# design 1

Figure 1. The metal 3 layer (design 1).
The bar under the picture is 50 µm long. Cells faint in the background.
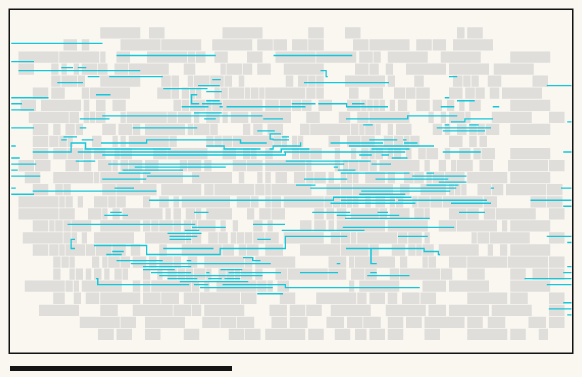
Figure 2. Signal wires on met4 (design 1).
The bar under the picture is 50 µm long.
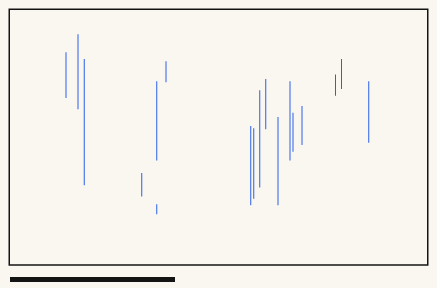
**src/rtl/dma_controller.sv**
```systemverilog
// dma_controller: single-channel 8-bit DMA engine with a 16-bit address bus.
// Optional DMAC_AUTOINIT_EN reloads count/src/dst from base copies at DONE.
module dma_controller (
  input  logic        CLK,
  input  logic        RST,
  input  logic        DREQ,
  input  logic        HLDA,
  input  logic        BG,
  input  logic        RDY,
  input  logic        REGW,
  input  logic [1:0]  REGSEL,
  input  logic [15:0] Setup,
  input  logic [7:0]  Data_in,
  output logic        HLD,
  output logic        DACK,
  output logic        MEMR,
  output logic        MEMW,
  output logic        IOR,
  output logic        IOW,
  output logic        EOP,
  output logic [15:0] Addrbus,
  output logic [7:0]  Data_out
);
  typedef enum logic [2:0] {
    S_IDLE, S_REQ, S_READ, S_LATCH, S_WRITE, S_DONE
  } state_t;

  state_t      r_state, w_nstate;
  logic [7:0]  r_mode, w_nmode;
  logic [15:0] r_cnt, r_src, r_dst;
  logic [15:0] w_ncnt, w_nsrc, w_ndst;
  logic [7:0]  r_temp, w_ntemp;
  logic        w_grant, w_flyby, w_steal;
  logic        w_io_in, w_io_out, w_reqhld;
  logic        w_hld, w_dack, w_memr, w_memw;
  logic        w_ior, w_iow, w_eop;
  logic [15:0] w_addr;
  logic [7:0]  w_dout;
  logic        w_unused;

`ifdef DMAC_AUTOINIT_EN
  logic [15:0] r_bcnt, r_bsrc, r_bdst;
`endif

  assign w_grant  = r_mode[7] ? BG : HLDA;
  assign w_flyby  = r_mode[5];
  assign w_steal  = (r_mode[7:6] == 2'b01);
  assign w_io_in  = (r_mode[2:1] == 2'b01);
  assign w_io_out = (r_mode[2:1] == 2'b10);
  assign w_unused = &{1'b0, r_mode[4:3]};

  always_comb begin
    w_nstate = r_state;
    w_nmode  = r_mode;
    w_ncnt   = r_cnt;
    w_nsrc   = r_src;
    w_ndst   = r_dst;
    w_ntemp  = r_temp;
    w_reqhld = 1'b1;
    unique case (r_state)
      S_IDLE: begin
        if (REGW) begin
          unique case (REGSEL)
            2'b00: w_nmode = Setup[7:0];
            2'b01: w_ncnt  = Setup;
            2'b10: w_nsrc  = Setup;
            default: w_ndst = Setup;
          endcase
        end else if (r_mode[0] && DREQ) begin
          w_nstate = (r_cnt == 16'd0) ? S_DONE : S_REQ;
        end
      end
      S_REQ: begin
        // a dropped HLD (cycle steal) is re-raised before grant counts
        if (HLD && w_grant) w_nstate = S_READ;
      end
      S_READ: begin
        if (RDY) begin
          w_ntemp  = Data_in;
          w_nstate = w_flyby ? S_WRITE : S_LATCH;
        end
      end
      S_LATCH: w_nstate = S_WRITE;
      S_WRITE: begin
        if (RDY) begin
          w_nsrc = r_src + 16'd1;
          w_ndst = r_dst + 16'd1;
          w_ncnt = r_cnt - 16'd1;
          if (w_ncnt == 16'd0) begin
            w_nstate = S_DONE;
          end else if (!DREQ) begin
            w_nstate = S_IDLE;
          end else if (!w_grant) begin
            w_nstate = S_REQ;
          end else if (w_steal) begin
            w_nstate = S_REQ;
            w_reqhld = 1'b0;
          end else begin
            w_nstate = S_READ;
          end
        end
      end
      S_DONE: begin
        w_nstate = S_IDLE;
`ifdef DMAC_AUTOINIT_EN
        w_ncnt = r_bcnt;
        w_nsrc = r_bsrc;
        w_ndst = r_bdst;
`else
        w_nmode[0] = 1'b0;
`endif
      end
      default: w_nstate = S_IDLE;
    endcase
  end

  // outputs are decoded from the next state so they register with it
  always_comb begin
    w_hld  = 1'b0;
    w_dack = 1'b0;
    w_memr = 1'b0;
    w_memw = 1'b0;
    w_ior  = 1'b0;
    w_iow  = 1'b0;
    w_eop  = 1'b0;
    w_addr = 16'd0;
    w_dout = Data_out;
    unique case (w_nstate)
      S_REQ: w_hld = w_reqhld;
      S_READ, S_LATCH: begin
        w_hld  = 1'b1;
        w_dack = 1'b1;
        w_addr = w_io_in ? w_ndst : w_nsrc;
        if (w_nstate == S_READ) begin
          w_ior  = w_io_in;
          w_memr = !w_io_in;
        end
      end
      S_WRITE: begin
        w_hld  = 1'b1;
        w_dack = 1'b1;
        w_iow  = w_io_out;
        w_memw = !w_io_out;
        w_addr = w_io_out ? w_nsrc : w_ndst;
        w_dout = w_ntemp;
      end
      S_DONE: w_eop = 1'b1;
      default: ;
    endcase
  end

  always_ff @(posedge CLK or posedge RST) begin
    if (RST) begin
      r_state  <= S_IDLE;
      r_mode   <= 8'd0;
      r_cnt    <= 16'd0;
      r_src    <= 16'd0;
      r_dst    <= 16'd0;
      r_temp   <= 8'd0;
      HLD      <= 1'b0;
      DACK     <= 1'b0;
      MEMR     <= 1'b0;
      MEMW     <= 1'b0;
      IOR      <= 1'b0;
      IOW      <= 1'b0;
      EOP      <= 1'b0;
      Addrbus  <= 16'd0;
      Data_out <= 8'd0;
    end else begin
      r_state  <= w_nstate;
      r_mode   <= w_nmode;
      r_cnt    <= w_ncnt;
      r_src    <= w_nsrc;
      r_dst    <= w_ndst;
      r_temp   <= w_ntemp;
      HLD      <= w_hld;
      DACK     <= w_dack;
      MEMR     <= w_memr;
      MEMW     <= w_memw;
      IOR      <= w_ior;
      IOW      <= w_iow;
      EOP      <= w_eop;
      Addrbus  <= w_addr;
      Data_out <= w_dout;
    end
  end

`ifdef DMAC_AUTOINIT_EN
  always_ff @(posedge CLK or posedge RST) begin
    if (RST) begin
      r_bcnt <= 16'd0;
      r_bsrc <= 16'd0;
      r_bdst <= 16'd0;
    end else if (r_state == S_IDLE && REGW) begin
      unique case (REGSEL)
        2'b01: r_bcnt <= Setup;
        2'b10: r_bsrc <= Setup;
        2'b11: r_bdst <= Setup;
        default: ;
      endcase
    end
  end
`endif

endmodule

```
**config.mk**
```make
export PLATFORM = sky130hd
export DESIGN_NAME = dma_controller
export DESIGN_NICKNAME = d
export VERILOG_FILES = /design/src/rtl/dma_controller.sv
export SDC_FILE = /design/constraint.sdc
export NUM_CORES = 1
export LEC_CHECK = 0
export CORE_ASPECT_RATIO = 0.6
export CORE_MARGIN = 1.5
export CORE_UTILIZATION = 56
export DETAILED_ROUTE_END_ITERATION = 7
export HOLD_SLACK_MARGIN = 0.03
export PLACE_DENSITY_LB_ADDON = 0.2
export SYNTH_ARGS = -nofsm -noshare
export SYNTH_HDL_FRONTEND = slang
export SYNTH_SLANG_ARGS = --single-unit
export TNS_END_PERCENT = 1
```
**constraint.sdc**
```tcl
create_clock -name CLK -period 3.55 [get_ports CLK]
set_input_delay 0.355 -clock CLK [delete_from_list [all_inputs] [get_ports CLK]]
set_output_delay 0.355 -clock CLK [all_outputs]
set_load 0.01 [all_outputs]
```
==> changes_impl.md <==
## Implementation

* Status: finished, final reports clean
* Sequential Area at about 2400 µm²
* GR Util met2 at 44.6%
* Net Sw Power at roughly 2.3 mW
* Total GRT Usage at a little under a third
* RSZ-0062 raised after global routing: no
* CP Max Fanout at 16
* CTS max path bufs at 2
* Met1 usage at between 40% and 50%
* Post-synth ARST share at 100%
* Drt drc at 0
* Sequential power at roughly 2.1 mW
* Synth area leaders: dfrtp_1 47%, mux2_2 4.8%, nand2_1 4.6%
* CP arrival at roughly 3.6 ns
* Switching Fraction at between 40% and 50%
* Max stage delay on crit path at 0.55 ns
* Fin. Hold Viols at 0
* Pleak at about 2.6 nW
* P_clk at between 1 and 1.5 mW
* Worst setup margin at between 0.2 and 0.25 ns
* Core area at about 8700 µm²
* Critical Path End: Addrbus[3]
* Signal buffers at 75
* Clk tree area frac at under 10%
* IO Pins at 64
* YS warnings at 0
* Layout cells sized above 1 at 10.7%
* Die height at approximately 77 µm
* CP Data Required Time at between 3 and 4 ns
* P&R area growth vs syn at 21.0%
* Clk network pwr share at between 15 and 20%
* Fin util at 71.4%
* Tapcells at 112
* Sequential power share at a little under two fifths
* Initial antenna violation count at 0
* Logic share of the area at about two fifths
* H-tree levels at 3
* Basic Gates by Area at between 10% and 20%
* Top non-seq family: AND-OR/OR-AND gates
* CTS tree: built
* Clk sinks at 96
* Most common reg cell: dfrtp_1
* Synthesized Nets at between 500 and 600
* Top cell area share at about 47%
* Syn Inst Count at 543
* Top Family by Delay on Critical Path: AND-OR/OR-AND gates
* Slew Limit Headroom at 51.4%
* Antenna diodes at 0
* Placed insts at about 700
* WP buf/inv at 1
* Antenna Nets Post-Route at 0
* Post-Synthesis Mean Instance Area at approximately 9.5 µm²
* Hold Slack at 0.482 ns
* Met3 wire length at about 1700 µm
* Fmax at 299 MHz
* Pwr top: combinational cells
* Setup CP Type: flop to flop
* EDFF count, synth at 0
* Drt pass-1 iters at 7
* Final setup fails at 0
* Compound Share, Synth at 23.9%
* Worst Skew at 0.00743 ns
Notes on Figure 1 above:
129 nets have wire on it. The wires run mostly horizontal. The layer holds 11% of the routed length. The layer carries 1710 µm of wire.

Notes on Figure 2 above:
The layer holds 2.1% of the routed length. The layer carries 309 µm of wire.


# design 2

Figure 3. M1 wires (design 2).
The bar under the picture is 20 µm long. Cells faint in the background.
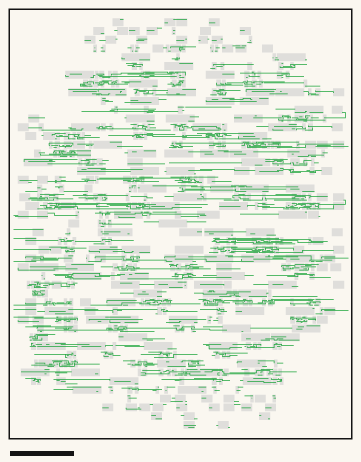
<file path="config.mk">
export PLATFORM = sky130hd
export DESIGN_NAME = stream_demux3
export DESIGN_NICKNAME = d
export VERILOG_FILES = /design/src/rtl/stream_demux3.sv
export SDC_FILE = /design/constraint.sdc
export NUM_CORES = 1
export LEC_CHECK = 0
export ABC_AREA = 1
export CAP_MARGIN = 15
export CORE_AREA = 2 2 104 131
export CTS_CLUSTER_DIAMETER = 200
export CTS_CLUSTER_SIZE = 16
export DETAILED_ROUTE_END_ITERATION = 10
export DIE_AREA = 0 0 106 133
export GPL_ROUTABILITY_DRIVEN = 0
export PLACE_DENSITY_LB_ADDON = 0.08
export SETUP_SLACK_MARGIN = 0.3
export SYNTH_ARGS = -nofsm -noshare
export SYNTH_HDL_FRONTEND = slang
export SYNTH_SLANG_ARGS = --single-unit
export TNS_END_PERCENT = 5
</file>
<file path="constraint.sdc">
create_clock -name clk -period 3.1 [get_ports clk]
set_clock_uncertainty 0.1 [all_clocks]
set_input_delay 0.62 -clock clk [delete_from_list [all_inputs] [get_ports clk]]
set_output_delay 0.62 -clock clk [all_outputs]
set_load 0.02 [all_outputs]
</file>
<file path="src/rtl/stream_demux3.sv">
// Steers each accepted word to one of three output channels (sel 11 discards it).
// Latency: a word accepted at one edge is presented no earlier than the following cycle.
// Backpressure: in_ready is low when two words are buffered; a stalled head blocks all later words.
module stream_demux3 #(
    parameter int WIDTH = 32,
    parameter int CNT_W = 8
) (
    input  logic             clk,
    input  logic             rst,
    input  logic             in_valid,
    output logic             in_ready,
    input  logic [WIDTH-1:0] in_data,
    input  logic [1:0]       in_sel,
    output logic             out0_valid,
    input  logic             out0_ready,
    output logic             out1_valid,
    input  logic             out1_ready,
    output logic             out2_valid,
    input  logic             out2_ready,
    output logic [WIDTH-1:0] out_data,
    output logic [CNT_W-1:0] drop_cnt,
    output logic             empty
);

    // The state is the buffer occupancy.
    typedef enum logic [1:0] {
        EMPTY = 2'd0,
        ONE   = 2'd1,
        FULL  = 2'd2
    } state_t;

    state_t           state;
    state_t           state_nxt;
    logic [WIDTH+1:0] mem [2];
    logic             wr_ptr;
    logic             rd_ptr;
    logic [1:0]       head_sel;
    logic [WIDTH-1:0] head_data;
    logic             push;
    logic             pop;

    // Occupancy register; reset drops all valids immediately through the decode below.
    always_ff @(posedge clk or posedge rst) begin
        if (rst) begin
            state <= EMPTY;
        end else begin
            state <= state_nxt;
        end
    end

    // Handshake decode, head presentation and occupancy next-state.
    always_comb begin
        state_nxt  = state;
        head_sel   = mem[rd_ptr][WIDTH+1:WIDTH];
        head_data  = mem[rd_ptr][WIDTH-1:0];
        in_ready   = 1'b0;
        push       = 1'b0;
        pop        = 1'b0;
        out0_valid = 1'b0;
        out1_valid = 1'b0;
        out2_valid = 1'b0;
        out_data   = '0;
        empty      = (state == EMPTY);

        // Only registered state gates acceptance, so there is no ready path from the outputs.
        in_ready = !rst && (state != FULL);
        push     = in_valid && in_ready;

        if (state != EMPTY) begin
            out_data   = head_data;
            out0_valid = (head_sel == 2'b00);
            out1_valid = (head_sel == 2'b01);
            out2_valid = (head_sel == 2'b10);
            // Discard words leave one per cycle without raising any channel valid.
            pop = (head_sel == 2'b11)
                || (out0_valid && out0_ready)
                || (out1_valid && out1_ready)
                || (out2_valid && out2_ready);
        end

        case (state)
            EMPTY:   if (push) state_nxt = ONE;
            ONE: begin
                if (push && !pop)      state_nxt = FULL;
                else if (pop && !push) state_nxt = EMPTY;
            end
            FULL:    if (pop) state_nxt = ONE;
            default: state_nxt = EMPTY;
        endcase
    end

    // Entry storage and 1-bit pointers, which wrap naturally and keep arrival order.
    always_ff @(posedge clk or posedge rst) begin
        if (rst) begin
            mem[0] <= '0;
            mem[1] <= '0;
            wr_ptr <= 1'b0;
            rd_ptr <= 1'b0;
        end else begin
            if (push) begin
                mem[wr_ptr] <= {in_sel, in_data};
                wr_ptr      <= ~wr_ptr;
            end
            if (pop) begin
                rd_ptr <= ~rd_ptr;
            end
        end
    end

    // Saturating count of discarded words.
    always_ff @(posedge clk or posedge rst) begin
        if (rst) begin
            drop_cnt <= '0;
        end else if (pop && (head_sel == 2'b11) && (drop_cnt != '1)) begin
            drop_cnt <= drop_cnt + 1'b1;
        end
    end

endmodule

</file>
==> changes_impl.md <==
## Implementation

* Max reg flops at about 70
* Buffering overhead at 18.9%
* DR top layer: met4
* Status: finished, final reports clean
* FF-to-FF path depth at 11
* Pre-CTS WS at 0.523 ns
* Total GRT Usage at between 10% and 20%
* Max Slew Vio Count at 0
* Met3 wire length at ~430 µm
* CP Max Fanout at 15
* WP buf/inv at 3
* Tapcells at about 170
* CP cell instances: inv_4, buf_4, nand2_1, a21oi_1, clkdlybuf4s50_1
* Combinational power share at a little under half
* Non-filler cells, final at about 720
* Slew Limit Headroom at a little under three fifths
* RSZ-0062 raised after global routing: yes
* Post-CTS sizing at 5
* IO Pins at 85
* Final setup fails at 0
* GR Util met2 at between 20 and 25%
* CP endpoint kind: output pin
* Clkbuf count at 14
* Synth area leaders: dfrtp_1 53%, nand2_1 17%, o21ai_0 8.4%
* Pwr Total at between 5 and 6 mW
* Pwr top: combinational cells
* GR Util met3 at under 10%
* Avg Vias per Cell at between 4 and 5
* Top Layout Cells: 168 x nand2_1, 82 x clkdlybuf4s50_1, 80 x dfrtp_1
* Yosys top cell by instances: nand2_1
* Signal buffers at 93
* Register clock-pin slew on the reported worst setup and hold paths at around 0.050 ns
* YS warnings at 0
* Setup CP Type: flop to output pin
* Finished Cell Area at ~5100 µm²
* Min-delay src: mem[52]
* Basic Gates by Area at between 20% and 30%
* Total grt overflow at 0
* # Post-CTS Setup Buffers at 0
* Adder share at 0.667%
* Met2 WL post-DR at ~4600 µm
About Figure 3:
The layer holds 46% of the routed length. The longest straight run is 29.9 µm. The layer carries 4380 µm of wire.
total routed wirelength: 9540 µm
routed vias: 3228
met1 usage: 18.5%


# design 3

Figure 4. M1 wires (design 3).
The bar under the picture is 200 µm long. Cells faint in the background.
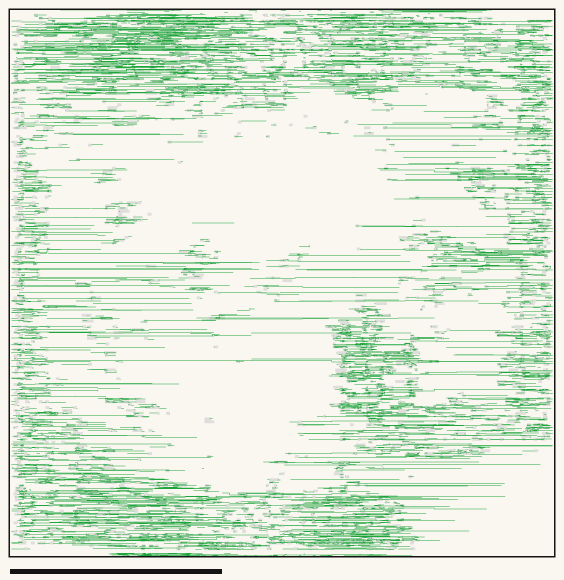
===== config.mk =====
export PLATFORM = sky130hd
export DESIGN_NAME = lcd_msg_arbiter
export DESIGN_NICKNAME = d
export VERILOG_FILES = /design/src/rtl/lcd_msg_arbiter.sv
export SDC_FILE = /design/constraint.sdc
export NUM_CORES = 1
export LEC_CHECK = 0
export CAP_MARGIN = 20
export CORE_AREA = 3 3 510 512
export DETAILED_ROUTE_END_ITERATION = 6
export DIE_AREA = 0 0 513 515
export PLACE_DENSITY_LB_ADDON = 0.15
export SLEW_MARGIN = 20
export SYNTH_ARGS = -nofsm -noshare
export SYNTH_HDL_FRONTEND = slang
export SYNTH_SLANG_ARGS = --single-unit

===== constraint.sdc =====
create_clock -name clk -period 13.7 [get_ports clk]
set_clock_uncertainty 0.1 [all_clocks]
set_input_delay 2.74 -clock clk [delete_from_list [all_inputs] [get_ports clk]]
set_output_delay 2.74 -clock clk [all_outputs]
set_load 0.01 [all_outputs]

===== src/rtl/lcd_msg_arbiter.sv =====
// lcd_msg_arbiter: shares one 1602 LCD string driver among NREQ message sources, round-robin when LCDARB_ROUNDROBIN_EN is defined, else fixed priority
module lcd_msg_arbiter #(
    parameter int unsigned NREQ         = 4,
    parameter int unsigned RST_CYCLES   = 262144,
    parameter int unsigned DWELL_CYCLES = 50000000
) (
    input  logic                  clk,
    input  logic                  reset,
    input  logic [NREQ-1:0]       req,
    input  logic [256*NREQ-1:0]   msg,
    input  logic [NREQ-1:0]       msg_line,
    output logic [NREQ-1:0]       gnt,
    output logic [2:0]            owner,
    output logic                  busy,
    output logic [255:0]          str,
    output logic                  line,
    output logic                  lcd_reset
);
    typedef enum logic [1:0] {IDLE, CLEAR, SHOW} state_t;
    state_t state_q, state_d;
    logic [31:0] cnt_q, cnt_d;
    logic [255:0] str_q, str_d;
    logic line_q, line_d;
    logic [2:0] owner_q, owner_d;
    logic [NREQ-1:0] gnt_q, gnt_d;
    logic found;
    logic [2:0] win;
    logic [255:0] win_str;
    logic win_line;
    logic [NREQ-1:0] win_oh;
`ifdef LCDARB_ROUNDROBIN_EN
    logic [2:0] ptr_q, ptr_d;
`endif
    // winner: first request at or above the pointer, then wrap to the lowest set index
    always_comb begin
        found = 1'b0;
        win = '0;
        win_str = '0;
        win_line = 1'b0;
        win_oh = '0;
`ifdef LCDARB_ROUNDROBIN_EN
        for (int i = 0; i < int'(NREQ); i++)
            if (!found && req[i] && i >= int'(ptr_q)) begin
                found = 1'b1;
                win = 3'(i);
                win_str = msg[256*i +: 256];
                win_line = msg_line[i];
                win_oh[i] = 1'b1;
            end
`endif
        for (int i = 0; i < int'(NREQ); i++)
            if (!found && req[i]) begin
                found = 1'b1;
                win = 3'(i);
                win_str = msg[256*i +: 256];
                win_line = msg_line[i];
                win_oh[i] = 1'b1;
            end
    end
    // next state: latch winner in IDLE, count out the clear pulse, then the dwell
    always_comb begin
        state_d = state_q;
        cnt_d = cnt_q;
        str_d = str_q;
        line_d = line_q;
        owner_d = owner_q;
        gnt_d = '0;
`ifdef LCDARB_ROUNDROBIN_EN
        ptr_d = ptr_q;
`endif
        case (state_q)
            IDLE: if (found) begin
                state_d = CLEAR;
                cnt_d = RST_CYCLES - 1;
                str_d = win_str;
                line_d = win_line;
                owner_d = win;
                gnt_d = win_oh;
`ifdef LCDARB_ROUNDROBIN_EN
                ptr_d = (int'(win) + 1 == int'(NREQ)) ? 3'd0 : win + 3'd1;
`endif
            end
            CLEAR: begin
                cnt_d = (cnt_q == 0) ? DWELL_CYCLES - 1 : cnt_q - 1;
                state_d = (cnt_q == 0) ? SHOW : CLEAR;
            end
            SHOW: begin
                cnt_d = (cnt_q == 0) ? 32'd0 : cnt_q - 1;
                state_d = (cnt_q == 0) ? IDLE : SHOW;
            end
            default: state_d = IDLE;
        endcase
    end
    // state and output registers, cleared immediately by the async reset
    always_ff @(posedge clk or posedge reset) begin
        if (reset) begin
            state_q <= IDLE;
            cnt_q <= '0;
            str_q <= '0;
            line_q <= 1'b0;
            owner_q <= '0;
            gnt_q <= '0;
`ifdef LCDARB_ROUNDROBIN_EN
            ptr_q <= '0;
`endif
        end else begin
            state_q <= state_d;
            cnt_q <= cnt_d;
            str_q <= str_d;
            line_q <= line_d;
            owner_q <= owner_d;
            gnt_q <= gnt_d;
`ifdef LCDARB_ROUNDROBIN_EN
            ptr_q <= ptr_d;
`endif
        end
    end
    assign gnt = gnt_q;
    assign owner = owner_q;
    assign str = str_q;
    assign line = line_q;
    assign busy = state_q != IDLE;
    assign lcd_reset = state_q == CLEAR;
endmodule


==> changes_impl.md <==
## Implementation

* Sequential power at around 1.6 mW
* Slowest CP cell: buf_4
* Syn Inst Count at 2017
* Max stage delay on crit path at approximately 0.80 ns
* Slew Limit Headroom at around 28%
* Fmax at about 160 MHz
* Drt drc at 0
* Net Sw Power at 2.18 mW
* Multi-input gate area at ~8800 µm²
* Synthesized Nets at 3057
* Yosys chip area at ~17000 µm²
* Drt pass-1 iters at 5
* Worst setup path start: req[2]
* Combinational power share at between 40 and 50%
* Non-filler cells, final at approximately 6600
* Die height at just over 500 µm
* Max Cap Viol at 0
* Max-area cell class: non-clock buffers
* CTS tree: built
* Antenna Nets Post-Route at 0
* Fill cells at ~29000
* Synth Seq Share at between 40% and 50%
* Layout cells sized above 1 at under 10%
* Worst-Margin Slew at 1.08 ns
* FF-to-FF path depth at 7
* Vias in the first global route at about 23000
* Post-CTS sizing at 0
* Top non-seq family: AND-OR/OR-AND gates
* Synth area leaders: dfrtp_1 44%, a221oi_1 13%, a22oi_1 11%
* Clk tree area frac at under 10%
* Initial drt markers at 1447
* Total routed wirelength at approximately 190000 µm
* Switching Fraction at between 30% and 40%
* Fin util at 14.0%
* Tool warnings at between 40 and 50
* Finished Cell Area at 35800 µm²
* Most Crowded Layer GR: met2
* Tapcells at ~3400
* Max VDD drop at approximately 89 µV
* Hold Slack at 0.376 ns
* Net count, final at 4241
* Final setup fails at 0
* Initial antenna violation count at between 90 and 100
* Cell Area, Placed at roughly 34000 µm²
* Signal buffers at between 1000 and 1500
* Status: finished, final reports clean
* FP Util at 6.66%
* Ys flops at 297
## Picture notes: Figure 4
The longest straight run is 233 µm. The layer carries 78.8 mm of wire. The wires run mostly horizontal. The layer holds 41% of the routed length. 3836 nets have wire on it.


# design 4

Figure 5. M1 wires (design 4).
The bar under the picture is 100 µm long. Cells faint in the background.
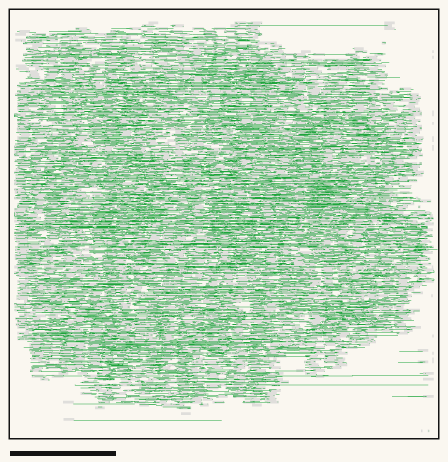
Figure 6. The metal 2 layer (design 4).
The bar under the picture is 100 µm long. Cells faint in the background.
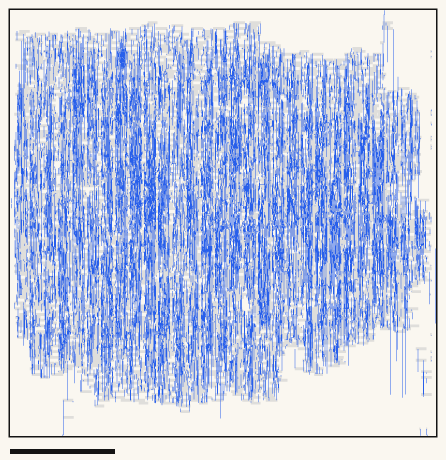
<file path="config.mk">
export PLATFORM = sky130hd
export DESIGN_NAME = ram_scan_resp
export DESIGN_NICKNAME = d
export VERILOG_FILES = /design/src/rtl/ram_scan_resp.sv
export SDC_FILE = /design/constraint.sdc
export NUM_CORES = 2
export LEC_CHECK = 0
export CAP_MARGIN = 10
export CORE_MARGIN = 4
export CORE_UTILIZATION = 51
export CTS_CLUSTER_SIZE = 8
export DETAILED_ROUTE_END_ITERATION = 12
export DONT_BUFFER_PORTS = 1
export GPL_TIMING_DRIVEN = 0
export MAX_ROUTING_LAYER = met4
export PLACE_DENSITY = 0.68
export REMOVE_ABC_BUFFERS = 1
export SLEW_MARGIN = 20
export SYNTH_ARGS = -nofsm -noshare
export SYNTH_HDL_FRONTEND = slang
export SYNTH_SLANG_ARGS = --single-unit
</file>
<file path="constraint.sdc">
create_clock -name clk -period 3.27 [get_ports clk]
set_clock_uncertainty 0.1 [all_clocks]
set_input_delay 0.654 -clock clk [delete_from_list [all_inputs] [get_ports clk]]
set_output_delay 0.654 -clock clk [all_outputs]
set_load 0.05 [all_outputs]
</file>
<file path="src/rtl/ram_scan_resp.sv">
// Byte-wide RAM responder for the TINYCPU bus with an optional display-window scan port.
// The scan port, dirty tracking and scan FSM are compiled in only when RAM_SCAN_EN is defined.
module ram_scan_resp #(
    parameter int WIN_BASE = 0,
    parameter int WIN_LEN  = 32
) (
    input  logic       clk,
    input  logic       rst,
    input  logic [7:0] ram_addr,
    input  logic [7:0] ram_wdat,
    output logic [7:0] ram_rdat,
    input  logic       ram_rd_,
    input  logic       ram_wr_,
    output logic       scan_valid,
    input  logic       scan_ready,
    output logic [7:0] scan_data,
    output logic [7:0] scan_idx,
    output logic       scan_last
);

    // Memory is deliberately left out of reset so preloaded contents survive it.
    logic [7:0] mem [0:255];

    always_ff @(posedge clk) begin
        if (!ram_wr_) begin
            mem[ram_addr] <= ram_wdat;
        end
    end

    assign ram_rdat = ram_rd_ ? 8'h00 : mem[ram_addr];

`ifdef RAM_SCAN_EN
    typedef enum logic [1:0] {IDLE, LOAD, SEND} state_t;

    state_t     state, state_nxt;
    logic       dirty, dirty_clr, win_hit, load;
    logic [7:0] idx, idx_nxt;
    logic [9:0] rel_addr;

    // Addresses below the window wrap to a large offset, so one compare covers both bounds.
    assign rel_addr = {2'b00, ram_addr} - 10'(WIN_BASE);
    assign win_hit  = !ram_wr_ && (rel_addr < 10'(WIN_LEN));

    always_ff @(posedge clk or posedge rst) begin
        if (rst) begin
            state     <= IDLE;
            dirty     <= 1'b0;
            idx       <= 8'd0;
            scan_data <= 8'd0;
            scan_idx  <= 8'd0;
            scan_last <= 1'b0;
        end else begin
            state <= state_nxt;
            idx   <= idx_nxt;
            if (win_hit) begin
                dirty <= 1'b1;
            end else if (dirty_clr) begin
                dirty <= 1'b0;
            end
            if (load) begin
                scan_data <= mem[8'(WIN_BASE) + idx];
                scan_idx  <= idx;
                scan_last <= (idx == 8'(WIN_LEN - 1));
            end
        end
    end

    always_comb begin
        state_nxt  = state;
        idx_nxt    = idx;
        dirty_clr  = 1'b0;
        load       = 1'b0;
        scan_valid = 1'b0;
        case (state)
            IDLE: begin
                if (dirty) begin
                    dirty_clr = 1'b1;
                    idx_nxt   = 8'd0;
                    state_nxt = LOAD;
                end
            end
            LOAD: begin
                load      = 1'b1;
                state_nxt = SEND;
            end
            SEND: begin
                scan_valid = 1'b1;
                if (scan_ready) begin
                    if (scan_last) begin
                        state_nxt = IDLE;
                    end else begin
                        idx_nxt   = idx + 8'd1;
                        state_nxt = LOAD;
                    end
                end
            end
            default: state_nxt = IDLE;
        endcase
    end
`else
    logic unused_scan_inputs;

    assign unused_scan_inputs = scan_ready | rst;
    assign scan_valid = 1'b0;
    assign scan_data  = 8'd0;
    assign scan_idx   = 8'd0;
    assign scan_last  = 1'b0;
`endif

endmodule

</file>
==> changes_impl.md <==
## Implementation

* Synth Seq Share at around three quarters
* Biggest regs: mem: 2048 flops
* Cell Rows at around 150
* Drt pass-1 iters at 7
* CP startpoint kind: input port
* Clk network pwr share at a little under half
* Fill cells at about 11000
* Worst setup margin at -0.948 ns
* Net Sw Power at between 10 and 15 mW
* Post-Route M1 WL at just over 80000 µm
* Worst hold stages at 0
* Pwr top: registers
* Failing checks: negative hold slack, negative setup slack
* Sequential power at 29.0 mW
* Multi-input gate area at 18100 µm²
* Max Cap Viol at 0
* Initial drt markers at between 5000 and 6000
* Register clock-pin slew on the reported worst setup and hold paths at approximately 0.050 ns
* Post-synth cell types at between 60 and 70
* Ys cells at between 3000 and 4000
* Comb gates at ~1700
* Adder share at 0%
* Initial antenna violation count at 2
* IO Pins at roughly 47
* Fmax at 237 MHz
* CP arrival at 3.46 ns
* Cell Area, Placed at approximately 82000 µm²
* IO Port Bufs at 0
* Placed insts at 5839
* Basic Gates by Area at under 10%
* Largest net degree at the start of global routing at roughly 390
* Leading area contributor after synthesis: edfxtp_1
* Reg with most FFs: mem
* Met3 wire length at 22000 µm
* Inverters, non-clock at 2
* CTS max path bufs at 4
* CTS Buf Count at 306
* Avg Vias per Cell at approximately 6.6
* # Post-CTS Setup Buffers at 12
* YS warnings at 0
* Met1 usage at 35.6%
* Total grt overflow at 0
* Flop count at 2048
* Final setup fails at 8
* Tapcells at roughly 2100
* Drt drc at 0
* Fin. Hold Viols at 257
* Sequential power share at between 40% and 50%
* Slowest CP cell: o22ai_1
* Most common reg cell: edfxtp_1
* Fin util at 59.1%
* Status: finished, violations left
* Synth area leaders: edfxtp_1 76%, mux4_2 10%, mux2i_1 3.8%
* Max stage delay on crit path at around 0.57 ns
* Setup TNS at -6.97 ns
* Total GRT Usage at 25.1%
* Layout cells sized above 1 at approximately 22%
* Hold Slack at -0.233 ns
* Pre-CTS WS at -2.73 ns
* Clk sinks at around 2000
* Post-Syn Area at 80500 µm²
* Signal buffers at 109
* Worst setup path start: ram_addr[3]
* Max reg flops at 2048
* Yosys chip area at just over 80000 µm²
* RSZ-0062 raised after global routing: yes
* Antenna diodes at 4
* Post-Synthesis Mean Instance Area at 20.2 µm²
* H-tree levels at 5
About Figure 5:
The layer holds 39% of the routed length. The wires run mostly horizontal.

About Figure 6:
The longest straight run is 156 µm. The layer carries 96.8 mm of wire.
GR Util met2: 37.2%
routed vias: 41300
total routed wirelength: 207000 µm


# design 5

[config.mk]
export PLATFORM = sky130hd
export DESIGN_NAME = fetch_unit
export DESIGN_NICKNAME = d
export VERILOG_FILES = /design/src/rtl/cpu_pkg.sv /design/src/rtl/fetch_queue.sv /design/src/rtl/fetch_unit.sv
export SDC_FILE = /design/constraint.sdc
export NUM_CORES = 1
export LEC_CHECK = 0
export CAP_MARGIN = 20
export CORE_MARGIN = 3
export CORE_UTILIZATION = 40
export CTS_BUF_LIST = sky130_fd_sc_hd__clkbuf_4 sky130_fd_sc_hd__clkbuf_8 sky130_fd_sc_hd__clkbuf_16
export CTS_CLUSTER_SIZE = 8
export DETAILED_ROUTE_END_ITERATION = 8
export PLACE_DENSITY = 0.73
export SYNTH_ARGS = -nofsm -noshare
export SYNTH_HDL_FRONTEND = slang
export SYNTH_SLANG_ARGS = --single-unit
[constraint.sdc]
create_clock -name clk -period 3.7 [get_ports clk]
set_input_delay 0.74 -clock clk [delete_from_list [all_inputs] [get_ports clk]]
set_output_delay 0.74 -clock clk [all_outputs]
set_load 0.05 [all_outputs]
[src/rtl/cpu_pkg.sv]
// -----------------------------------------------------------------------------
// cpu_pkg
// Types and constants shared by the fetch stage and its prefetch queue.
//   INSTR_W / ADDR_W   : instruction word and byte-address widths
//   PC_INC             : sequential PC step (one 32-bit word)
//   DEFAULT_RESET_PC   : default PC loaded on reset
//   fetch_entry_t      : one prefetched {pc, instr} pair
//   next_seq_pc()      : sequential next-PC helper (wraps at 2^ADDR_W)
// -----------------------------------------------------------------------------
package cpu_pkg;

  localparam int INSTR_W = 32;
  localparam int ADDR_W  = 32;

  localparam logic [ADDR_W-1:0] PC_INC           = 32'd4;
  localparam logic [ADDR_W-1:0] DEFAULT_RESET_PC = 32'h0000_0000;

  typedef struct packed {
    logic [ADDR_W-1:0]  pc;
    logic [INSTR_W-1:0] instr;
  } fetch_entry_t;

  // Plain modular add: the PC wraps at the top of the address space.
  function automatic logic [ADDR_W-1:0] next_seq_pc(input logic [ADDR_W-1:0] pc);
    return pc + PC_INC;
  endfunction

endpackage : cpu_pkg

[src/rtl/fetch_queue.sv]
// -----------------------------------------------------------------------------
// fetch_queue
// Synchronous FIFO of fetch_entry_t used as the prefetch buffer.
//   clk, rst_n   : clock and asynchronous active-low reset
//   i_push       : write i_wr_entry at the tail (accepted if not full, or if
//                  a pop happens in the same cycle)
//   i_pop        : retire the head entry (ignored when empty)
//   i_flush      : discard all entries; overrides push and pop
//   i_wr_entry   : entry to write
//   o_head       : current head entry (holds stale data when empty)
//   o_full       : DEPTH entries stored
//   o_empty      : no entries stored
// DEPTH must be a power of two >= 2 so the pointers wrap by overflow.
// -----------------------------------------------------------------------------
module fetch_queue
  import cpu_pkg::*;
#(
  parameter int DEPTH = 2
) (
  input  logic         clk,
  input  logic         rst_n,
  input  logic         i_push,
  input  logic         i_pop,
  input  logic         i_flush,
  input  fetch_entry_t i_wr_entry,
  output fetch_entry_t o_head,
  output logic         o_full,
  output logic         o_empty
);

  localparam int PTR_W = $clog2(DEPTH);
  localparam int CNT_W = PTR_W + 1;
  localparam logic [CNT_W-1:0] FULL_CNT = CNT_W'(DEPTH);

  fetch_entry_t     r_mem [DEPTH];
  logic [PTR_W-1:0] r_head;
  logic [PTR_W-1:0] r_tail;
  logic [CNT_W-1:0] r_count;

  logic w_do_push;
  logic w_do_pop;

  assign o_full  = (r_count == FULL_CNT);
  assign o_empty = (r_count == '0);
  assign o_head  = r_mem[r_head];

  // A pop frees a slot for a push on the same edge, so a full queue can
  // still stream one entry per cycle.
  assign w_do_pop  = i_pop && !o_empty && !i_flush;
  assign w_do_push = i_push && !i_flush && (!o_full || w_do_pop);

  // NOTE: the storage is reset because the head entry drives out_pc/out_instr
  // directly and those must read zero out of reset; with only a few entries
  // the reset cost is small.
  always_ff @(posedge clk or negedge rst_n) begin
    if (!rst_n) begin
      for (int i = 0; i < DEPTH; i++) begin
        r_mem[i] <= '0;
      end
    end else if (w_do_push) begin
      r_mem[r_tail] <= i_wr_entry;
    end
  end

  // NOTE: sequential state is updated with non-blocking assignments so every
  // register samples the pre-edge values regardless of statement order.
  always_ff @(posedge clk or negedge rst_n) begin
    if (!rst_n) begin
      r_head  <= '0;
      r_tail  <= '0;
      r_count <= '0;
    end else if (i_flush) begin
      // Stored data is left in place; only the bookkeeping is cleared.
      r_head  <= '0;
      r_tail  <= '0;
      r_count <= '0;
    end else begin
      if (w_do_push) begin
        r_tail <= r_tail + PTR_W'(1);
      end
      if (w_do_pop) begin
        r_head <= r_head + PTR_W'(1);
      end
      r_count <= r_count + CNT_W'(w_do_push) - CNT_W'(w_do_pop);
    end
  end

endmodule : fetch_queue

[src/rtl/fetch_unit.sv]
// -----------------------------------------------------------------------------
// fetch_unit
// Program counter and prefetch stage in front of instruction_memory.
//   clk, rst_n      : clock and asynchronous active-low reset
//   imem_addr       : byte address to instruction memory (= fetch PC)
//   imem_rd_data    : instruction word returned combinationally for imem_addr
//   redirect_valid  : branch/jump redirect this cycle (highest priority)
//   redirect_pc     : redirect target byte address
//   out_valid       : head entry valid toward decode
//   out_ready       : decode accepts the head this cycle
//   out_instr       : head instruction word
//   out_pc          : byte address of out_instr
//   fetch_err       : sticky error (misaligned redirect or PC past the last
//                     word of instruction memory); cleared only by reset
// The fetch PC advances whenever a word is captured; a redirect flushes the
// queue, drops the head, and restarts fetch at the target.
// -----------------------------------------------------------------------------
module fetch_unit
  import cpu_pkg::*;
#(
  parameter logic [ADDR_W-1:0] RESET_PC   = DEFAULT_RESET_PC,
  parameter int                DEPTH      = 2,
  parameter int                IMEM_BYTES = 1024
) (
  input  logic               clk,
  input  logic               rst_n,
  output logic [ADDR_W-1:0]  imem_addr,
  input  logic [INSTR_W-1:0] imem_rd_data,
  input  logic               redirect_valid,
  input  logic [ADDR_W-1:0]  redirect_pc,
  output logic               out_valid,
  input  logic               out_ready,
  output logic [INSTR_W-1:0] out_instr,
  output logic [ADDR_W-1:0]  out_pc,
  output logic               fetch_err
);

  // Highest word-aligned byte address that still lies inside the memory.
  localparam logic [ADDR_W-1:0] LAST_PC = ADDR_W'(IMEM_BYTES - 4);

  logic [ADDR_W-1:0] r_fetch_pc;
  logic [ADDR_W-1:0] w_next_pc;
  logic              r_fetch_err;
  logic              w_next_err;

  logic              w_full;
  logic              w_empty;
  logic              w_pop;
  logic              w_push;
  logic              w_space;
  logic              w_fetch_ok;
  logic              w_out_of_range;
  logic              w_misalign;
  fetch_entry_t      w_wr_entry;
  fetch_entry_t      w_head;

  // ---------------------------------------------------------------------------
  // Handshake and push qualification
  // ---------------------------------------------------------------------------
  // A redirect kills the head even if decode is ready for it.
  assign w_pop = out_valid && out_ready && !redirect_valid;

  // Room is judged after this cycle's pop so a full queue keeps streaming.
  assign w_space = !w_full || w_pop;

  assign w_out_of_range = (r_fetch_pc > LAST_PC);
  assign w_misalign     = redirect_valid && (redirect_pc[1:0] != 2'b00);

  // The stage would fetch this cycle; whether the word is captured or the
  // range error fires instead depends on the current PC.
  assign w_fetch_ok = !redirect_valid && !r_fetch_err && w_space;
  assign w_push     = w_fetch_ok && !w_out_of_range;

  assign w_wr_entry = '{pc: r_fetch_pc, instr: imem_rd_data};

  // ---------------------------------------------------------------------------
  // Next-PC and error priority: redirect > sequential fetch > hold
  // ---------------------------------------------------------------------------
  // NOTE: every signal assigned in this block gets a default first, so no
  // path leaves it unassigned and no latch is inferred.
  always_comb begin
    w_next_pc  = r_fetch_pc;
    w_next_err = r_fetch_err;
    if (redirect_valid) begin
      w_next_pc = redirect_pc;
      if (w_misalign) begin
        w_next_err = 1'b1;
      end
    end else if (w_push) begin
      w_next_pc = next_seq_pc(r_fetch_pc);
    end else if (w_fetch_ok && w_out_of_range) begin
      // Ran off the end of memory with room to store: stop fetching for good.
      w_next_err = 1'b1;
    end
  end

  always_ff @(posedge clk or negedge rst_n) begin
    if (!rst_n) begin
      r_fetch_pc  <= RESET_PC;
      r_fetch_err <= 1'b0;
    end else begin
      r_fetch_pc  <= w_next_pc;
      r_fetch_err <= w_next_err;
    end
  end

  // ---------------------------------------------------------------------------
  // Prefetch queue
  // ---------------------------------------------------------------------------
  fetch_queue #(
    .DEPTH (DEPTH)
  ) u_queue (
    .clk        (clk),
    .rst_n      (rst_n),
    .i_push     (w_push),
    .i_pop      (w_pop),
    .i_flush    (redirect_valid),
    .i_wr_entry (w_wr_entry),
    .o_head     (w_head),
    .o_full     (w_full),
    .o_empty    (w_empty)
  );

  // ---------------------------------------------------------------------------
  // Outputs
  // ---------------------------------------------------------------------------
  assign imem_addr = r_fetch_pc;
  assign out_valid = !w_empty;
  assign out_pc    = w_head.pc;
  assign out_instr = w_head.instr;
  assign fetch_err = r_fetch_err;

endmodule : fetch_unit
Figure 7. M1 wires (design 5).
The bar under the picture is 50 µm long. Cells faint in the background.
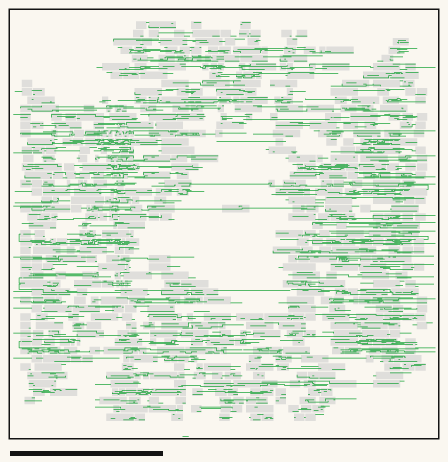
The longest straight run is 44.2 µm. 642 nets have wire on it. The layer holds 46% of the routed length.
total routed wirelength: 15500 µm
routed vias: 4443
met1 usage: 22.3%

==> changes_impl.md <==
## Implementation

* R2R Setup Slk at 0.68 ns
* Post-Syn Area at about 7100 µm²
* Logic share of the area at just under 30%
* Max reg flops at roughly 130
* Max-area cell class: flip-flops and latches
* Fin. Hold Viols at 0
* Core area at around 17000 µm²
* Pwr top: registers
* Synth cell count leaders: 165 x dfrtp_1, 133 x mux2_2, 44 x and2_1
* DIE AREA at between 15000 and 20000 µm²
* Flop count at 165
* Die height at ~140 µm
* Synthesized Nets at about 560
* Crit path depth at 6
* Sequential Area at 4130 µm²
* Top Family by Delay on Critical Path: simple AND/OR/NAND/NOR gates
* Root buffer cell: clkbuf_16
* CP Max Fanout at around 64
* Worst Skew at roughly 0.0097 ns
* Cell Area, Placed at roughly 9000 µm²
* Drt pass-1 iters at 4
* Min Tclk post-route at 3.02 ns
* Worst setup margin at just under 0.7 ns
* Status: finished, final reports clean
* Avg WL per Cell at roughly 17 µm
* CP Data Required Time at about 4 ns
* CP arrival at 3.31 ns
* Post-CTS sizing at 0

# design 6

[config.mk]
export PLATFORM = sky130hd
export DESIGN_NAME = regfile8x16
export DESIGN_NICKNAME = d
export VERILOG_FILES = /design/src/rtl/regfile8x16.sv
export SDC_FILE = /design/constraint.sdc
export NUM_CORES = 1
export LEC_CHECK = 0
export ABC_AREA = 1
export CAP_MARGIN = 30
export CORE_MARGIN = 4
export CORE_UTILIZATION = 30
export CTS_BUF_LIST = sky130_fd_sc_hd__clkbuf_8
export DETAILED_ROUTE_END_ITERATION = 12
export PLACE_DENSITY = 0.5
export REMOVE_ABC_BUFFERS = 1
export SETUP_SLACK_MARGIN = 0.5
export SLEW_MARGIN = 25
export SYNTH_ARGS = -nofsm -noshare
export SYNTH_HDL_FRONTEND = slang
export SYNTH_SLANG_ARGS = --single-unit
[constraint.sdc]
create_clock -name clk_i -period 2.1 [get_ports clk_i]
set_input_delay 0.42 -clock clk_i [delete_from_list [all_inputs] [get_ports clk_i]]
set_output_delay 0.42 -clock clk_i [all_outputs]
set_load 0.01 [all_outputs]
[src/rtl/regfile8x16.sv]
// 8-entry register file with one-hot write select, two combinational read ports
// with write-through bypass, a sticky invalid-select flag and a saturating write counter.
module regfile8x16 #(
    parameter int unsigned WIDTH = 16
) (
    input  logic             clk_i,
    input  logic             rst_ni,
    input  logic             we_i,
    input  logic [7:0]       wsel_i,
    input  logic [WIDTH-1:0] wdata_i,
    input  logic [2:0]       raddr_a_i,
    input  logic [2:0]       raddr_b_i,
    output logic [WIDTH-1:0] rdata_a_o,
    output logic [WIDTH-1:0] rdata_b_o,
    input  logic             err_clr_i,
    output logic             sel_err_o,
    output logic [7:0]       wr_count_o
);

    logic [WIDTH-1:0] regs_q [8];
    logic [WIDTH-1:0] regs_d [8];
    logic             sel_err_q, sel_err_d;
    logic [7:0]       wr_count_q, wr_count_d;

    logic sel_onehot;
    logic wr_valid;
    logic wr_invalid;
    logic bypass_a;
    logic bypass_b;

    // A power of two has exactly one bit set: x != 0 and x & (x-1) == 0.
    always_comb begin
        sel_onehot = (wsel_i != 8'h00) && ((wsel_i & (wsel_i - 8'd1)) == 8'h00);
        wr_valid   = we_i && sel_onehot;
        wr_invalid = we_i && !sel_onehot;
    end

    always_comb begin
        for (int i = 0; i < 8; i++) begin
            regs_d[i] = (wr_valid && wsel_i[i]) ? wdata_i : regs_q[i];
        end
        // Set wins over clear when both happen at the same edge.
        sel_err_d = sel_err_q;
        if (err_clr_i) begin
            sel_err_d = 1'b0;
        end
        if (wr_invalid) begin
            sel_err_d = 1'b1;
        end
        wr_count_d = wr_count_q;
        if (wr_valid && (wr_count_q != 8'hFF)) begin
            wr_count_d = wr_count_q + 8'd1;
        end
    end

    always_ff @(posedge clk_i or negedge rst_ni) begin
        if (!rst_ni) begin
            for (int i = 0; i < 8; i++) begin
                regs_q[i] <= '0;
            end
            sel_err_q  <= 1'b0;
            wr_count_q <= 8'h00;
        end else begin
            for (int i = 0; i < 8; i++) begin
                regs_q[i] <= regs_d[i];
            end
            sel_err_q  <= sel_err_d;
            wr_count_q <= wr_count_d;
        end
    end

    // Bypass is suppressed during reset so the read ports show the cleared state.
    always_comb begin
        bypass_a  = rst_ni && wr_valid && wsel_i[raddr_a_i];
        bypass_b  = rst_ni && wr_valid && wsel_i[raddr_b_i];
        rdata_a_o = !rst_ni ? '0 : (bypass_a ? wdata_i : regs_q[raddr_a_i]);
        rdata_b_o = !rst_ni ? '0 : (bypass_b ? wdata_i : regs_q[raddr_b_i]);
    end

    assign sel_err_o  = sel_err_q;
    assign wr_count_o = wr_count_q;

endmodule

Figure 8. M1 wires (design 6).
The bar under the picture is 50 µm long. Cells faint in the background.
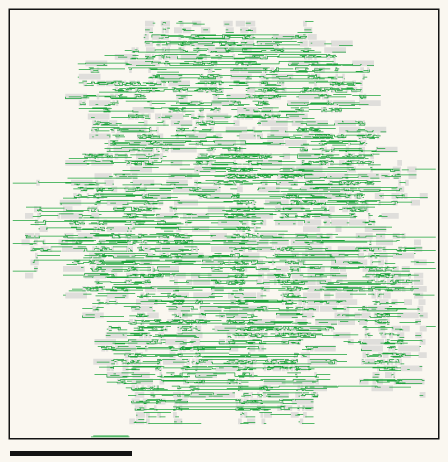
The wires run mostly horizontal. The longest straight run is 56.6 µm. The layer holds 47% of the routed length.
met1 usage: 28.8%
routed vias: 8608
total routed wirelength: 30900 µm

==> changes_impl.md <==
## Implementation

* Initial antenna violation count at 0
* CTS Buf Count at 17
* Status: finished, violations left
* Leading area contributor after synthesis: dfrtp_1
* Buffering overhead at roughly 21%
* Fin util at between 40% and 50%
* Adder share at less than 1%
* Net Sw Power at 2.15 mW
* P&R area growth vs syn at 38.4%
* Core area at 27800 µm²
* Syn Inst Count at ~1200
* Slowest CP cell: buf_4
* Top cell excl fill/tap: nand2_1
* Slew Limit Headroom at between 60% and 70%
* CP Max Fanout at 6
* Met2 WL post-DR at 14000 µm
* YS warnings at 0
* Min Tclk post-route at approximately 2.3 ns
* Tool warnings at 27
* Total GRT Usage at about a fifth
* Final setup fails at 32
* Post-synth cell types at 28
* Top Layout Cells: 315 x nand2_1, 136 x dfrtp_1, 127 x o21ai_1
* Logic share of the area at between 30% and 40%
* Reg-to-Reg Start: wr_count_o[0]
* Worst setup margin at -0.199 ns
* IO Port Bufs at approximately 74
* Largest net degree at the start of global routing at ~67
* Setup CP Type: input port to output pin
* Cell Rows at slightly above 60
* P per Cell Area at between 500 and 600 nW/µm²
* Tapcells at 378
* Pwr Total at 6.97 mW
* Critical Path End: rdata_a_o[8]
* Post-CTS sizing at about 280
* Root buffer cell: clkbuf_8
* Latency at later pin at around 0.45 ns
* P_clk at ~2.5 mW
* CP startpoint kind: input port
* Max reg flops at between 100 and 150
* Multi-input gate area at roughly 4600 µm²
* CP Data Required Time at ~1.7 ns
* Total grt overflow at 0
* Combinational power share at between 20% and 30%
* Failing checks: negative setup slack
* Comb gates at between 800 and 900
* GR Util met2 at 31.2%
* Non-filler cells, final at around 1700
* CP endpoint kind: output pin
* First-pass GRT wire length at 48600 µm
* Inverters, non-clock at between 70 and 80

# design 7

Figure 9. M1 wires (design 7).
The bar under the picture is 20 µm long. Cells faint in the background.
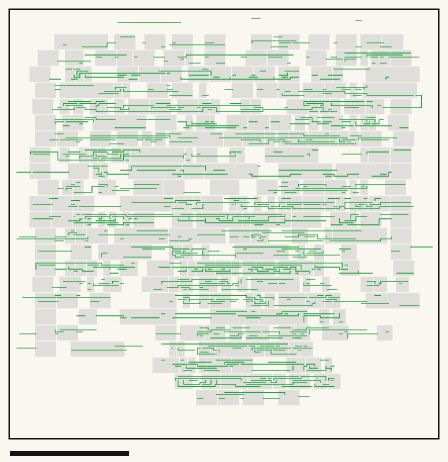
Figure 10. The metal 2 layer (design 7).
The bar under the picture is 20 µm long. Cells faint in the background.
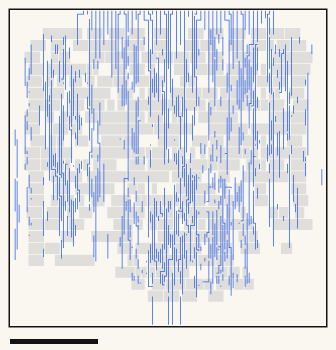
--- config.mk ---
export PLATFORM = sky130hd
export DESIGN_NAME = mux_n_way16_rr
export DESIGN_NICKNAME = d
export VERILOG_FILES = /design/src/rtl/mux_n_way16_pkg.sv /design/src/rtl/rr_arbiter_n.sv /design/src/rtl/mux_n_way16_rr.sv
export SDC_FILE = /design/constraint.sdc
export NUM_CORES = 1
export LEC_CHECK = 0
export ABC_CLOCK_PERIOD_IN_PS = 10900
export CORE_MARGIN = 3
export CORE_UTILIZATION = 44
export DETAILED_ROUTE_END_ITERATION = 8
export MAX_ROUTING_LAYER = met4
export PLACE_DENSITY = 0.86
export SKIP_CTS_REPAIR_TIMING = 1
export SLEW_MARGIN = 20
export SYNTH_ARGS = -nofsm -noshare
export SYNTH_HDL_FRONTEND = slang
export SYNTH_SLANG_ARGS = --single-unit
export TNS_END_PERCENT = 100
--- constraint.sdc ---
create_clock -name clk -period 10.9 [get_ports clk]
set_input_delay 2.725 -clock clk [delete_from_list [all_inputs] [get_ports clk]]
set_output_delay 2.725 -clock clk [all_outputs]
set_load 0.01 [all_outputs]
--- src/rtl/mux_n_way16_pkg.sv ---
// mux_n_way16_pkg: shared word width and word type for the N-way 16-bit gather mux
package mux_n_way16_pkg;
  localparam int WORD_W = 16;
  typedef logic [WORD_W-1:0] word_t;
endpackage

--- src/rtl/rr_arbiter_n.sv ---
// rr_arbiter_n: one-hot grant over req, round-robin from last+1 (lowest index wins with MUX_N_WAY16_FIXED_PRIO_EN)
module rr_arbiter_n
  import mux_n_way16_pkg::*;
#(
  parameter int WAYS = 4,
  parameter int SEL_WIDTH = $clog2(WAYS)
) (
  input  logic            clk,
  input  logic            rst_n,
  input  logic [WAYS-1:0] req,
  input  logic            advance,
  output logic [WAYS-1:0] grant
);
`ifdef MUX_N_WAY16_FIXED_PRIO_EN
  logic unused;
  assign unused = ^{clk, rst_n, advance};
  assign grant = req & (~req + WAYS'(1));
`else
  logic [SEL_WIDTH-1:0] last_q, last_d;
  always_comb begin
    grant = '0;
    last_d = last_q;
    for (int k = WAYS; k >= 1; k--) begin
      int pos;
      pos = int'(last_q) + k;
      pos = pos >= WAYS ? pos - WAYS : pos;
      if (req[SEL_WIDTH'(pos)]) begin
        grant = '0;
        grant[SEL_WIDTH'(pos)] = 1'b1;
        last_d = advance ? SEL_WIDTH'(pos) : last_q;
      end
    end
  end
  always_ff @(posedge clk or negedge rst_n)
    if (!rst_n) last_q <= SEL_WIDTH'(WAYS - 1);
    else last_q <= last_d;
`endif
endmodule

--- src/rtl/mux_n_way16_rr.sv ---
// mux_n_way16_rr: N-way 16-bit valid/ready gather mux with tagged registered output (MUX_N_WAY16_FIXED_PRIO_EN = fixed priority)
module mux_n_way16_rr
  import mux_n_way16_pkg::*;
#(
  parameter int WAYS = 4,
  parameter int SEL_WIDTH = $clog2(WAYS)
) (
  input  logic                 clk,
  input  logic                 rst_n,
  input  word_t                in [WAYS],
  input  logic [WAYS-1:0]      in_valid,
  output logic [WAYS-1:0]      in_ready,
  output word_t                out,
  output logic [SEL_WIDTH-1:0] out_sel,
  output logic                 out_valid,
  input  logic                 out_ready
);
  logic [WAYS-1:0] grant;
  logic load, xfer, valid_q, valid_d;
  word_t out_q, out_d;
  logic [SEL_WIDTH-1:0] sel_q, sel_d;
  assign load = !valid_q || out_ready;
  assign in_ready = (load && rst_n) ? grant : '0;
  assign xfer = |in_ready;
  rr_arbiter_n #(.WAYS(WAYS), .SEL_WIDTH(SEL_WIDTH)) u_arb (
    .clk(clk), .rst_n(rst_n), .req(in_valid), .advance(xfer), .grant(grant)
  );
  always_comb begin
    out_d = out_q;
    sel_d = sel_q;
    for (int i = 0; i < WAYS; i++) begin
      out_d = in_ready[i] ? in[i] : out_d;
      sel_d = in_ready[i] ? SEL_WIDTH'(i) : sel_d;
    end
    valid_d = xfer || (valid_q && !out_ready);
  end
  always_ff @(posedge clk or negedge rst_n)
    if (!rst_n) begin
      valid_q <= 1'b0;
      out_q <= '0;
      sel_q <= '0;
    end else begin
      valid_q <= valid_d;
      out_q <= out_d;
      sel_q <= sel_d;
    end
  assign out = out_q;
  assign out_sel = sel_q;
  assign out_valid = valid_q;
endmodule
==> changes_impl.md <==
## Implementation

* Status: finished, final reports clean
* Adder share at 4.57%
* Post-synth ARST share at 100%
* DR top layer: met4
* Ys flops at 21
* CP Data Required Time at around 8.2 ns
* CTS Buf Count at 3
* Worst setup margin at between 2 and 2.5 ns
* FF-to-FF path depth at 9
* Tapcells at 50
* Buffering overhead at between 30% and 40%
* Post-Syn Area at approximately 1900 µm²
* Core area at ~4000 µm²
* XOR Share, Synth at 0%
* P&R area growth vs syn at 49.4%
* YS warnings at 0
* P per Cell Area at just under 300 nW/µm²
* Worst setup path start: in_valid[3]
* Vias in the first global route at roughly 1900
* Multi-input gate area at 1240 µm²
* Most Crowded Layer GR: met2
* Clk sinks at 21
* Setup CP Type: input port to output pin
* Latency at later pin at between 0.2 and 0.3 ns
* Sequential Area at 528 µm²
* Avg WL per Cell at 15.4 µm
* Fmax at between 100 and 150 MHz
* Top Family by Delay on Critical Path: buffers and inverters
* Initial antenna violation count at 0
* Max Cap Viol at 0
* Synth cell count leaders: 37 x nand2_1, 21 x mux2i_1, 21 x o21ai_0
* Drt drc at 0
* CP arrival at just under 6 ns
* Net Sw Power at between 0.3 and 0.4 mW
* Crit-path most repeated cell: clkdlybuf4s50_1
* Flop count at 21
* Post-Route M1 WL at between 2000 and 2500 µm
* Initial drt markers at 149
* Syn Inst Count at between 200 and 250
* Min-delay src: out[13]
* CTS max path bufs at 2
* Worst-Margin Slew at between 0.6 and 0.7 ns
* First-pass GRT wire length at ~8600 µm
* Max-area cell class: combinational gates
* Signal buffers at around 96
* Cell Rows at 23
* CP Max Fanout at 19
* Antenna Nets Post-Route at 0
## Picture notes: Figure 9
The layer holds 41% of the routed length. The layer carries 2260 µm of wire. 333 nets have wire on it.
total routed wirelength: 5460 µm
routed vias: 1990
met1 usage: 27.3%

## Picture notes: Figure 10
The layer holds 49% of the routed length. The layer carries 2690 µm of wire. The longest straight run is 35.4 µm.
GR Util met2: 34.8%


# design 8

Figure 11. M1 wires (design 8).
The bar under the picture is 20 µm long. Cells faint in the background.
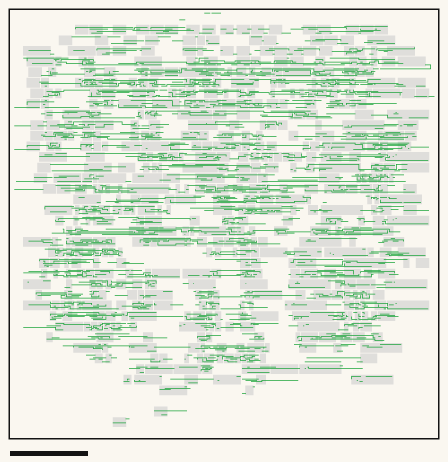
File: src/rtl/frame_wr_arbiter.sv
// Round-robin write arbiter into a double-banked frame RAM.
// Banks swap on every rising edge of the 8 kHz frame strobe.
module frame_wr_arbiter #(
   parameter int unsigned NREQ        = 3,
   parameter logic [9:0]  MAX_WAIT    = 10'd200,
   parameter logic [7:0]  FRAME_BYTES = 8'd128
) (
   input  logic              iClk,
   input  logic              reset,
   input  logic              i8KHz,
   input  logic [NREQ-1:0]   iReq,
   input  logic [8*NREQ-1:0] iData,
   input  logic [7*NREQ-1:0] iAddr,
   output logic [NREQ-1:0]   oGnt,
   output logic [7:0]        oData,
   output logic [7:0]        oAddr,
   output logic              oWrEn,
   output logic              oBank,
   output logic [NREQ-1:0]   oStarve,
   output logic              oOvf
);

   localparam int PW = (NREQ > 2) ? 2 : 1;

   typedef enum logic [1:0] {
      IDLE,
      RUN,
      HOLD
   } state_t;

   state_t          state;
   state_t          state_nxt;
   logic            sync1;
   logic            sync2;
   logic            sync3;
   logic            frame_edge;
   logic            wr_bank;
   logic            wr_bank_nxt;
   logic [7:0]      wr_cnt;
   logic [7:0]      wr_cnt_nxt;
   logic [PW-1:0]   rr_ptr;
   logic [PW-1:0]   rr_ptr_nxt;
   logic [PW-1:0]   sel_idx;
   logic            sel_vld;
   logic [NREQ-1:0] cand;
   logic [NREQ-1:0] sel;
   logic [9:0]      wait_cnt [NREQ];

   always_ff @(posedge iClk) begin
      if (reset) begin
         sync1 <= 1'b0;
         sync2 <= 1'b0;
         sync3 <= 1'b0;
      end else begin
         sync1 <= i8KHz;
         sync2 <= sync1;
         sync3 <= sync2;
      end
   end

   assign frame_edge = sync2 & ~sync3;

   // A requester holding oGnt still shows its old iReq; keep it out.
   assign cand = iReq & ~oGnt;

   always_comb begin
      int idx;
      idx     = 0;
      sel_vld = 1'b0;
      sel_idx = '0;
      if (state == RUN) begin
         for (int i = 0; i < int'(NREQ); i++) begin
            idx = int'(rr_ptr) + i;
            if (idx >= int'(NREQ)) begin
               idx = idx - int'(NREQ);
            end
            if (!sel_vld && cand[idx[PW-1:0]]) begin
               sel_vld = 1'b1;
               sel_idx = idx[PW-1:0];
            end
         end
      end
   end

   assign sel = sel_vld ? (NREQ'(1) << sel_idx) : '0;

   assign rr_ptr_nxt = !sel_vld ? rr_ptr :
                       (sel_idx == PW'(NREQ - 1)) ? '0 :
                       sel_idx + 1'b1;

   always_comb begin
      state_nxt   = state;
      wr_bank_nxt = wr_bank;
      wr_cnt_nxt  = wr_cnt;
      unique case (state)
         IDLE: begin
            if (frame_edge) begin
               state_nxt   = RUN;
               wr_bank_nxt = 1'b0;
               wr_cnt_nxt  = '0;
            end
         end
         RUN: begin
            // a grant on the frame edge is write 1 of the new frame
            if (frame_edge) begin
               wr_bank_nxt = ~wr_bank;
               wr_cnt_nxt  = {7'd0, sel_vld};
            end else begin
               wr_cnt_nxt  = wr_cnt + {7'd0, sel_vld};
            end
            if (wr_cnt_nxt == FRAME_BYTES) begin
               state_nxt = HOLD;
            end
         end
         HOLD: begin
            if (frame_edge) begin
               state_nxt   = RUN;
               wr_bank_nxt = ~wr_bank;
               wr_cnt_nxt  = '0;
            end
         end
         default: begin
            state_nxt = IDLE;
         end
      endcase
   end

   always_ff @(posedge iClk) begin
      if (reset) begin
         state   <= IDLE;
         wr_bank <= 1'b0;
         wr_cnt  <= '0;
         rr_ptr  <= '0;
         oGnt    <= '0;
         oWrEn   <= 1'b0;
         oData   <= '0;
         oAddr   <= '0;
         oBank   <= 1'b1;
         oOvf    <= 1'b0;
      end else begin
         state   <= state_nxt;
         wr_bank <= wr_bank_nxt;
         wr_cnt  <= wr_cnt_nxt;
         rr_ptr  <= rr_ptr_nxt;
         oGnt    <= sel;
         oWrEn   <= sel_vld;
         oBank   <= ~wr_bank_nxt;
         if (sel_vld) begin
            oData <= iData[int'(sel_idx)*8 +: 8];
            oAddr <= {wr_bank_nxt,
                      iAddr[int'(sel_idx)*7 +: 7]};
         end
         if (state == HOLD && |cand) begin
            oOvf <= 1'b1;
         end
      end
   end

   always_ff @(posedge iClk) begin
      if (reset) begin
         for (int n = 0; n < int'(NREQ); n++) begin
            wait_cnt[n] <= '0;
         end
         oStarve <= '0;
      end else begin
         for (int n = 0; n < int'(NREQ); n++) begin
            if (iReq[n] && !oGnt[n] && !sel[n]) begin
               if (wait_cnt[n] < MAX_WAIT) begin
                  wait_cnt[n] <= wait_cnt[n] + 10'd1;
                  if (wait_cnt[n] == MAX_WAIT - 10'd1) begin
                     oStarve[n] <= 1'b1;
                  end
               end
            end else begin
               wait_cnt[n] <= '0;
            end
         end
      end
   end

endmodule

File: config.mk
export PLATFORM = sky130hd
export DESIGN_NAME = frame_wr_arbiter
export DESIGN_NICKNAME = d
export VERILOG_FILES = /design/src/rtl/frame_wr_arbiter.sv
export SDC_FILE = /design/constraint.sdc
export NUM_CORES = 1
export LEC_CHECK = 0
export CAP_MARGIN = 25
export CORE_MARGIN = 2
export CORE_UTILIZATION = 40
export CTS_BUF_LIST = sky130_fd_sc_hd__clkbuf_4 sky130_fd_sc_hd__clkbuf_8 sky130_fd_sc_hd__clkbuf_16
export CTS_CLUSTER_DIAMETER = 120
export DETAILED_ROUTE_END_ITERATION = 12
export PLACE_DENSITY = 0.65
export SLEW_MARGIN = 20
export SYNTH_ARGS = -nofsm -noshare
export SYNTH_HDL_FRONTEND = slang
export SYNTH_SLANG_ARGS = --single-unit
File: constraint.sdc
create_clock -name iClk -period 3.4 [get_ports iClk]
set_input_delay 0.68 -clock iClk [delete_from_list [all_inputs] [get_ports iClk]]
set_output_delay 0.68 -clock iClk [all_outputs]
set_load 0.01 [all_outputs]
==> changes_impl.md <==
## Implementation

* Worst setup margin at about 0.12 ns
* Top non-seq family: simple AND/OR/NAND/NOR gates
* Die height at roughly 110 µm
* Clk sinks at approximately 71
* R2R Setup Slk at approximately 0.24 ns
* Top cell excl fill/tap: clkdlybuf4s50_1
* Latency at later pin at between 0.3 and 0.4 ns
* HP Class: flop to flop
* Top cell area share at 22.8%
* Max Slew Vio Count at 0
* Max stage delay on crit path at around 0.56 ns
* Most common reg cell: dfxtp_1
* Total GRT Usage at 21.2%
* Antenna Nets Post-Route at 0
* Most Crowded Layer GR: met2
* Status: finished, final reports clean
* Slowest CP cell: or4_4
* Min-delay src: sync1
* # Post-CTS Setup Buffers at 0
* Slew Limit Headroom at a little over half
* Pwr Total at roughly 1.9 mW
* Clk network pwr share at between 30% and 40%
* Register clock-pin slew on the reported worst setup and hold paths at approximately 0.08 ns
* Fin. Hold Viols at 0
* Net count, final at 645
About Figure 11:
The layer carries 5600 µm of wire. The wires run mostly horizontal.
met1 usage: 28.1%
total routed wirelength: 12400 µm


# design 9

[src/rtl/gpu_pkg.sv]
// Shared types and defaults for the task queue and its scheduler/core neighbours.
package gpu_pkg;

    localparam int NUM_CORES = 4;
    localparam int DATA_W    = 32;

    typedef logic [DATA_W-1:0] task_t;

    typedef enum logic [1:0] {
        IDLE  = 2'd0,
        OFFER = 2'd1,
        WAIT  = 2'd2
    } tq_state_t;

endpackage

[src/rtl/sync_fifo.sv]
// Single-clock FIFO with guarded push/pop; head is the oldest entry, count is registered.
module sync_fifo #(
    parameter int DATA_W = 32,
    parameter int DEPTH  = 8
) (
    input  logic                     clk,
    input  logic                     reset,
    input  logic                     push,
    input  logic [DATA_W-1:0]        data_in,
    input  logic                     pop,
    output logic [DATA_W-1:0]        head,
    output logic [$clog2(DEPTH):0]   count
);

    localparam int AW = $clog2(DEPTH);
    localparam logic [AW:0] FULL_C = (AW+1)'(DEPTH);

    logic [DATA_W-1:0] mem_r [DEPTH];
    logic [AW-1:0]     wr_ptr_r;
    logic [AW-1:0]     rd_ptr_r;
    logic [AW:0]       count_r;
    logic              do_push_s;
    logic              do_pop_s;

    assign do_push_s = push && (count_r != FULL_C);
    assign do_pop_s  = pop && (count_r != '0);

    // Pointer and occupancy bookkeeping; pointers wrap naturally at DEPTH.
    always_ff @(posedge clk or posedge reset) begin
        if (reset) begin
            wr_ptr_r <= '0;
            rd_ptr_r <= '0;
            count_r  <= '0;
        end else begin
            if (do_push_s) wr_ptr_r <= wr_ptr_r + 1'b1;
            if (do_pop_s)  rd_ptr_r <= rd_ptr_r + 1'b1;
            case ({do_push_s, do_pop_s})
                2'b10:   count_r <= count_r + 1'b1;
                2'b01:   count_r <= count_r - 1'b1;
                default: count_r <= count_r;
            endcase
        end
    end

    // Storage array write port.
    always_ff @(posedge clk) begin
        if (do_push_s) mem_r[wr_ptr_r] <= data_in;
    end

    assign head  = mem_r[rd_ptr_r];
    assign count = count_r;

endmodule

[src/rtl/task_queue.sv]
// Buffers host task descriptors and offers them one at a time to the scheduler,
// latching each accepted descriptor into the chosen core's task register.
module task_queue #(
    parameter int DATA_W    = gpu_pkg::DATA_W,
    parameter int DEPTH     = 8,
    parameter int NUM_CORES = gpu_pkg::NUM_CORES
) (
    input  logic                          clk,
    input  logic                          reset,
    input  logic                          host_valid,
    input  logic [DATA_W-1:0]             host_data,
    output logic                          host_ready,
    output logic                          new_task,
    input  logic                          dispatch_task,
    input  logic [NUM_CORES-1:0]          execute_core,
    output logic [NUM_CORES-1:0]          core_start,
    output logic [NUM_CORES*DATA_W-1:0]   core_task,
    output logic [$clog2(DEPTH):0]        count,
    output logic [7:0]                    retry_cnt,
    output logic                          proto_err
);

    import gpu_pkg::*;

    localparam int CW = $clog2(DEPTH) + 1;
    localparam logic [CW-1:0] FULL_C = CW'(DEPTH);
    localparam logic [CW-1:0] ONE_C  = CW'(1);

    tq_state_t                   state_r;
    tq_state_t                   state_s;
    logic                        push_s;
    logic                        pop_s;
    logic                        retry_inc_s;
    logic                        perr_set_s;
    logic [DATA_W-1:0]           head_s;
    logic [CW-1:0]               count_s;
    logic                        new_task_r;
    logic [NUM_CORES-1:0]        core_start_r;
    logic [NUM_CORES*DATA_W-1:0] core_task_r;
    logic [7:0]                  retry_cnt_r;
    logic                        proto_err_r;

    // Readiness depends only on the registered occupancy, never on a same-cycle pop.
    assign host_ready = (count_s != FULL_C);
    assign push_s     = host_valid && host_ready;

    sync_fifo #(
        .DATA_W (DATA_W),
        .DEPTH  (DEPTH)
    ) u_fifo (
        .clk     (clk),
        .reset   (reset),
        .push    (push_s),
        .data_in (host_data),
        .pop     (pop_s),
        .head    (head_s),
        .count   (count_s)
    );

    // Next-state and per-cycle action decode.
    always_comb begin
        state_s     = state_r;
        pop_s       = 1'b0;
        retry_inc_s = 1'b0;
        perr_set_s  = 1'b0;
        case (state_r)
            IDLE: begin
                perr_set_s = dispatch_task;
                if ((count_s != '0) || push_s) state_s = OFFER;
                else                           state_s = IDLE;
            end
            OFFER: begin
                perr_set_s = dispatch_task;
                state_s    = WAIT;
            end
            WAIT: begin
                if (dispatch_task && $onehot(execute_core)) begin
                    pop_s = 1'b1;
                    if ((count_s > ONE_C) || push_s) state_s = OFFER;
                    else                             state_s = IDLE;
                end else if (dispatch_task) begin
                    perr_set_s = 1'b1;
                    state_s    = OFFER;
                end else begin
                    retry_inc_s = 1'b1;
                    state_s     = OFFER;
                end
            end
            default: state_s = IDLE;
        endcase
    end

    // FSM state register.
    always_ff @(posedge clk or posedge reset) begin
        if (reset) state_r <= IDLE;
        else       state_r <= state_s;
    end

    // Registered outputs: offer pulse, core hand-off, and sticky status.
    always_ff @(posedge clk or posedge reset) begin
        if (reset) begin
            new_task_r   <= 1'b0;
            core_start_r <= '0;
            core_task_r  <= '0;
            retry_cnt_r  <= 8'd0;
            proto_err_r  <= 1'b0;
        end else begin
            new_task_r   <= (state_s == OFFER);
            core_start_r <= pop_s ? execute_core : '0;
            for (int i = 0; i < NUM_CORES; i++) begin
                if (pop_s && execute_core[i]) core_task_r[i*DATA_W +: DATA_W] <= head_s;
            end
            if (retry_inc_s && (retry_cnt_r != 8'hFF)) retry_cnt_r <= retry_cnt_r + 8'd1;
            if (perr_set_s) proto_err_r <= 1'b1;
        end
    end

    assign new_task   = new_task_r;
    assign core_start = core_start_r;
    assign core_task  = core_task_r;
    assign count      = count_s;
    assign retry_cnt  = retry_cnt_r;
    assign proto_err  = proto_err_r;

endmodule

[config.mk]
export PLATFORM = sky130hd
export DESIGN_NAME = task_queue
export DESIGN_NICKNAME = d
export VERILOG_FILES = /design/src/rtl/gpu_pkg.sv /design/src/rtl/sync_fifo.sv /design/src/rtl/task_queue.sv
export SDC_FILE = /design/constraint.sdc
export NUM_CORES = 1
export LEC_CHECK = 0
export ABC_AREA = 1
export CAP_MARGIN = 0
export CORE_MARGIN = 2
export CORE_UTILIZATION = 57
export CTS_CLUSTER_DIAMETER = 50
export CTS_CLUSTER_SIZE = 12
export DETAILED_ROUTE_END_ITERATION = 8
export PLACE_DENSITY_LB_ADDON = 0.25
export SLEW_MARGIN = 20
export SYNTH_ARGS = -nofsm -noshare
export SYNTH_HDL_FRONTEND = slang
export SYNTH_SLANG_ARGS = --single-unit
[constraint.sdc]
create_clock -name clk -period 11.6 [get_ports clk]
set_input_delay 2.32 -clock clk [delete_from_list [all_inputs] [get_ports clk]]
set_output_delay 2.32 -clock clk [all_outputs]
set_load 0.1 [all_outputs]
Figure 12. M1 wires (design 9).
The bar under the picture is 50 µm long. Cells faint in the background.
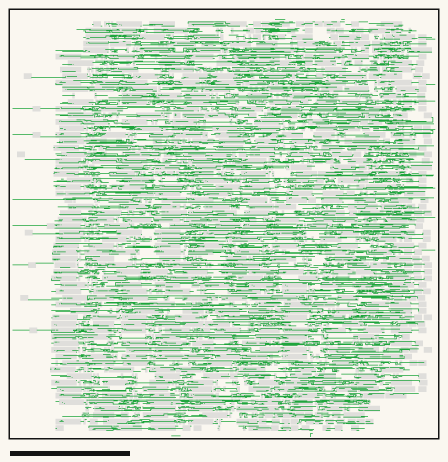
1768 nets have wire on it. The longest straight run is 59.3 µm.
met1 usage: 40.0%
total routed wirelength: 43400 µm
routed vias: 12700

==> changes_impl.md <==
## Implementation

* Status: finished, final reports clean
* Die width at 179 µm
* DIE AREA at between 30000 and 40000 µm²
* R2R Setup Slk at roughly 8.6 ns
* Setup TNS at 0 ns
* Top Layout Cells: 566 x nand2_1, 324 x nand3_1, 283 x inv_1
* Fin util at approximately 69%
* Synth Seq Share at between 60% and 70%
* DP Wirelength at between 20000 and 30000 µm
* Most common reg cell: edfxtp_1
* Most Crowded Layer GR: met2
* Avg Vias per Cell at between 5 and 6
* Top non-seq family: simple AND/OR/NAND/NOR gates
* WP buf/inv at 5
Figure 13. The metal 2 layer (design 9).
The bar under the picture is 50 µm long. Cells faint in the background.
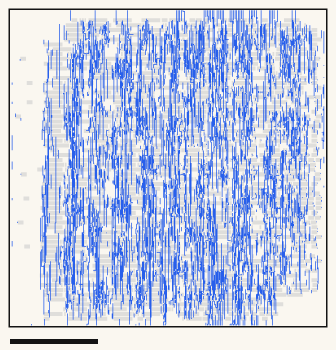
The layer holds 46% of the routed length. The layer carries 19800 µm of wire.
GR Util met2: 42.7%


# design 10

### src/rtl/fpga_itrng_pkg.sv
// Shared types and default constants for the FPGA internal-TRNG stimulus source.
package fpga_itrng_pkg;

  typedef enum logic [1:0] {
    ITRNG_FIB    = 2'd0,
    ITRNG_LFSR   = 2'd1,
    ITRNG_STUCK  = 2'd2,
    ITRNG_REPEAT = 2'd3
  } itrng_mode_e;

  typedef enum logic [1:0] {
    ST_IDLE = 2'd0,
    ST_WAIT = 2'd1,
    ST_EMIT = 2'd2
  } itrng_state_e;

  localparam logic [31:0] ITRNG_LFSR_POLY = 32'h8020_0003;
  localparam logic [31:0] ITRNG_LFSR_SEED = 32'hACE1_2468;

endpackage

### src/rtl/fpga_itrng_lfsr.sv
// Free-running Galois LFSR (right shift) with a reseed port; a zero seed
// falls back to SEED so the register can never lock up at all-zeros.
module fpga_itrng_lfsr
  import fpga_itrng_pkg::*;
#(
  parameter int unsigned     W     = 32,
  parameter int unsigned     OUT_W = 4,
  parameter logic [W-1:0]    POLY  = W'(ITRNG_LFSR_POLY),
  parameter logic [W-1:0]    SEED  = W'(ITRNG_LFSR_SEED)
) (
  input  logic             clk_i,
  input  logic             rst_i,
  input  logic             load_i,
  input  logic [W-1:0]     seed_i,
  output logic [OUT_W-1:0] data_o
);

  logic [W-1:0] lfsr_q;
  logic [W-1:0] lfsr_d;

  always_comb begin
    lfsr_d = lfsr_q >> 1;
    if (load_i) begin
      lfsr_d = (seed_i == '0) ? SEED : seed_i;
    end else if (lfsr_q[0]) begin
      lfsr_d = (lfsr_q >> 1) ^ POLY;
    end
  end

  always_ff @(posedge clk_i) begin
    if (rst_i) begin
      lfsr_q <= SEED;
    end else begin
      lfsr_q <= lfsr_d;
    end
  end

  assign data_o = lfsr_q[OUT_W-1:0];

endmodule

### src/rtl/fpga_itrng_gen.sv
// Pseudo-random itrng_data/itrng_valid source for FPGA builds: selectable
// generator, idle-gap divider, burst length, reseed and a saturating sample count.
module fpga_itrng_gen
  import fpga_itrng_pkg::*;
#(
  parameter int unsigned        DATA_W    = 4,
  parameter int unsigned        LFSR_W    = 32,
  parameter logic [LFSR_W-1:0]  LFSR_POLY = LFSR_W'(ITRNG_LFSR_POLY),
  parameter logic [LFSR_W-1:0]  LFSR_SEED = LFSR_W'(ITRNG_LFSR_SEED),
  parameter int unsigned        DIV_W     = 16,
  parameter int unsigned        BURST_W   = 4
) (
  input  logic               core_clk,
  input  logic               cptra_rst,
  input  logic               enable,
  input  logic [1:0]         mode,
  input  logic [DIV_W-1:0]   div,
  input  logic [BURST_W-1:0] burst_len,
  input  logic [DATA_W-1:0]  stuck_val,
  input  logic               seed_load,
  input  logic [LFSR_W-1:0]  seed,
  output logic [DATA_W-1:0]  itrng_data,
  output logic               itrng_valid,
  output logic               busy,
  output logic [31:0]        sample_count
);

  // itrng_valid is a one-cycle pulse per sample with no back-pressure:
  // itrng_data is meaningful on that cycle and simply held otherwise.

  itrng_state_e       state_q;
  itrng_mode_e        mode_q;
  logic [DIV_W-1:0]   div_q;
  logic [DIV_W-1:0]   wait_cnt_q;
  logic [BURST_W-1:0] burst_q;
  logic [BURST_W-1:0] burst_cnt_q;
  logic [DATA_W-1:0]  last_q;
  logic [DATA_W-1:0]  data_q;
  logic               valid_q;
  logic [31:0]        count_q;

  logic [DATA_W-1:0]  fib_a_q, fib_a_d;
  logic [DATA_W-1:0]  fib_b_q, fib_b_d;
  logic [DATA_W-1:0]  lfsr_data;
  logic [DATA_W-1:0]  sample;
  logic [DIV_W-1:0]   div_eff;
  logic [BURST_W-1:0] burst_eff;

  fpga_itrng_lfsr #(
    .W     (LFSR_W),
    .OUT_W (DATA_W),
    .POLY  (LFSR_POLY),
    .SEED  (LFSR_SEED)
  ) u_lfsr (
    .clk_i  (core_clk),
    .rst_i  (cptra_rst),
    .load_i (seed_load),
    .seed_i (seed),
    .data_o (lfsr_data)
  );

  always_comb begin
    if (seed_load) begin
      fib_a_d = seed[DATA_W-1:0] | DATA_W'(1);
      fib_b_d = DATA_W'(1);
    end else begin
      fib_a_d = fib_b_q;
      fib_b_d = fib_a_q + fib_b_q;
    end
  end

  always_ff @(posedge core_clk) begin
    if (cptra_rst) begin
      fib_a_q <= DATA_W'(1);
      fib_b_q <= DATA_W'(1);
    end else begin
      fib_a_q <= fib_a_d;
      fib_b_q <= fib_b_d;
    end
  end

  always_comb begin
    case (mode_q)
      ITRNG_FIB:    sample = fib_b_q;
      ITRNG_LFSR:   sample = lfsr_data;
      ITRNG_STUCK:  sample = stuck_val;
      default:      sample = last_q;
    endcase
  end

  // Zero divider / burst length are promoted to 1 at latch time.
  assign div_eff   = (div == '0) ? DIV_W'(1) : div;
  assign burst_eff = (burst_len == '0) ? BURST_W'(1) : burst_len;

  always_ff @(posedge core_clk) begin
    if (cptra_rst) begin
      state_q     <= ST_IDLE;
      mode_q      <= ITRNG_FIB;
      div_q       <= DIV_W'(1);
      burst_q     <= BURST_W'(1);
      wait_cnt_q  <= '0;
      burst_cnt_q <= '0;
      last_q      <= '0;
      data_q      <= '0;
      valid_q     <= 1'b0;
      count_q     <= '0;
    end else begin
      valid_q <= 1'b0;
      case (state_q)
        ST_IDLE: begin
          if (enable) begin
            mode_q     <= itrng_mode_e'(mode);
            div_q      <= div_eff;
            burst_q    <= burst_eff;
            wait_cnt_q <= '0;
            state_q    <= ST_WAIT;
          end
        end
        ST_WAIT: begin
          wait_cnt_q <= wait_cnt_q + 1'b1;
          if (!enable) begin
            state_q <= ST_IDLE;
          end else if (wait_cnt_q == div_q - 1'b1) begin
            burst_cnt_q <= '0;
            state_q     <= ST_EMIT;
          end
        end
        ST_EMIT: begin
          valid_q     <= 1'b1;
          data_q      <= sample;
          last_q      <= sample;
          burst_cnt_q <= burst_cnt_q + 1'b1;
          if (count_q != '1) begin
            count_q <= count_q + 1'b1;
          end
          // A burst always runs to completion; enable is only looked at here.
          if (burst_cnt_q == burst_q - 1'b1) begin
            if (enable) begin
              mode_q     <= itrng_mode_e'(mode);
              div_q      <= div_eff;
              burst_q    <= burst_eff;
              wait_cnt_q <= '0;
              state_q    <= ST_WAIT;
            end else begin
              state_q <= ST_IDLE;
            end
          end
        end
        default: state_q <= ST_IDLE;
      endcase
    end
  end

  assign itrng_data   = data_q;
  assign itrng_valid  = valid_q;
  assign busy         = (state_q != ST_IDLE);
  assign sample_count = count_q;

endmodule

### config.mk
export PLATFORM = sky130hd
export DESIGN_NAME = fpga_itrng_gen
export DESIGN_NICKNAME = d
export VERILOG_FILES = /design/src/rtl/fpga_itrng_pkg.sv /design/src/rtl/fpga_itrng_lfsr.sv /design/src/rtl/fpga_itrng_gen.sv
export SDC_FILE = /design/constraint.sdc
export NUM_CORES = 1
export LEC_CHECK = 0
export CELL_PAD_IN_SITES_DETAIL_PLACEMENT = 1
export CELL_PAD_IN_SITES_GLOBAL_PLACEMENT = 1
export CORE_MARGIN = 2
export CORE_UTILIZATION = 40
export CTS_CLUSTER_DIAMETER = 60
export DETAILED_ROUTE_END_ITERATION = 8
export GPL_TIMING_DRIVEN = 0
export PLACE_DENSITY = 0.85
export RECOVER_POWER = 100
export SLEW_MARGIN = 20
export SYNTH_ARGS = -nofsm -noshare
export SYNTH_HDL_FRONTEND = slang
export SYNTH_HIERARCHICAL = 1
export SYNTH_SLANG_ARGS = --single-unit
### constraint.sdc
create_clock -name core_clk -period 3.6 [get_ports core_clk]
set_clock_uncertainty 0.1 [all_clocks]
set_input_delay 0.72 -clock core_clk [delete_from_list [all_inputs] [get_ports core_clk]]
set_output_delay 0.72 -clock core_clk [all_outputs]
set_load 0.03 [all_outputs]
Figure 14. M1 wires (design 10).
The bar under the picture is 20 µm long. Cells faint in the background.
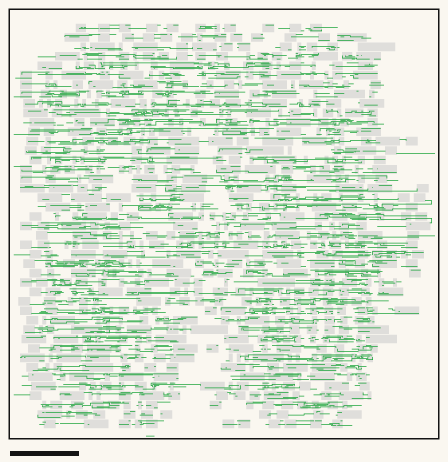
The wires run mostly horizontal. The longest straight run is 32.7 µm.

Figure 15. The metal 2 layer (design 10).
The bar under the picture is 20 µm long. Cells faint in the background.
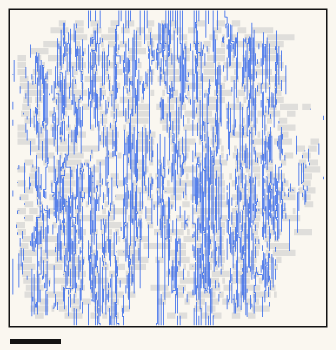
The wires run mostly vertical. The layer holds 52% of the routed length. The longest straight run is 58.5 µm. The layer carries 8820 µm of wire. 764 nets have wire on it.
GR Util met2: 41.8%
routed vias: 5098
total routed wirelength: 16900 µm

==> changes_impl.md <==
## Implementation

* Status: finished, final reports clean
* Die width at 124 µm
* Antenna Nets Post-Route at 0
* CP endpoint kind: flop
* Clk network pwr share at about half
* Antenna diodes at 0
* P_clk at between 1.5 and 2 mW
* Inverters, non-clock at 15
* Hold Slack at ~0.37 ns
* Fmax at 297 MHz
* Initial antenna violation count at 0
* Comb pwr at ~0.36 mW
* P&R area growth vs syn at 31.1%
* Synth Seq Share at 42.4%
* Layout cells sized above 1 at under 10%
* FF-to-FF path depth at 7
* Post-synth cell types at roughly 58
* Yosys chip area at approximately 5700 µm²
* DR top layer: met4
* Syn Inst Count at 635
* Leading area contributor after synthesis: dfxtp_1
* CTS Buf Count at 17
* CP cell instances: or4_1, or4_1, a311oi_1, o2111ai_1, or4_1, o21a_1, mux2_4
* First-pass GRT wire length at ~27000 µm
* HP Class: flop to flop
* Slew Limit Headroom at a little over a fifth
* Min Tclk post-route at roughly 3.4 ns
* CP startpoint kind: flop
* EDFF count, synth at 0
* Cts hold-fix bufs at 0
* IO Pins at 100
* Worst setup margin at 0.238 ns
* Most common reg cell: dfxtp_1
* Placed insts at 912
* DIE AREA at ~15000 µm²
* XOR Share, Synth at 12.0%
* Pwr Total at roughly 3.5 mW
* Largest net degree at the start of global routing at 17
* Synthesized Nets at between 700 and 800
* Flop count at approximately 120
* Post-synth ARST share at 0%
* WP buf/inv at 0
* R2R Setup Slk at 0.24 ns
* Final setup fails at 0
* Max Cap Viol at 0
* Cell Rows at between 40 and 50
* Ys cells at ~640
* RePlAce Congestion at 0.910
* Tool warnings at 28
* Vias in the first global route at approximately 5500
* Avg Vias per Cell at approximately 5.4
* CTS max path bufs at 2
* YS warnings at 6
* Worst R2R End: burst_cnt_q[0]
* Max Slew Vio Count at 0
* Register clock-pin slew on the reported worst setup and hold paths at ~0.05 ns
* Synth area leaders: dfxtp_1 42%, nor2_1 6.4%, xor2_1 6.0%
* Power Internal at 2.74 mW
* Root buffer cell: clkbuf_16
* Comb gates at between 400 and 500
* CTS tree: built
* CP arrival at approximately 3.6 ns
* Worst Hold End: u_lfsr/lfsr_q[15]
* Fin util at 53.8%
* Clk tree area frac at about 8.0%
* Slowest CP cell: or4_1

# design 11

Figure 16. M1 wires (design 11).
The bar under the picture is 10 µm long. Cells faint in the background.
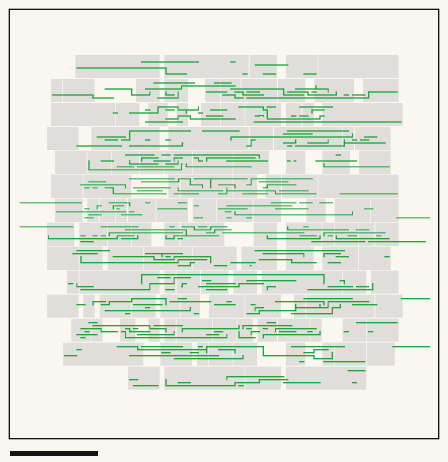
Figure 17. The metal 2 layer (design 11).
The bar under the picture is 10 µm long. Cells faint in the background.
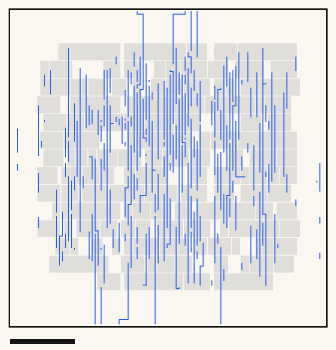
===== config.mk =====
export PLATFORM = sky130hd
export DESIGN_NAME = contador_nivel2
export DESIGN_NICKNAME = d
export VERILOG_FILES = /design/src/rtl/contador_pkg.sv /design/src/rtl/contador_digito.sv /design/src/rtl/contador_nivel2.sv
export SDC_FILE = /design/constraint.sdc
export NUM_CORES = 1
export LEC_CHECK = 0
export CAP_MARGIN = 20
export CORE_MARGIN = 3
export CORE_UTILIZATION = 37
export DETAILED_ROUTE_END_ITERATION = 16
export GPL_ROUTABILITY_DRIVEN = 0
export PLACE_DENSITY = 0.72
export SYNTH_ARGS = -nofsm -noshare
export SYNTH_HDL_FRONTEND = slang
export SYNTH_SLANG_ARGS = --single-unit

===== constraint.sdc =====
create_clock -name clk -period 1.5 [get_ports clk]
set_input_delay 0.3 -clock clk [delete_from_list [all_inputs] [get_ports clk]]
set_output_delay 0.3 -clock clk [all_outputs]
set_load 0.005 [all_outputs]

===== src/rtl/contador_pkg.sv =====
// Shared digit limits and widths for the M:DU countdown timer.
package contador_pkg;
    localparam int UNI_MAX_DEF = 9;
    localparam int DEZ_MAX_DEF = 5;
    localparam int MIN_MAX_DEF = 9;
    localparam int UNI_W       = 4;
    localparam int DEZ_W       = 3;
    localparam int MIN_W       = 4;
endpackage


===== src/rtl/contador_digito.sv =====
// One countdown digit: load, decrement request, wrap to MAX with borrow-out.
// Latency 1 clk; no backpressure. Load clamping to MAX under CONTADOR_LOAD_CLAMP_EN.
module contador_digito #(
    parameter int W   = 4,
    parameter int MAX = 9
) (
    input  logic         clk,
    input  logic         rst_n,
    input  logic         load,
    input  logic [W-1:0] load_val,
    input  logic         dec,
    output logic [W-1:0] count,
    output logic         is_zero,
    output logic         borrow
);
    localparam logic [W-1:0] MAX_V = W'(MAX);

    logic [W-1:0] load_eff;

`ifdef CONTADOR_LOAD_CLAMP_EN
    assign load_eff = (load_val > MAX_V) ? MAX_V : load_val;
`else
    assign load_eff = load_val;
`endif

    assign is_zero = (count == '0);
    // Borrow is the decrement request forwarded to the next digit when this one wraps.
    assign borrow  = dec & is_zero;

    always_ff @(posedge clk or negedge rst_n) begin
        if (!rst_n) begin
            count <= '0;
        end else if (load) begin
            count <= load_eff;
        end else if (dec) begin
            count <= is_zero ? MAX_V : count - W'(1);
        end
    end
endmodule


===== src/rtl/contador_nivel2.sv =====
// M:DU countdown timer built from three chained digits; holds at 0:00, load has priority.
// Latency 1 clk per second step, zero is combinational; no backpressure. Option: CONTADOR_LOAD_CLAMP_EN.
module contador_nivel2
    import contador_pkg::*;
#(
    parameter int UNI_MAX = UNI_MAX_DEF,
    parameter int DEZ_MAX = DEZ_MAX_DEF,
    parameter int MIN_MAX = MIN_MAX_DEF
) (
    input  logic [UNI_W-1:0] uni_sec,
    input  logic [DEZ_W-1:0] dez_sec,
    input  logic [MIN_W-1:0] min,
    input  logic             clk,
    input  logic             enable,
    input  logic             load,
    output logic [UNI_W-1:0] count_us,
    output logic [DEZ_W-1:0] count_ds,
    output logic [MIN_W-1:0] count_m,
    output logic             zero,
    input  logic             rst_n
);
    logic dec_us;
    logic borrow_us, borrow_ds, unused_borrow;
    logic zero_us, zero_ds, zero_m;

    // Gating on zero stops the chain at 0:00, so the minutes digit never wraps.
    assign dec_us = enable & ~load & ~zero;
    assign zero   = zero_us & zero_ds & zero_m;

    contador_digito #(.W(UNI_W), .MAX(UNI_MAX)) u_uni (
        .clk      (clk),
        .rst_n    (rst_n),
        .load     (load),
        .load_val (uni_sec),
        .dec      (dec_us),
        .count    (count_us),
        .is_zero  (zero_us),
        .borrow   (borrow_us)
    );

    contador_digito #(.W(DEZ_W), .MAX(DEZ_MAX)) u_dez (
        .clk      (clk),
        .rst_n    (rst_n),
        .load     (load),
        .load_val (dez_sec),
        .dec      (borrow_us),
        .count    (count_ds),
        .is_zero  (zero_ds),
        .borrow   (borrow_ds)
    );

    contador_digito #(.W(MIN_W), .MAX(MIN_MAX)) u_min (
        .clk      (clk),
        .rst_n    (rst_n),
        .load     (load),
        .load_val (min),
        .dec      (borrow_ds),
        .count    (count_m),
        .is_zero  (zero_m),
        .borrow   (unused_borrow)
    );
endmodule


==> changes_impl.md <==
## Implementation

* Switching Fraction at ~31%
* Tapcells at 24
* Non-filler cells, final at around 150
* Finished Cell Area at 1310 µm²
* Drt drc at 0
* Avg Vias per Cell at ~5.6
* Yosys top cell by instances: dfrtp_1
* Clk tree area frac at ~2.0%
* P&R area growth vs syn at 95.7%
* Comb pwr at approximately 0.37 mW
* Critical Path End: zero
* Tcrit/Tclk final at 121%
* First-pass GRT wire length at around 3700 µm
* FP Util at 41.6%
* Net count, final at ~150
* Pleak at around 0.53 nW
* Reg-to-Reg Start: u_uni.count[2]
* CTS max path bufs at 2
* Die width at between 40 and 50 µm
* DIE AREA at about 2400 µm²
* Drt pass-1 iters at 4
* Hold Slack at just under 0.4 ns
* Multi-input gate area at 467 µm²
* Slew Limit Headroom at between 60% and 70%
* Cell Area, Placed at about 1100 µm²
* YS warnings at 0
* Initial antenna violation count at 0
* CP Data Required Time at approximately 1.2 ns
* Syn Inst Count at about 75
* Worst setup margin at -0.309 ns
* Ys cells at 75
* Worst-Margin Slew at 0.557 ns
* Met2 WL post-DR at approximately 1100 µm
* Status: finished, violations left
* Compound Share, Synth at between 20 and 30%
* CTS Buf Count at 3
* Power Internal at 0.636 mW
* Max stage delay on crit path at 0.53 ns
* Worst Skew at between 0.003 and 0.004 ns
* Post-Route M1 WL at about 1000 µm
* Total GRT Usage at 19.6%
* Crit path depth at 3
* Failing checks: negative setup slack
* HP Class: input port to asynchronous set/reset pin
* Mux area share at 0%
* Clk sinks at 11
* Sequential power share at between 30% and 40%
* Sequential power at 0.352 mW
* Final setup fails at 8
* Fmax at ~550 MHz
* Post-Syn Area at 671 µm²
* P_clk at a little over 0.2 mW
* Antenna Nets Post-Route at 0
* Max Cap Viol at 0
* DR top layer: met4
* Die height at a little under 50 µm
* Most Crowded Layer GR: met2
* Leading area contributor after synthesis: dfrtp_1
* Max Slew Vio Count at 0
About Figure 16:
The wires run mostly horizontal. 124 nets have wire on it. The layer carries 1020 µm of wire. The longest straight run is 20.7 µm. The layer holds 44% of the routed length.

About Figure 17:
The layer carries 1140 µm of wire. The layer holds 49% of the routed length. The wires run mostly vertical.
GR Util met2: 32.3%
routed vias: 850


# design 12

Figure 18. M1 wires (design 12).
The bar under the picture is 20 µm long. Cells faint in the background.
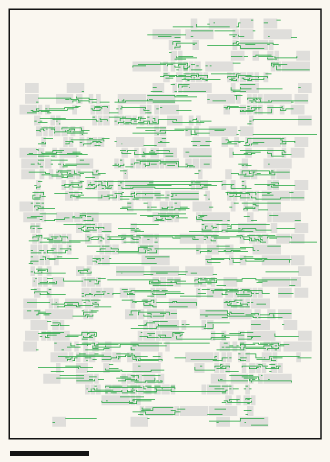
<file path="config.mk">
export PLATFORM = sky130hd
export DESIGN_NAME = mnacidpro_valve_seq
export DESIGN_NICKNAME = d
export VERILOG_FILES = /design/src/rtl/mnacidpro_valve_seq.sv
export SDC_FILE = /design/constraint.sdc
export NUM_CORES = 1
export LEC_CHECK = 0
export ABC_AREA = 1
export CORE_ASPECT_RATIO = 1.4
export CORE_MARGIN = 2
export CORE_UTILIZATION = 40
export CTS_CLUSTER_SIZE = 25
export DETAILED_ROUTE_END_ITERATION = 8
export PLACE_DENSITY = 0.57
export SLEW_MARGIN = 20
export SYNTH_ARGS = -nofsm -noshare
export SYNTH_HDL_FRONTEND = slang
export SYNTH_SLANG_ARGS = --single-unit
</file>
<file path="constraint.sdc">
create_clock -name clk -period 5 [get_ports clk]
set_input_delay 0.5 -clock clk [delete_from_list [all_inputs] [get_ports clk]]
set_output_delay 0.5 -clock clk [all_outputs]
set_load 0.1 [all_outputs]
</file>
<file path="src/rtl/mnacidpro_valve_seq.sv">
// Purpose: valve/pump sequencer turning single fluid commands into c1..c13 / p1..p3 drive.
// Latency: valves open the cycle after accept; done follows dur + SETTLE cycles later.
// Backpressure: cmd_ready is high only in IDLE without rst/abort; one command in flight.
module mnacidpro_valve_seq #(
   parameter int SETTLE = 8,
   parameter int PH_CYC = 4
) (
   input  logic        clk,
   input  logic        rst,
   input  logic        cmd_valid,
   output logic        cmd_ready,
   input  logic [1:0]  cmd_op,
   input  logic [2:0]  cmd_sel,
   input  logic [7:0]  cmd_dur,
   input  logic        abort,
   output logic [12:0] c,
   output logic [2:0]  p,
   output logic        busy,
   output logic        done,
   output logic        err
);

   localparam int CW = $clog2(255 * 6 * PH_CYC + 1);
   localparam int HW = (SETTLE > 1) ? $clog2(SETTLE + 1) : 1;
   localparam int PW = (PH_CYC > 1) ? $clog2(PH_CYC) : 1;

   localparam logic [12:0] C_CLOSED = 13'h1FFF;
   localparam logic [2:0]  P_IDLE   = 3'b111;

   typedef enum logic [1:0] {S_IDLE, S_ACTIVE, S_HOLD} state_t;

   state_t          state, state_nx;
   logic [CW-1:0]   cnt, cnt_nx;
   logic [HW-1:0]   hcnt, hcnt_nx;
   logic [PW-1:0]   pcnt, pcnt_nx;
   logic [2:0]      ph, ph_nx;
   logic            is_mix, is_mix_nx;
   logic            aborted, aborted_nx;
   logic [12:0]     c_nx;
   logic [2:0]      p_nx;
   logic            done_nx, err_nx;
   logic [12:0]     open_mask;
   logic            illegal;
   logic            accept;

   // Peristaltic 6-phase waveform.
   function automatic logic [2:0] mix_p(input logic [2:0] idx);
      case (idx)
         3'd0:    mix_p = 3'b110;
         3'd1:    mix_p = 3'b100;
         3'd2:    mix_p = 3'b101;
         3'd3:    mix_p = 3'b001;
         3'd4:    mix_p = 3'b011;
         default: mix_p = 3'b010;
      endcase
   endfunction

   assign cmd_ready = (state == S_IDLE) & ~rst & ~abort;
   assign accept    = cmd_valid & cmd_ready;
   assign busy      = (state != S_IDLE);

   // Decode the command into the set of valves to open and flag illegal selects.
   always_comb begin
      open_mask = 13'h0000;
      illegal   = 1'b0;
      case (cmd_op)
         2'd0: begin
            case (cmd_sel)
               3'd0:    open_mask = 13'h0009;
               3'd1:    open_mask = 13'h000A;
               3'd2:    open_mask = 13'h000C;
               3'd3:    open_mask = 13'h0010;
               3'd4:    open_mask = 13'h0020;
               default: illegal   = 1'b1;
            endcase
         end
         2'd1: open_mask = 13'h0040;
         2'd2: open_mask = 13'h0000;
         default: begin
            open_mask = 13'h0400 | (cmd_sel[2] ? 13'h1000 : 13'h0800);
            case (cmd_sel[1:0])
               2'd0:    open_mask = open_mask | 13'h0080;
               2'd1:    open_mask = open_mask | 13'h0100;
               2'd2:    open_mask = open_mask | 13'h0200;
               default: illegal   = 1'b1;
            endcase
         end
      endcase
   end

   // Next-state and next-output logic; every exit from ACTIVE passes through a closed HOLD.
   always_comb begin
      state_nx   = state;
      cnt_nx     = cnt;
      hcnt_nx    = hcnt;
      pcnt_nx    = pcnt;
      ph_nx      = ph;
      is_mix_nx  = is_mix;
      aborted_nx = aborted;
      c_nx       = c;
      p_nx       = p;
      done_nx    = 1'b0;
      err_nx     = 1'b0;
      case (state)
         S_IDLE: begin
            if (accept) begin
               aborted_nx = 1'b0;
               if (illegal) begin
                  err_nx = 1'b1;
               end else if (cmd_dur == 8'd0) begin
                  state_nx = S_HOLD;
                  hcnt_nx  = HW'(SETTLE - 1);
                  c_nx     = C_CLOSED;
                  p_nx     = P_IDLE;
               end else begin
                  state_nx  = S_ACTIVE;
                  is_mix_nx = (cmd_op == 2'd2);
                  ph_nx     = 3'd0;
                  pcnt_nx   = '0;
                  c_nx      = C_CLOSED & ~open_mask;
                  if (cmd_op == 2'd2) begin
                     cnt_nx = CW'(cmd_dur) * CW'(6 * PH_CYC) - CW'(1);
                     p_nx   = mix_p(3'd0);
                  end else begin
                     cnt_nx = CW'(cmd_dur) - CW'(1);
                     p_nx   = P_IDLE;
                  end
               end
            end
         end
         S_ACTIVE: begin
            if (abort || cnt == '0) begin
               state_nx   = S_HOLD;
               hcnt_nx    = HW'(SETTLE - 1);
               c_nx       = C_CLOSED;
               p_nx       = P_IDLE;
               aborted_nx = abort;
            end else begin
               cnt_nx = cnt - CW'(1);
               if (is_mix) begin
                  if (pcnt == PW'(PH_CYC - 1)) begin
                     pcnt_nx = '0;
                     ph_nx   = (ph == 3'd5) ? 3'd0 : ph + 3'd1;
                     p_nx    = mix_p(ph_nx);
                  end else begin
                     pcnt_nx = pcnt + PW'(1);
                  end
               end
            end
         end
         S_HOLD: begin
            if (hcnt == '0) begin
               state_nx   = S_IDLE;
               done_nx    = ~aborted;
               aborted_nx = 1'b0;
            end else begin
               hcnt_nx = hcnt - HW'(1);
            end
         end
         default: begin
            state_nx = S_IDLE;
            c_nx     = C_CLOSED;
            p_nx     = P_IDLE;
         end
      endcase
   end

   // State and registered outputs; reset closes everything and clears all counters.
   always_ff @(posedge clk) begin
      if (rst) begin
         state   <= S_IDLE;
         cnt     <= '0;
         hcnt    <= '0;
         pcnt    <= '0;
         ph      <= 3'd0;
         is_mix  <= 1'b0;
         aborted <= 1'b0;
         c       <= C_CLOSED;
         p       <= P_IDLE;
         done    <= 1'b0;
         err     <= 1'b0;
      end else begin
         state   <= state_nx;
         cnt     <= cnt_nx;
         hcnt    <= hcnt_nx;
         pcnt    <= pcnt_nx;
         ph      <= ph_nx;
         is_mix  <= is_mix_nx;
         aborted <= aborted_nx;
         c       <= c_nx;
         p       <= p_nx;
         done    <= done_nx;
         err     <= err_nx;
      end
   end

endmodule

</file>
==> changes_impl.md <==
## Implementation

* Status: finished, final reports clean
* Met1 usage at about 20%
* Tapcells at roughly 100
* Power Internal at ~0.75 mW
* Slew Limit Headroom at 29.1%
* Fin. Hold Viols at 0
* Comb pwr at 0.751 mW
* Post-Synthesis Mean Instance Area at between 6 and 7 µm²
* Non-filler cells, final at about 610
* Fin util at a little under half
* Min Tclk post-route at between 3 and 4 ns
* Crit-path most repeated cell: clkdlybuf4s50_1
* Compound Share, Synth at roughly 15%
* Basic Gates by Area at around 34%
* RePlAce Congestion at between 0.8 and 0.9
* Synth cell count leaders: 115 x nand2_1, 59 x inv_1, 45 x nand3_1
* First-pass GRT wire length at 12800 µm
* Signal buffers at 38
* WP buf/inv at 3
* Min-delay src: aborted
* CP Data Required Time at 4.50 ns
* Flop count at 44
* CP endpoint kind: output pin
* Routed vias at ~3000
* CTS max path bufs at 2
* Top cell area share at between 20 and 30%
* Avg Vias per Cell at just under 5
* Fmax at between 300 and 400 MHz
* Tool warnings at 36
* Clk network pwr share at 16.4%
* Sequential power at 0.453 mW
* Root buffer cell: clkbuf_8
* Setup CP Type: input port to output pin
* Met3 wire length at between 200 and 250 µm
* Cts hold-fix bufs at 0
* Ys flops at around 44
* Max VDD drop at 195 µV
* DP Wirelength at between 5000 and 6000 µm
* Multi-input gate area at 1910 µm²
* Biggest regs: c: 13 flops, cnt: 13 flops, hcnt: 4 flops
* Leading area contributor after synthesis: dfxtp_1
* Sequential Area at 881 µm²
* Most common reg cell: dfxtp_1
* Net count, final at around 540
* Post-Route M1 WL at 3080 µm
* P_clk at between 0.2 and 0.25 mW
* Avg WL per Cell at between 10 and 15 µm
* Worst R2R End: c[12]
* GR Util met2 at between 30% and 40%
* HP Class: flop to flop
About Figure 18:
The layer carries 3080 µm of wire. 488 nets have wire on it. The longest straight run is 29.9 µm. The wires run mostly horizontal. The layer holds 41% of the routed length.


# design 13

Figure 19. M1 wires (design 13).
The bar under the picture is 20 µm long. Cells faint in the background.
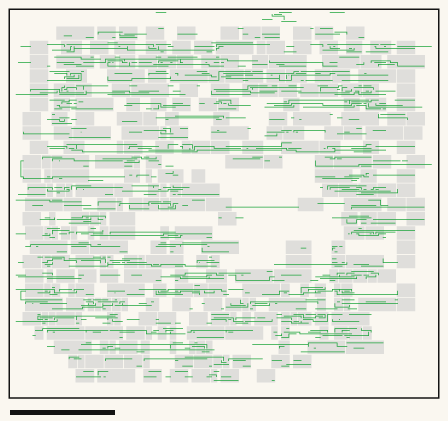
Figure 20. The metal 2 layer (design 13).
The bar under the picture is 20 µm long. Cells faint in the background.
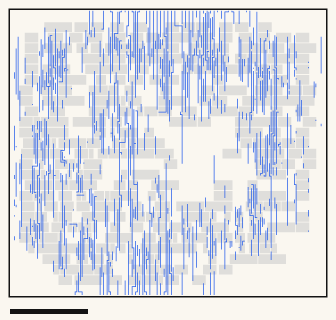
===== src/rtl/crypto_job_scheduler.sv =====
// crypto_job_scheduler
//   Two-requester front end for a shared three-stage cipher datapath.
//   One job is in flight at a time. A job is accepted in IDLE, stepped
//   through ST1..ST3 with a one-hot stage strobe, and its result is held
//   in RESP until the consumer takes it.
//   Optional feature: define CRYPTO_SCHED_BURST_EN to let the last-granted
//   requester keep the grant for up to MAX_BURST consecutive jobs.
//   Without it, contention is resolved by strict round-robin.
module crypto_job_scheduler #(
    parameter int unsigned MAX_BURST = 4
) (
    input  logic        clk,
    input  logic        rst,
    input  logic [1:0]  req_valid,
    output logic [1:0]  req_ready,
    input  logic [15:0] req_data0,
    input  logic [15:0] req_data1,
    input  logic [5:0]  req_key0,
    input  logic [5:0]  req_key1,
    output logic [15:0] dp_data,
    output logic [5:0]  dp_key,
    output logic        dp_mode,
    output logic [2:0]  dp_stage_en,
    input  logic [15:0] dp_result,
    output logic        rsp_valid,
    input  logic        rsp_ready,
    output logic        rsp_id,
    output logic [15:0] rsp_data,
    output logic        busy,
    output logic [7:0]  jobs_done
);

    typedef enum logic [2:0] {
        IDLE = 3'd0,
        ST1  = 3'd1,
        ST2  = 3'd2,
        ST3  = 3'd3,
        RESP = 3'd4
    } state_t;

    state_t      state_q, state_d;
    logic        last_q, last_d;        // index granted most recently
    logic [15:0] dp_data_q, dp_data_d;
    logic [5:0]  dp_key_q, dp_key_d;
    logic        dp_mode_q, dp_mode_d;
    logic [15:0] rsp_data_q, rsp_data_d;
    logic [7:0]  jobs_done_q, jobs_done_d;

    logic        accept;                // a job transfers this cycle
    logic        grant_idx;             // requester that wins if accept is high

    assign accept = (state_q == IDLE) && (req_valid != 2'b00);

`ifdef CRYPTO_SCHED_BURST_EN
    localparam logic [3:0] BURST_LIMIT = 4'(MAX_BURST);

    // Consecutive grants already given to last_q; 0 means no grant since reset.
    logic [3:0] burst_cnt_q, burst_cnt_d;

    // Arbitration: the incumbent keeps the grant until its burst is used up.
    always_comb begin
        grant_idx   = req_valid[1];
        burst_cnt_d = burst_cnt_q;
        if (req_valid == 2'b11) begin
            if ((burst_cnt_q != 4'd0) && (burst_cnt_q < BURST_LIMIT)) begin
                grant_idx = last_q;
            end else begin
                grant_idx = ~last_q;
            end
        end
        if (accept) begin
            if ((grant_idx == last_q) && (burst_cnt_q != 4'd0)) begin
                if (burst_cnt_q != 4'hF) begin
                    burst_cnt_d = burst_cnt_q + 4'd1;
                end
            end else begin
                burst_cnt_d = 4'd1;
            end
        end
    end

    // Burst counter register.
    always_ff @(posedge clk) begin
        if (rst) begin
            burst_cnt_q <= 4'd0;
        end else begin
            burst_cnt_q <= burst_cnt_d;
        end
    end
`else
    // Arbitration: strict round-robin, a lone requester always wins.
    always_comb begin
        grant_idx = req_valid[1];
        if (req_valid == 2'b11) begin
            grant_idx = ~last_q;
        end
    end
`endif

    // Next-state, job latching and handshake outputs.
    always_comb begin
        // NOTE: every signal assigned here gets a default first so no path
        // leaves it unassigned; otherwise synthesis infers a latch.
        state_d     = state_q;
        last_d      = last_q;
        dp_data_d   = dp_data_q;
        dp_key_d    = dp_key_q;
        dp_mode_d   = dp_mode_q;
        rsp_data_d  = rsp_data_q;
        jobs_done_d = jobs_done_q;
        req_ready   = 2'b00;
        dp_stage_en = 3'b000;

        case (state_q)
            IDLE: begin
                if (accept) begin
                    req_ready = grant_idx ? 2'b10 : 2'b01;
                    last_d    = grant_idx;
                    dp_mode_d = grant_idx;
                    dp_data_d = grant_idx ? req_data1 : req_data0;
                    dp_key_d  = grant_idx ? req_key1  : req_key0;
                    state_d   = ST1;
                end
            end
            ST1: begin
                dp_stage_en = 3'b001;
                state_d     = ST2;
            end
            ST2: begin
                dp_stage_en = 3'b010;
                state_d     = ST3;
            end
            ST3: begin
                dp_stage_en = 3'b100;
                rsp_data_d  = dp_result;
                state_d     = RESP;
            end
            RESP: begin
                if (rsp_ready) begin
                    jobs_done_d = jobs_done_q + 8'd1;
                    state_d     = IDLE;
                end
            end
            default: begin
                state_d = IDLE;
            end
        endcase
    end

    // State and datapath registers; reset abandons any job in flight.
    always_ff @(posedge clk) begin
        // NOTE: sequential state uses non-blocking assignments so every flop
        // samples the pre-edge values regardless of statement order.
        if (rst) begin
            state_q     <= IDLE;
            last_q      <= 1'b1;
            dp_data_q   <= 16'd0;
            dp_key_q    <= 6'd0;
            dp_mode_q   <= 1'b0;
            rsp_data_q  <= 16'd0;
            jobs_done_q <= 8'd0;
        end else begin
            state_q     <= state_d;
            last_q      <= last_d;
            dp_data_q   <= dp_data_d;
            dp_key_q    <= dp_key_d;
            dp_mode_q   <= dp_mode_d;
            rsp_data_q  <= rsp_data_d;
            jobs_done_q <= jobs_done_d;
        end
    end

    assign dp_data   = dp_data_q;
    assign dp_key    = dp_key_q;
    assign dp_mode   = dp_mode_q;
    assign rsp_valid = (state_q == RESP);
    // The granted index stays latched in dp_mode_q until the next acceptance,
    // which cannot happen before the response completes.
    assign rsp_id    = dp_mode_q;
    assign rsp_data  = rsp_data_q;
    assign busy      = (state_q != IDLE);
    assign jobs_done = jobs_done_q;

endmodule


===== config.mk =====
export PLATFORM = sky130hd
export DESIGN_NAME = crypto_job_scheduler
export DESIGN_NICKNAME = d
export VERILOG_FILES = /design/src/rtl/crypto_job_scheduler.sv
export SDC_FILE = /design/constraint.sdc
export NUM_CORES = 1
export LEC_CHECK = 0
export CAP_MARGIN = 20
export CORE_ASPECT_RATIO = 0.9
export CORE_MARGIN = 2
export CORE_UTILIZATION = 40
export DETAILED_ROUTE_END_ITERATION = 6
export PLACE_DENSITY = 0.9
export SLEW_MARGIN = 10
export SYNTH_ARGS = -nofsm -noshare
export SYNTH_HDL_FRONTEND = slang
export SYNTH_SLANG_ARGS = --single-unit

===== constraint.sdc =====
create_clock -name clk -period 3 [get_ports clk]
set_input_delay 0.6 -clock clk [delete_from_list [all_inputs] [get_ports clk]]
set_output_delay 0.6 -clock clk [all_outputs]
set_load 0.01 [all_outputs]

==> changes_impl.md <==
## Implementation

* Register clock-pin slew on the reported worst setup and hold paths at 0.09 ns
* RSZ-0062 raised after global routing: no
* Met3 wire length at around 440 µm
* Inverters, non-clock at 4
* Pleak at approximately 1.2 nW
* Pre-CTS WS at around 0.11 ns
* Slowest CP cell: clkdlybuf4s50_1
* Syn Inst Count at about 230
* Layout cells sized above 1 at between 10% and 20%
* Status: finished, final reports clean
* CTS tree: built
* CP startpoint kind: input port
* Multi-input gate area at approximately 1000 µm²
* Drt pass-1 iters at 4
* Power Internal at between 1 and 1.5 mW
* DP Wirelength at about 4300 µm
* Ys cells at around 230
* Pwr top: registers
* Post-synth ARST share at 0%
* Finished Cell Area at around 3500 µm²
* Synth cell count leaders: 51 x dfxtp_1, 37 x nand2_1, 26 x a21oi_1
* Worst Hold End: rsp_data[4]
* Reg-to-Reg Start: state_q[2]
* Most common reg cell: dfxtp_1
* Root buffer cell: clkbuf_8
* P_clk at 0.421 mW
* Core area at 5220 µm²
* Max Cap Viol at 0
* DIE AREA at between 6000 and 7000 µm²
* Initial drt markers at 65
* Met2 WL post-DR at between 3000 and 4000 µm
* Sequential power at between 0.7 and 0.8 mW
* Top non-seq family: simple AND/OR/NAND/NOR gates
* Comb gates at 146
* Pwr Total at 1.59 mW
About Figure 19:
341 nets have wire on it. The wires run mostly horizontal. The longest straight run is 25.8 µm. The layer carries 2570 µm of wire.

About Figure 20:
The wires run mostly vertical. 347 nets have wire on it. The longest straight run is 33.1 µm. The layer carries 3010 µm of wire. The layer holds 50% of the routed length.
routed vias: 2159
total routed wirelength: 6060 µm
GR Util met2: 34.2%


# design 14

Figure 21. M1 wires (design 14).
The bar under the picture is 20 µm long. Cells faint in the background.
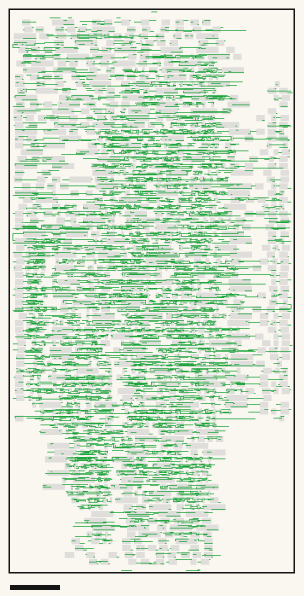
Figure 22. The metal 2 layer (design 14).
The bar under the picture is 20 µm long. Cells faint in the background.
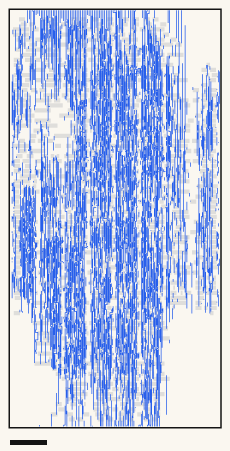
**src/rtl/v0stkseq.sv**
```systemverilog
// ---------------------------------------------------------------------------
// v0stkseq -- multi-cycle sequencer for the v0 stack operations PSH, POP,
// PSM and POM. Walks a register bitmap one register at a time and issues one
// 32-bit data-memory access per register. It reports the final stack pointer
// and a status code.
//
// Optional feature (compile-time macro V0_STKSEQ_LIMIT_EN): adds the stklim
// input. A push whose target address would fall below stklim, or would wrap
// below zero, ends the operation with err=LIM.
//
// Ports:
//   clk, rst         clock, asynchronous active-low reset
//   start/op/map/sp  operation request; sampled when start && ready
//   ready, done      idle indicator, one-cycle completion pulse
//   spout, err       final stack pointer / status (00 OK, 01 ALN, 10 BUS, 11 LIM)
//   rf_ra/rf_rd      register-file read port (combinational read data)
//   rf_we/wa/wd      register-file write port (pops only)
//   mem_*            data-memory request/acknowledge port
//   stklim           lowest legal stack address (V0_STKSEQ_LIMIT_EN only)
//   dbg_state        current FSM state (00 IDLE, 01 SEL, 10 XFER, 11 DONE)
//
// Handshakes:
//   start/ready: a request is taken on a rising edge where start=1 and
//   ready=1; start at any other time is ignored, never queued. done is a
//   one-cycle pulse with no back-pressure. mem_req stays high with mem_we,
//   mem_adr and mem_wd frozen until a rising edge sees mem_ack=1; mem_err is
//   only meaningful in that same cycle.
// ---------------------------------------------------------------------------
module v0stkseq #(
  parameter int NREG  = 16,
  parameter int RBITS = 4
) (
  input  logic             clk,
  input  logic             rst,
  input  logic             start,
  input  logic [1:0]       op,
  input  logic [NREG-1:0]  map,
  input  logic [31:0]      sp,
  output logic             ready,
  output logic             done,
  output logic [31:0]      spout,
  output logic [1:0]       err,
  output logic [RBITS-1:0] rf_ra,
  input  logic [31:0]      rf_rd,
  output logic             rf_we,
  output logic [RBITS-1:0] rf_wa,
  output logic [31:0]      rf_wd,
  output logic             mem_req,
  output logic             mem_we,
  output logic [31:0]      mem_adr,
  output logic [31:0]      mem_wd,
  input  logic [31:0]      mem_rd,
  input  logic             mem_ack,
  input  logic             mem_err,
`ifdef V0_STKSEQ_LIMIT_EN
  input  logic [31:0]      stklim,
`endif
  output logic [1:0]       dbg_state
);

  localparam logic [1:0] S_IDLE = 2'b00;
  localparam logic [1:0] S_SEL  = 2'b01;
  localparam logic [1:0] S_XFER = 2'b10;
  localparam logic [1:0] S_DONE = 2'b11;

  localparam logic [1:0] ERR_OK  = 2'b00;
  localparam logic [1:0] ERR_ALN = 2'b01;
  localparam logic [1:0] ERR_BUS = 2'b10;
`ifdef V0_STKSEQ_LIMIT_EN
  localparam logic [1:0] ERR_LIM = 2'b11;
`endif

  localparam logic [NREG-1:0] ONE = {{(NREG-1){1'b0}}, 1'b1};

  // Highest set bit: pushes store the highest register first so that a
  // later multi-pop (lowest first) restores registers in mirror order.
  function automatic logic [RBITS-1:0] hi_bit(input logic [NREG-1:0] m);
    logic [RBITS-1:0] id;
    id = '0;
    for (int i = 0; i < NREG; i++) begin
      if (m[i]) id = RBITS'(i);
    end
    return id;
  endfunction

  function automatic logic [RBITS-1:0] lo_bit(input logic [NREG-1:0] m);
    logic [RBITS-1:0] id;
    id = '0;
    for (int i = NREG - 1; i >= 0; i--) begin
      if (m[i]) id = RBITS'(i);
    end
    return id;
  endfunction

  logic [1:0]       state_q, state_d;
  logic [NREG-1:0]  mask_q, mask_d;
  logic [31:0]      sp_q, sp_d;
  logic             push_q, push_d;
  logic [RBITS-1:0] cur_q, cur_d;
  logic [31:0]      mem_adr_q, mem_adr_d;
  logic [31:0]      mem_wd_q, mem_wd_d;
  logic             mem_we_q, mem_we_d;
  logic [31:0]      spout_q, spout_d;
  logic [1:0]       err_q, err_d;

  logic [NREG-1:0]  mask_in;   // mask implied by the incoming request
  logic [RBITS-1:0] sel_id;    // register picked in SEL
  logic [NREG-1:0]  mask_clr;  // mask with the in-flight register removed
  logic [31:0]      sp_dec;
  logic [31:0]      sp_nxt;    // sp after a successful access
  logic             ack_ok;

  // Single-register ops decode the low ID bits into a one-hot mask so that
  // both op families share the bitmap walk.
  assign mask_in  = op[1] ? map : (ONE << map[RBITS-1:0]);
  assign sel_id   = push_q ? hi_bit(mask_q) : lo_bit(mask_q);
  assign mask_clr = mask_q & ~(ONE << cur_q);
  assign sp_dec   = sp_q - 32'd4;
  // A push's new sp equals the address just stored to.
  assign sp_nxt   = push_q ? mem_adr_q : (sp_q + 32'd4);
  assign ack_ok   = mem_ack && !mem_err;

`ifdef V0_STKSEQ_LIMIT_EN
  logic lim_hit;
  // sp < 4 means sp-4 wraps past zero, which is always illegal.
  assign lim_hit = (sp_q < 32'd4) || (sp_dec < stklim);
`endif

  // State and datapath registers
  always_ff @(posedge clk or negedge rst) begin
    if (!rst) begin
      state_q   <= S_IDLE;
      mask_q    <= '0;
      sp_q      <= '0;
      push_q    <= 1'b0;
      cur_q     <= '0;
      mem_adr_q <= '0;
      mem_wd_q  <= '0;
      mem_we_q  <= 1'b0;
      spout_q   <= '0;
      err_q     <= ERR_OK;
    end else begin
      state_q   <= state_d;
      mask_q    <= mask_d;
      sp_q      <= sp_d;
      push_q    <= push_d;
      cur_q     <= cur_d;
      mem_adr_q <= mem_adr_d;
      mem_wd_q  <= mem_wd_d;
      mem_we_q  <= mem_we_d;
      spout_q   <= spout_d;
      err_q     <= err_d;
    end
  end

  // Next state
  always_comb begin
    state_d = state_q;
    case (state_q)
      S_IDLE: begin
        if (start) begin
          if (sp[1:0] != 2'b00)  state_d = S_DONE;
          else if (mask_in == '0) state_d = S_DONE;
          else                   state_d = S_SEL;
        end
      end
      S_SEL: begin
        state_d = S_XFER;
`ifdef V0_STKSEQ_LIMIT_EN
        if (push_q && lim_hit) state_d = S_DONE;
`endif
      end
      S_XFER: begin
        if (mem_ack) begin
          if (mem_err)            state_d = S_DONE;
          else if (mask_clr == '0) state_d = S_DONE;
          else                    state_d = S_SEL;
        end
      end
      default: state_d = S_IDLE;
    endcase
  end

  // Datapath next values
  always_comb begin
    mask_d    = mask_q;
    sp_d      = sp_q;
    push_d    = push_q;
    cur_d     = cur_q;
    mem_adr_d = mem_adr_q;
    mem_wd_d  = mem_wd_q;
    mem_we_d  = mem_we_q;
    spout_d   = spout_q;
    err_d     = err_q;
    case (state_q)
      S_IDLE: begin
        if (start) begin
          mask_d = mask_in;
          sp_d   = sp;
          push_d = ~op[0];
          if (sp[1:0] != 2'b00) begin
            mask_d  = '0;
            spout_d = sp;
            err_d   = ERR_ALN;
          end else if (mask_in == '0) begin
            spout_d = sp;
            err_d   = ERR_OK;
          end
        end
      end
      S_SEL: begin
        cur_d     = sel_id;
        mem_we_d  = push_q;
        mem_adr_d = push_q ? sp_dec : sp_q;
        if (push_q) mem_wd_d = rf_rd;
`ifdef V0_STKSEQ_LIMIT_EN
        if (push_q && lim_hit) begin
          mask_d  = '0;
          spout_d = sp_q;
          err_d   = ERR_LIM;
        end
`endif
      end
      S_XFER: begin
        if (mem_ack) begin
          if (mem_err) begin
            // Faulting access leaves sp untouched; remaining bits dropped.
            mask_d  = '0;
            spout_d = sp_q;
            err_d   = ERR_BUS;
          end else begin
            mask_d = mask_clr;
            sp_d   = sp_nxt;
            if (mask_clr == '0) begin
              spout_d = sp_nxt;
              err_d   = ERR_OK;
            end
          end
        end
      end
      default: ;
    endcase
  end

  // Outputs
  always_comb begin
    ready     = (state_q == S_IDLE);
    done      = (state_q == S_DONE);
    mem_req   = (state_q == S_XFER);
    rf_ra     = (state_q == S_SEL) ? sel_id : '0;
    rf_we     = (state_q == S_XFER) && ack_ok && !push_q;
    rf_wa     = cur_q;
    rf_wd     = rf_we ? mem_rd : '0;
    mem_we    = mem_we_q;
    mem_adr   = mem_adr_q;
    mem_wd    = mem_wd_q;
    spout     = spout_q;
    err       = err_q;
    dbg_state = state_q;
  end

endmodule
```
**config.mk**
```make
export PLATFORM = sky130hd
export DESIGN_NAME = v0stkseq
export DESIGN_NICKNAME = d
export VERILOG_FILES = /design/src/rtl/v0stkseq.sv
export SDC_FILE = /design/constraint.sdc
export NUM_CORES = 1
export LEC_CHECK = 0
export CAP_MARGIN = 20
export CELL_PAD_IN_SITES_DETAIL_PLACEMENT = 1
export CELL_PAD_IN_SITES_GLOBAL_PLACEMENT = 1
export CORE_ASPECT_RATIO = 2
export CORE_UTILIZATION = 39
export DETAILED_ROUTE_END_ITERATION = 10
export MAX_ROUTING_LAYER = met4
export PLACE_DENSITY = 0.94
export SYNTH_ARGS = -nofsm -noshare
export SYNTH_HDL_FRONTEND = slang
export SYNTH_SLANG_ARGS = --single-unit
```
**constraint.sdc**
```tcl
create_clock -name clk -period 4.1 [get_ports clk]
set_input_delay 0.615 -clock clk [delete_from_list [all_inputs] [get_ports clk]]
set_output_delay 0.615 -clock clk [all_outputs]
set_load 0.005 [all_outputs]
```
==> changes_impl.md <==
## Implementation

* Top cell area share at between 40% and 50%
* Top non-seq family: simple AND/OR/NAND/NOR gates
* Root buffer cell: clkbuf_16
* Slowest CP cell: dfrtp_1
* Non-filler cells, final at between 1500 and 2000
* Clkbuf count at 17
* Status: finished, final reports clean
* Tool warnings at 27
* Met2 WL post-DR at about 21000 µm
* CTS max path bufs at 2
* RSZ-0062 raised after global routing: no
* P&R area growth vs syn at 34.9%
* CTS Buf Count at 17
* Cts hold-fix bufs at 0
* CP endpoint kind: output pin
* Worst setup path start: push_q
* Adder share at less than 1%
* Net Sw Power at 4.45 mW
* Placed insts at approximately 1600
* DIE AREA at 25300 µm²
* Net count, final at roughly 1400
* CP arrival at 2.90 ns
* Basic Gates by Area at between 20% and 30%
* Pleak at 5.11 nW
* Inverters, non-clock at 21
* Total GRT Usage at around a third
* CP Data Required Time at 3.48 ns
* Initial antenna violation count at 0
* Cell Rows at ~80
* Fmax at approximately 280 MHz
* Top Layout Cells: 262 x clkdlybuf4s50_1, 154 x dfrtp_1, 124 x nand2_1
* Min Tclk post-route at 3.51 ns
* Most Crowded Layer GR: met2
* Ys flops at ~150
Notes on Figure 21 above:
The longest straight run is 35.0 µm. The wires run mostly horizontal.
total routed wirelength: 37900 µm
routed vias: 9934
met1 usage: 29.2%

Notes on Figure 22 above:
The longest straight run is 70.4 µm. 1309 nets have wire on it. The layer holds 54% of the routed length. The wires run mostly vertical. The layer carries 20.6 mm of wire.
GR Util met2: 56.1%



==> gallery <==
Routing congestion.
(a)
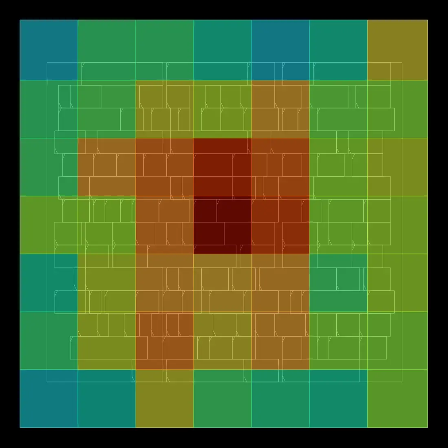
(b)
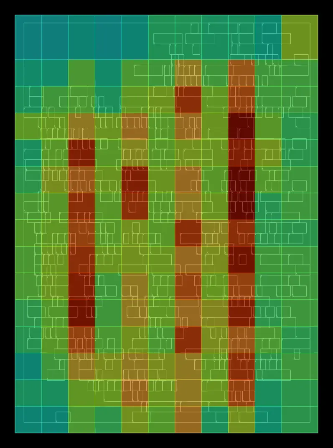
(c)
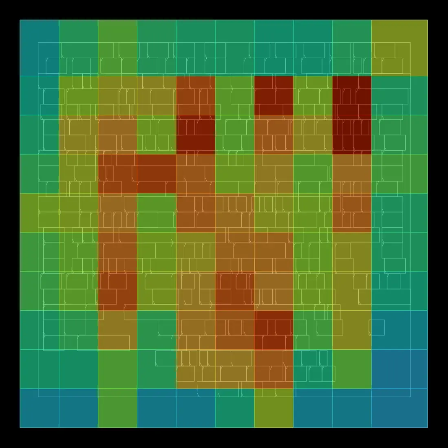
(d)
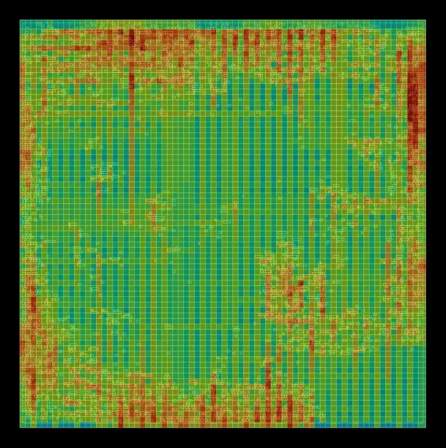
(e)
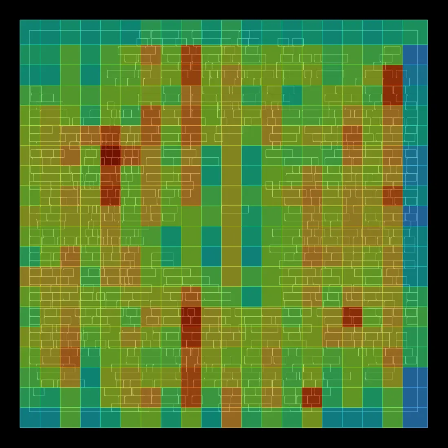
(f)
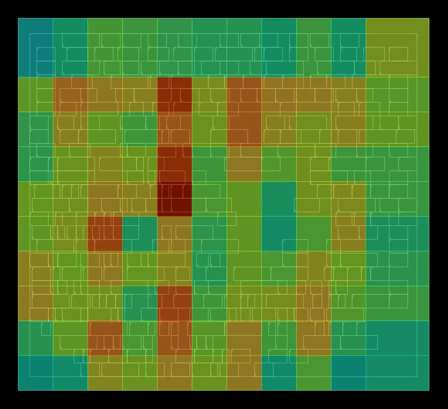
Of these, most wire per cell: (d)
Of these, lowest track usage: (d)
Design 13 is (f).
Design 3 is (d).
Design 11 is (a).
Design 12 is (b).
Design 7 is (c).
Design 5 is (e).


==> notes/layouts.md <==
Pictures saved along the way, in no particular order.

Pin placement.
Plate I
The bar under the picture is 50 µm long. Pins as bars across the die edge, other pins in grey.
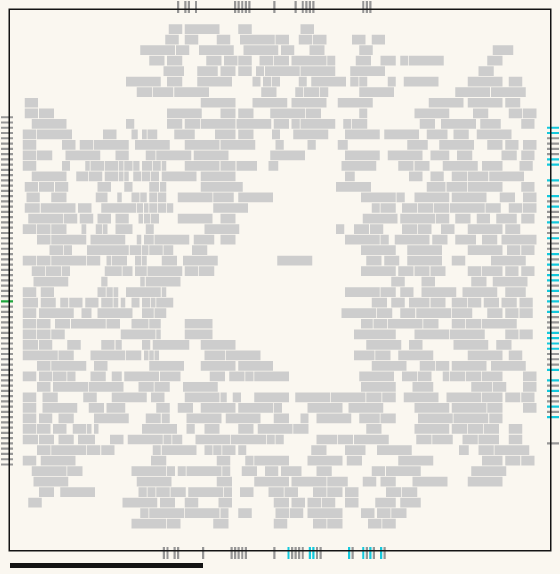
Plate II
The bar under the picture is 20 µm long. Pins as bars across the die edge, other pins in grey.
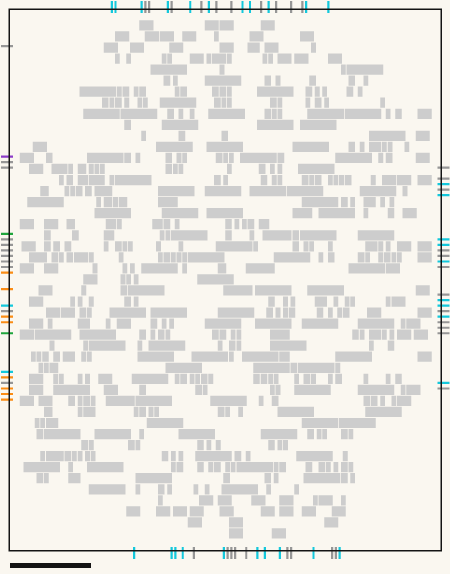
Plate III
The bar under the picture is 20 µm long. Pins as bars across the die edge, other pins in grey.
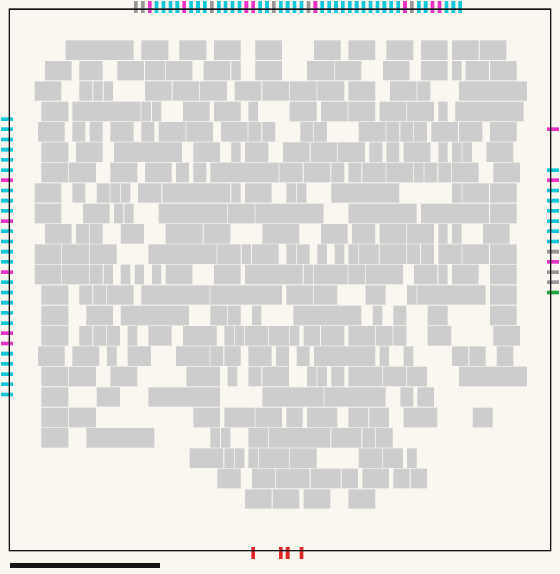
Plate IV
The bar under the picture is 10 µm long. Pins as bars across the die edge, other pins in grey.
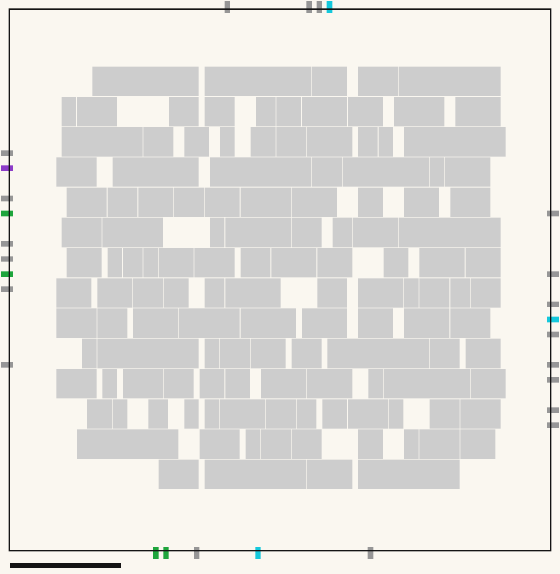
Plate V
The bar under the picture is 20 µm long. Pins as bars across the die edge, other pins in grey.
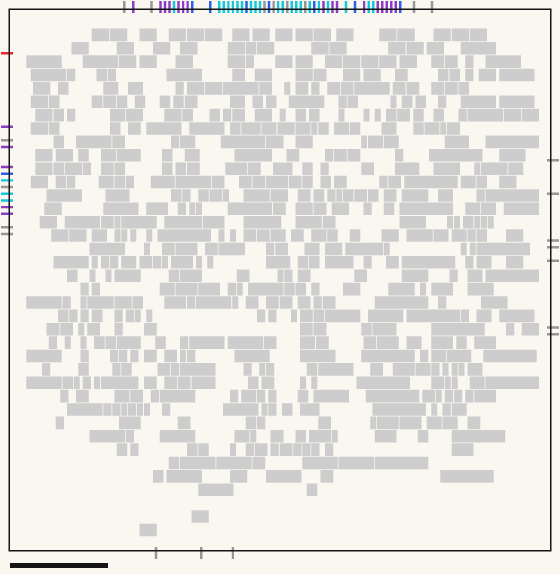
Plate VI
The bar under the picture is 20 µm long. Pins as bars across the die edge, other pins in grey.
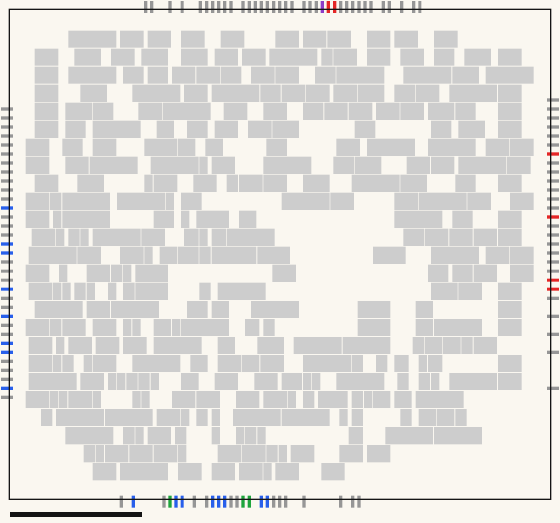
| picture | from |
|---|---|
| Plate VI | design 13 |
| Plate V | design 8 |
| Plate I | design 5 |
| Plate II | design 2 |
| Plate III | design 7 |
| Plate IV | design 11 |
- smallest die: Plate IV

Key to Plate I:
Key: cyan = `imem_rd_data` [pins 32, direction input, edge 25 right, 7 bottom]; green = `out_ready` [pins 1, direction input, edge left]
All pins by edge: 67 left, 53 right, 28 bottom, 18 top.

Power and IR drop assume default switching activity.
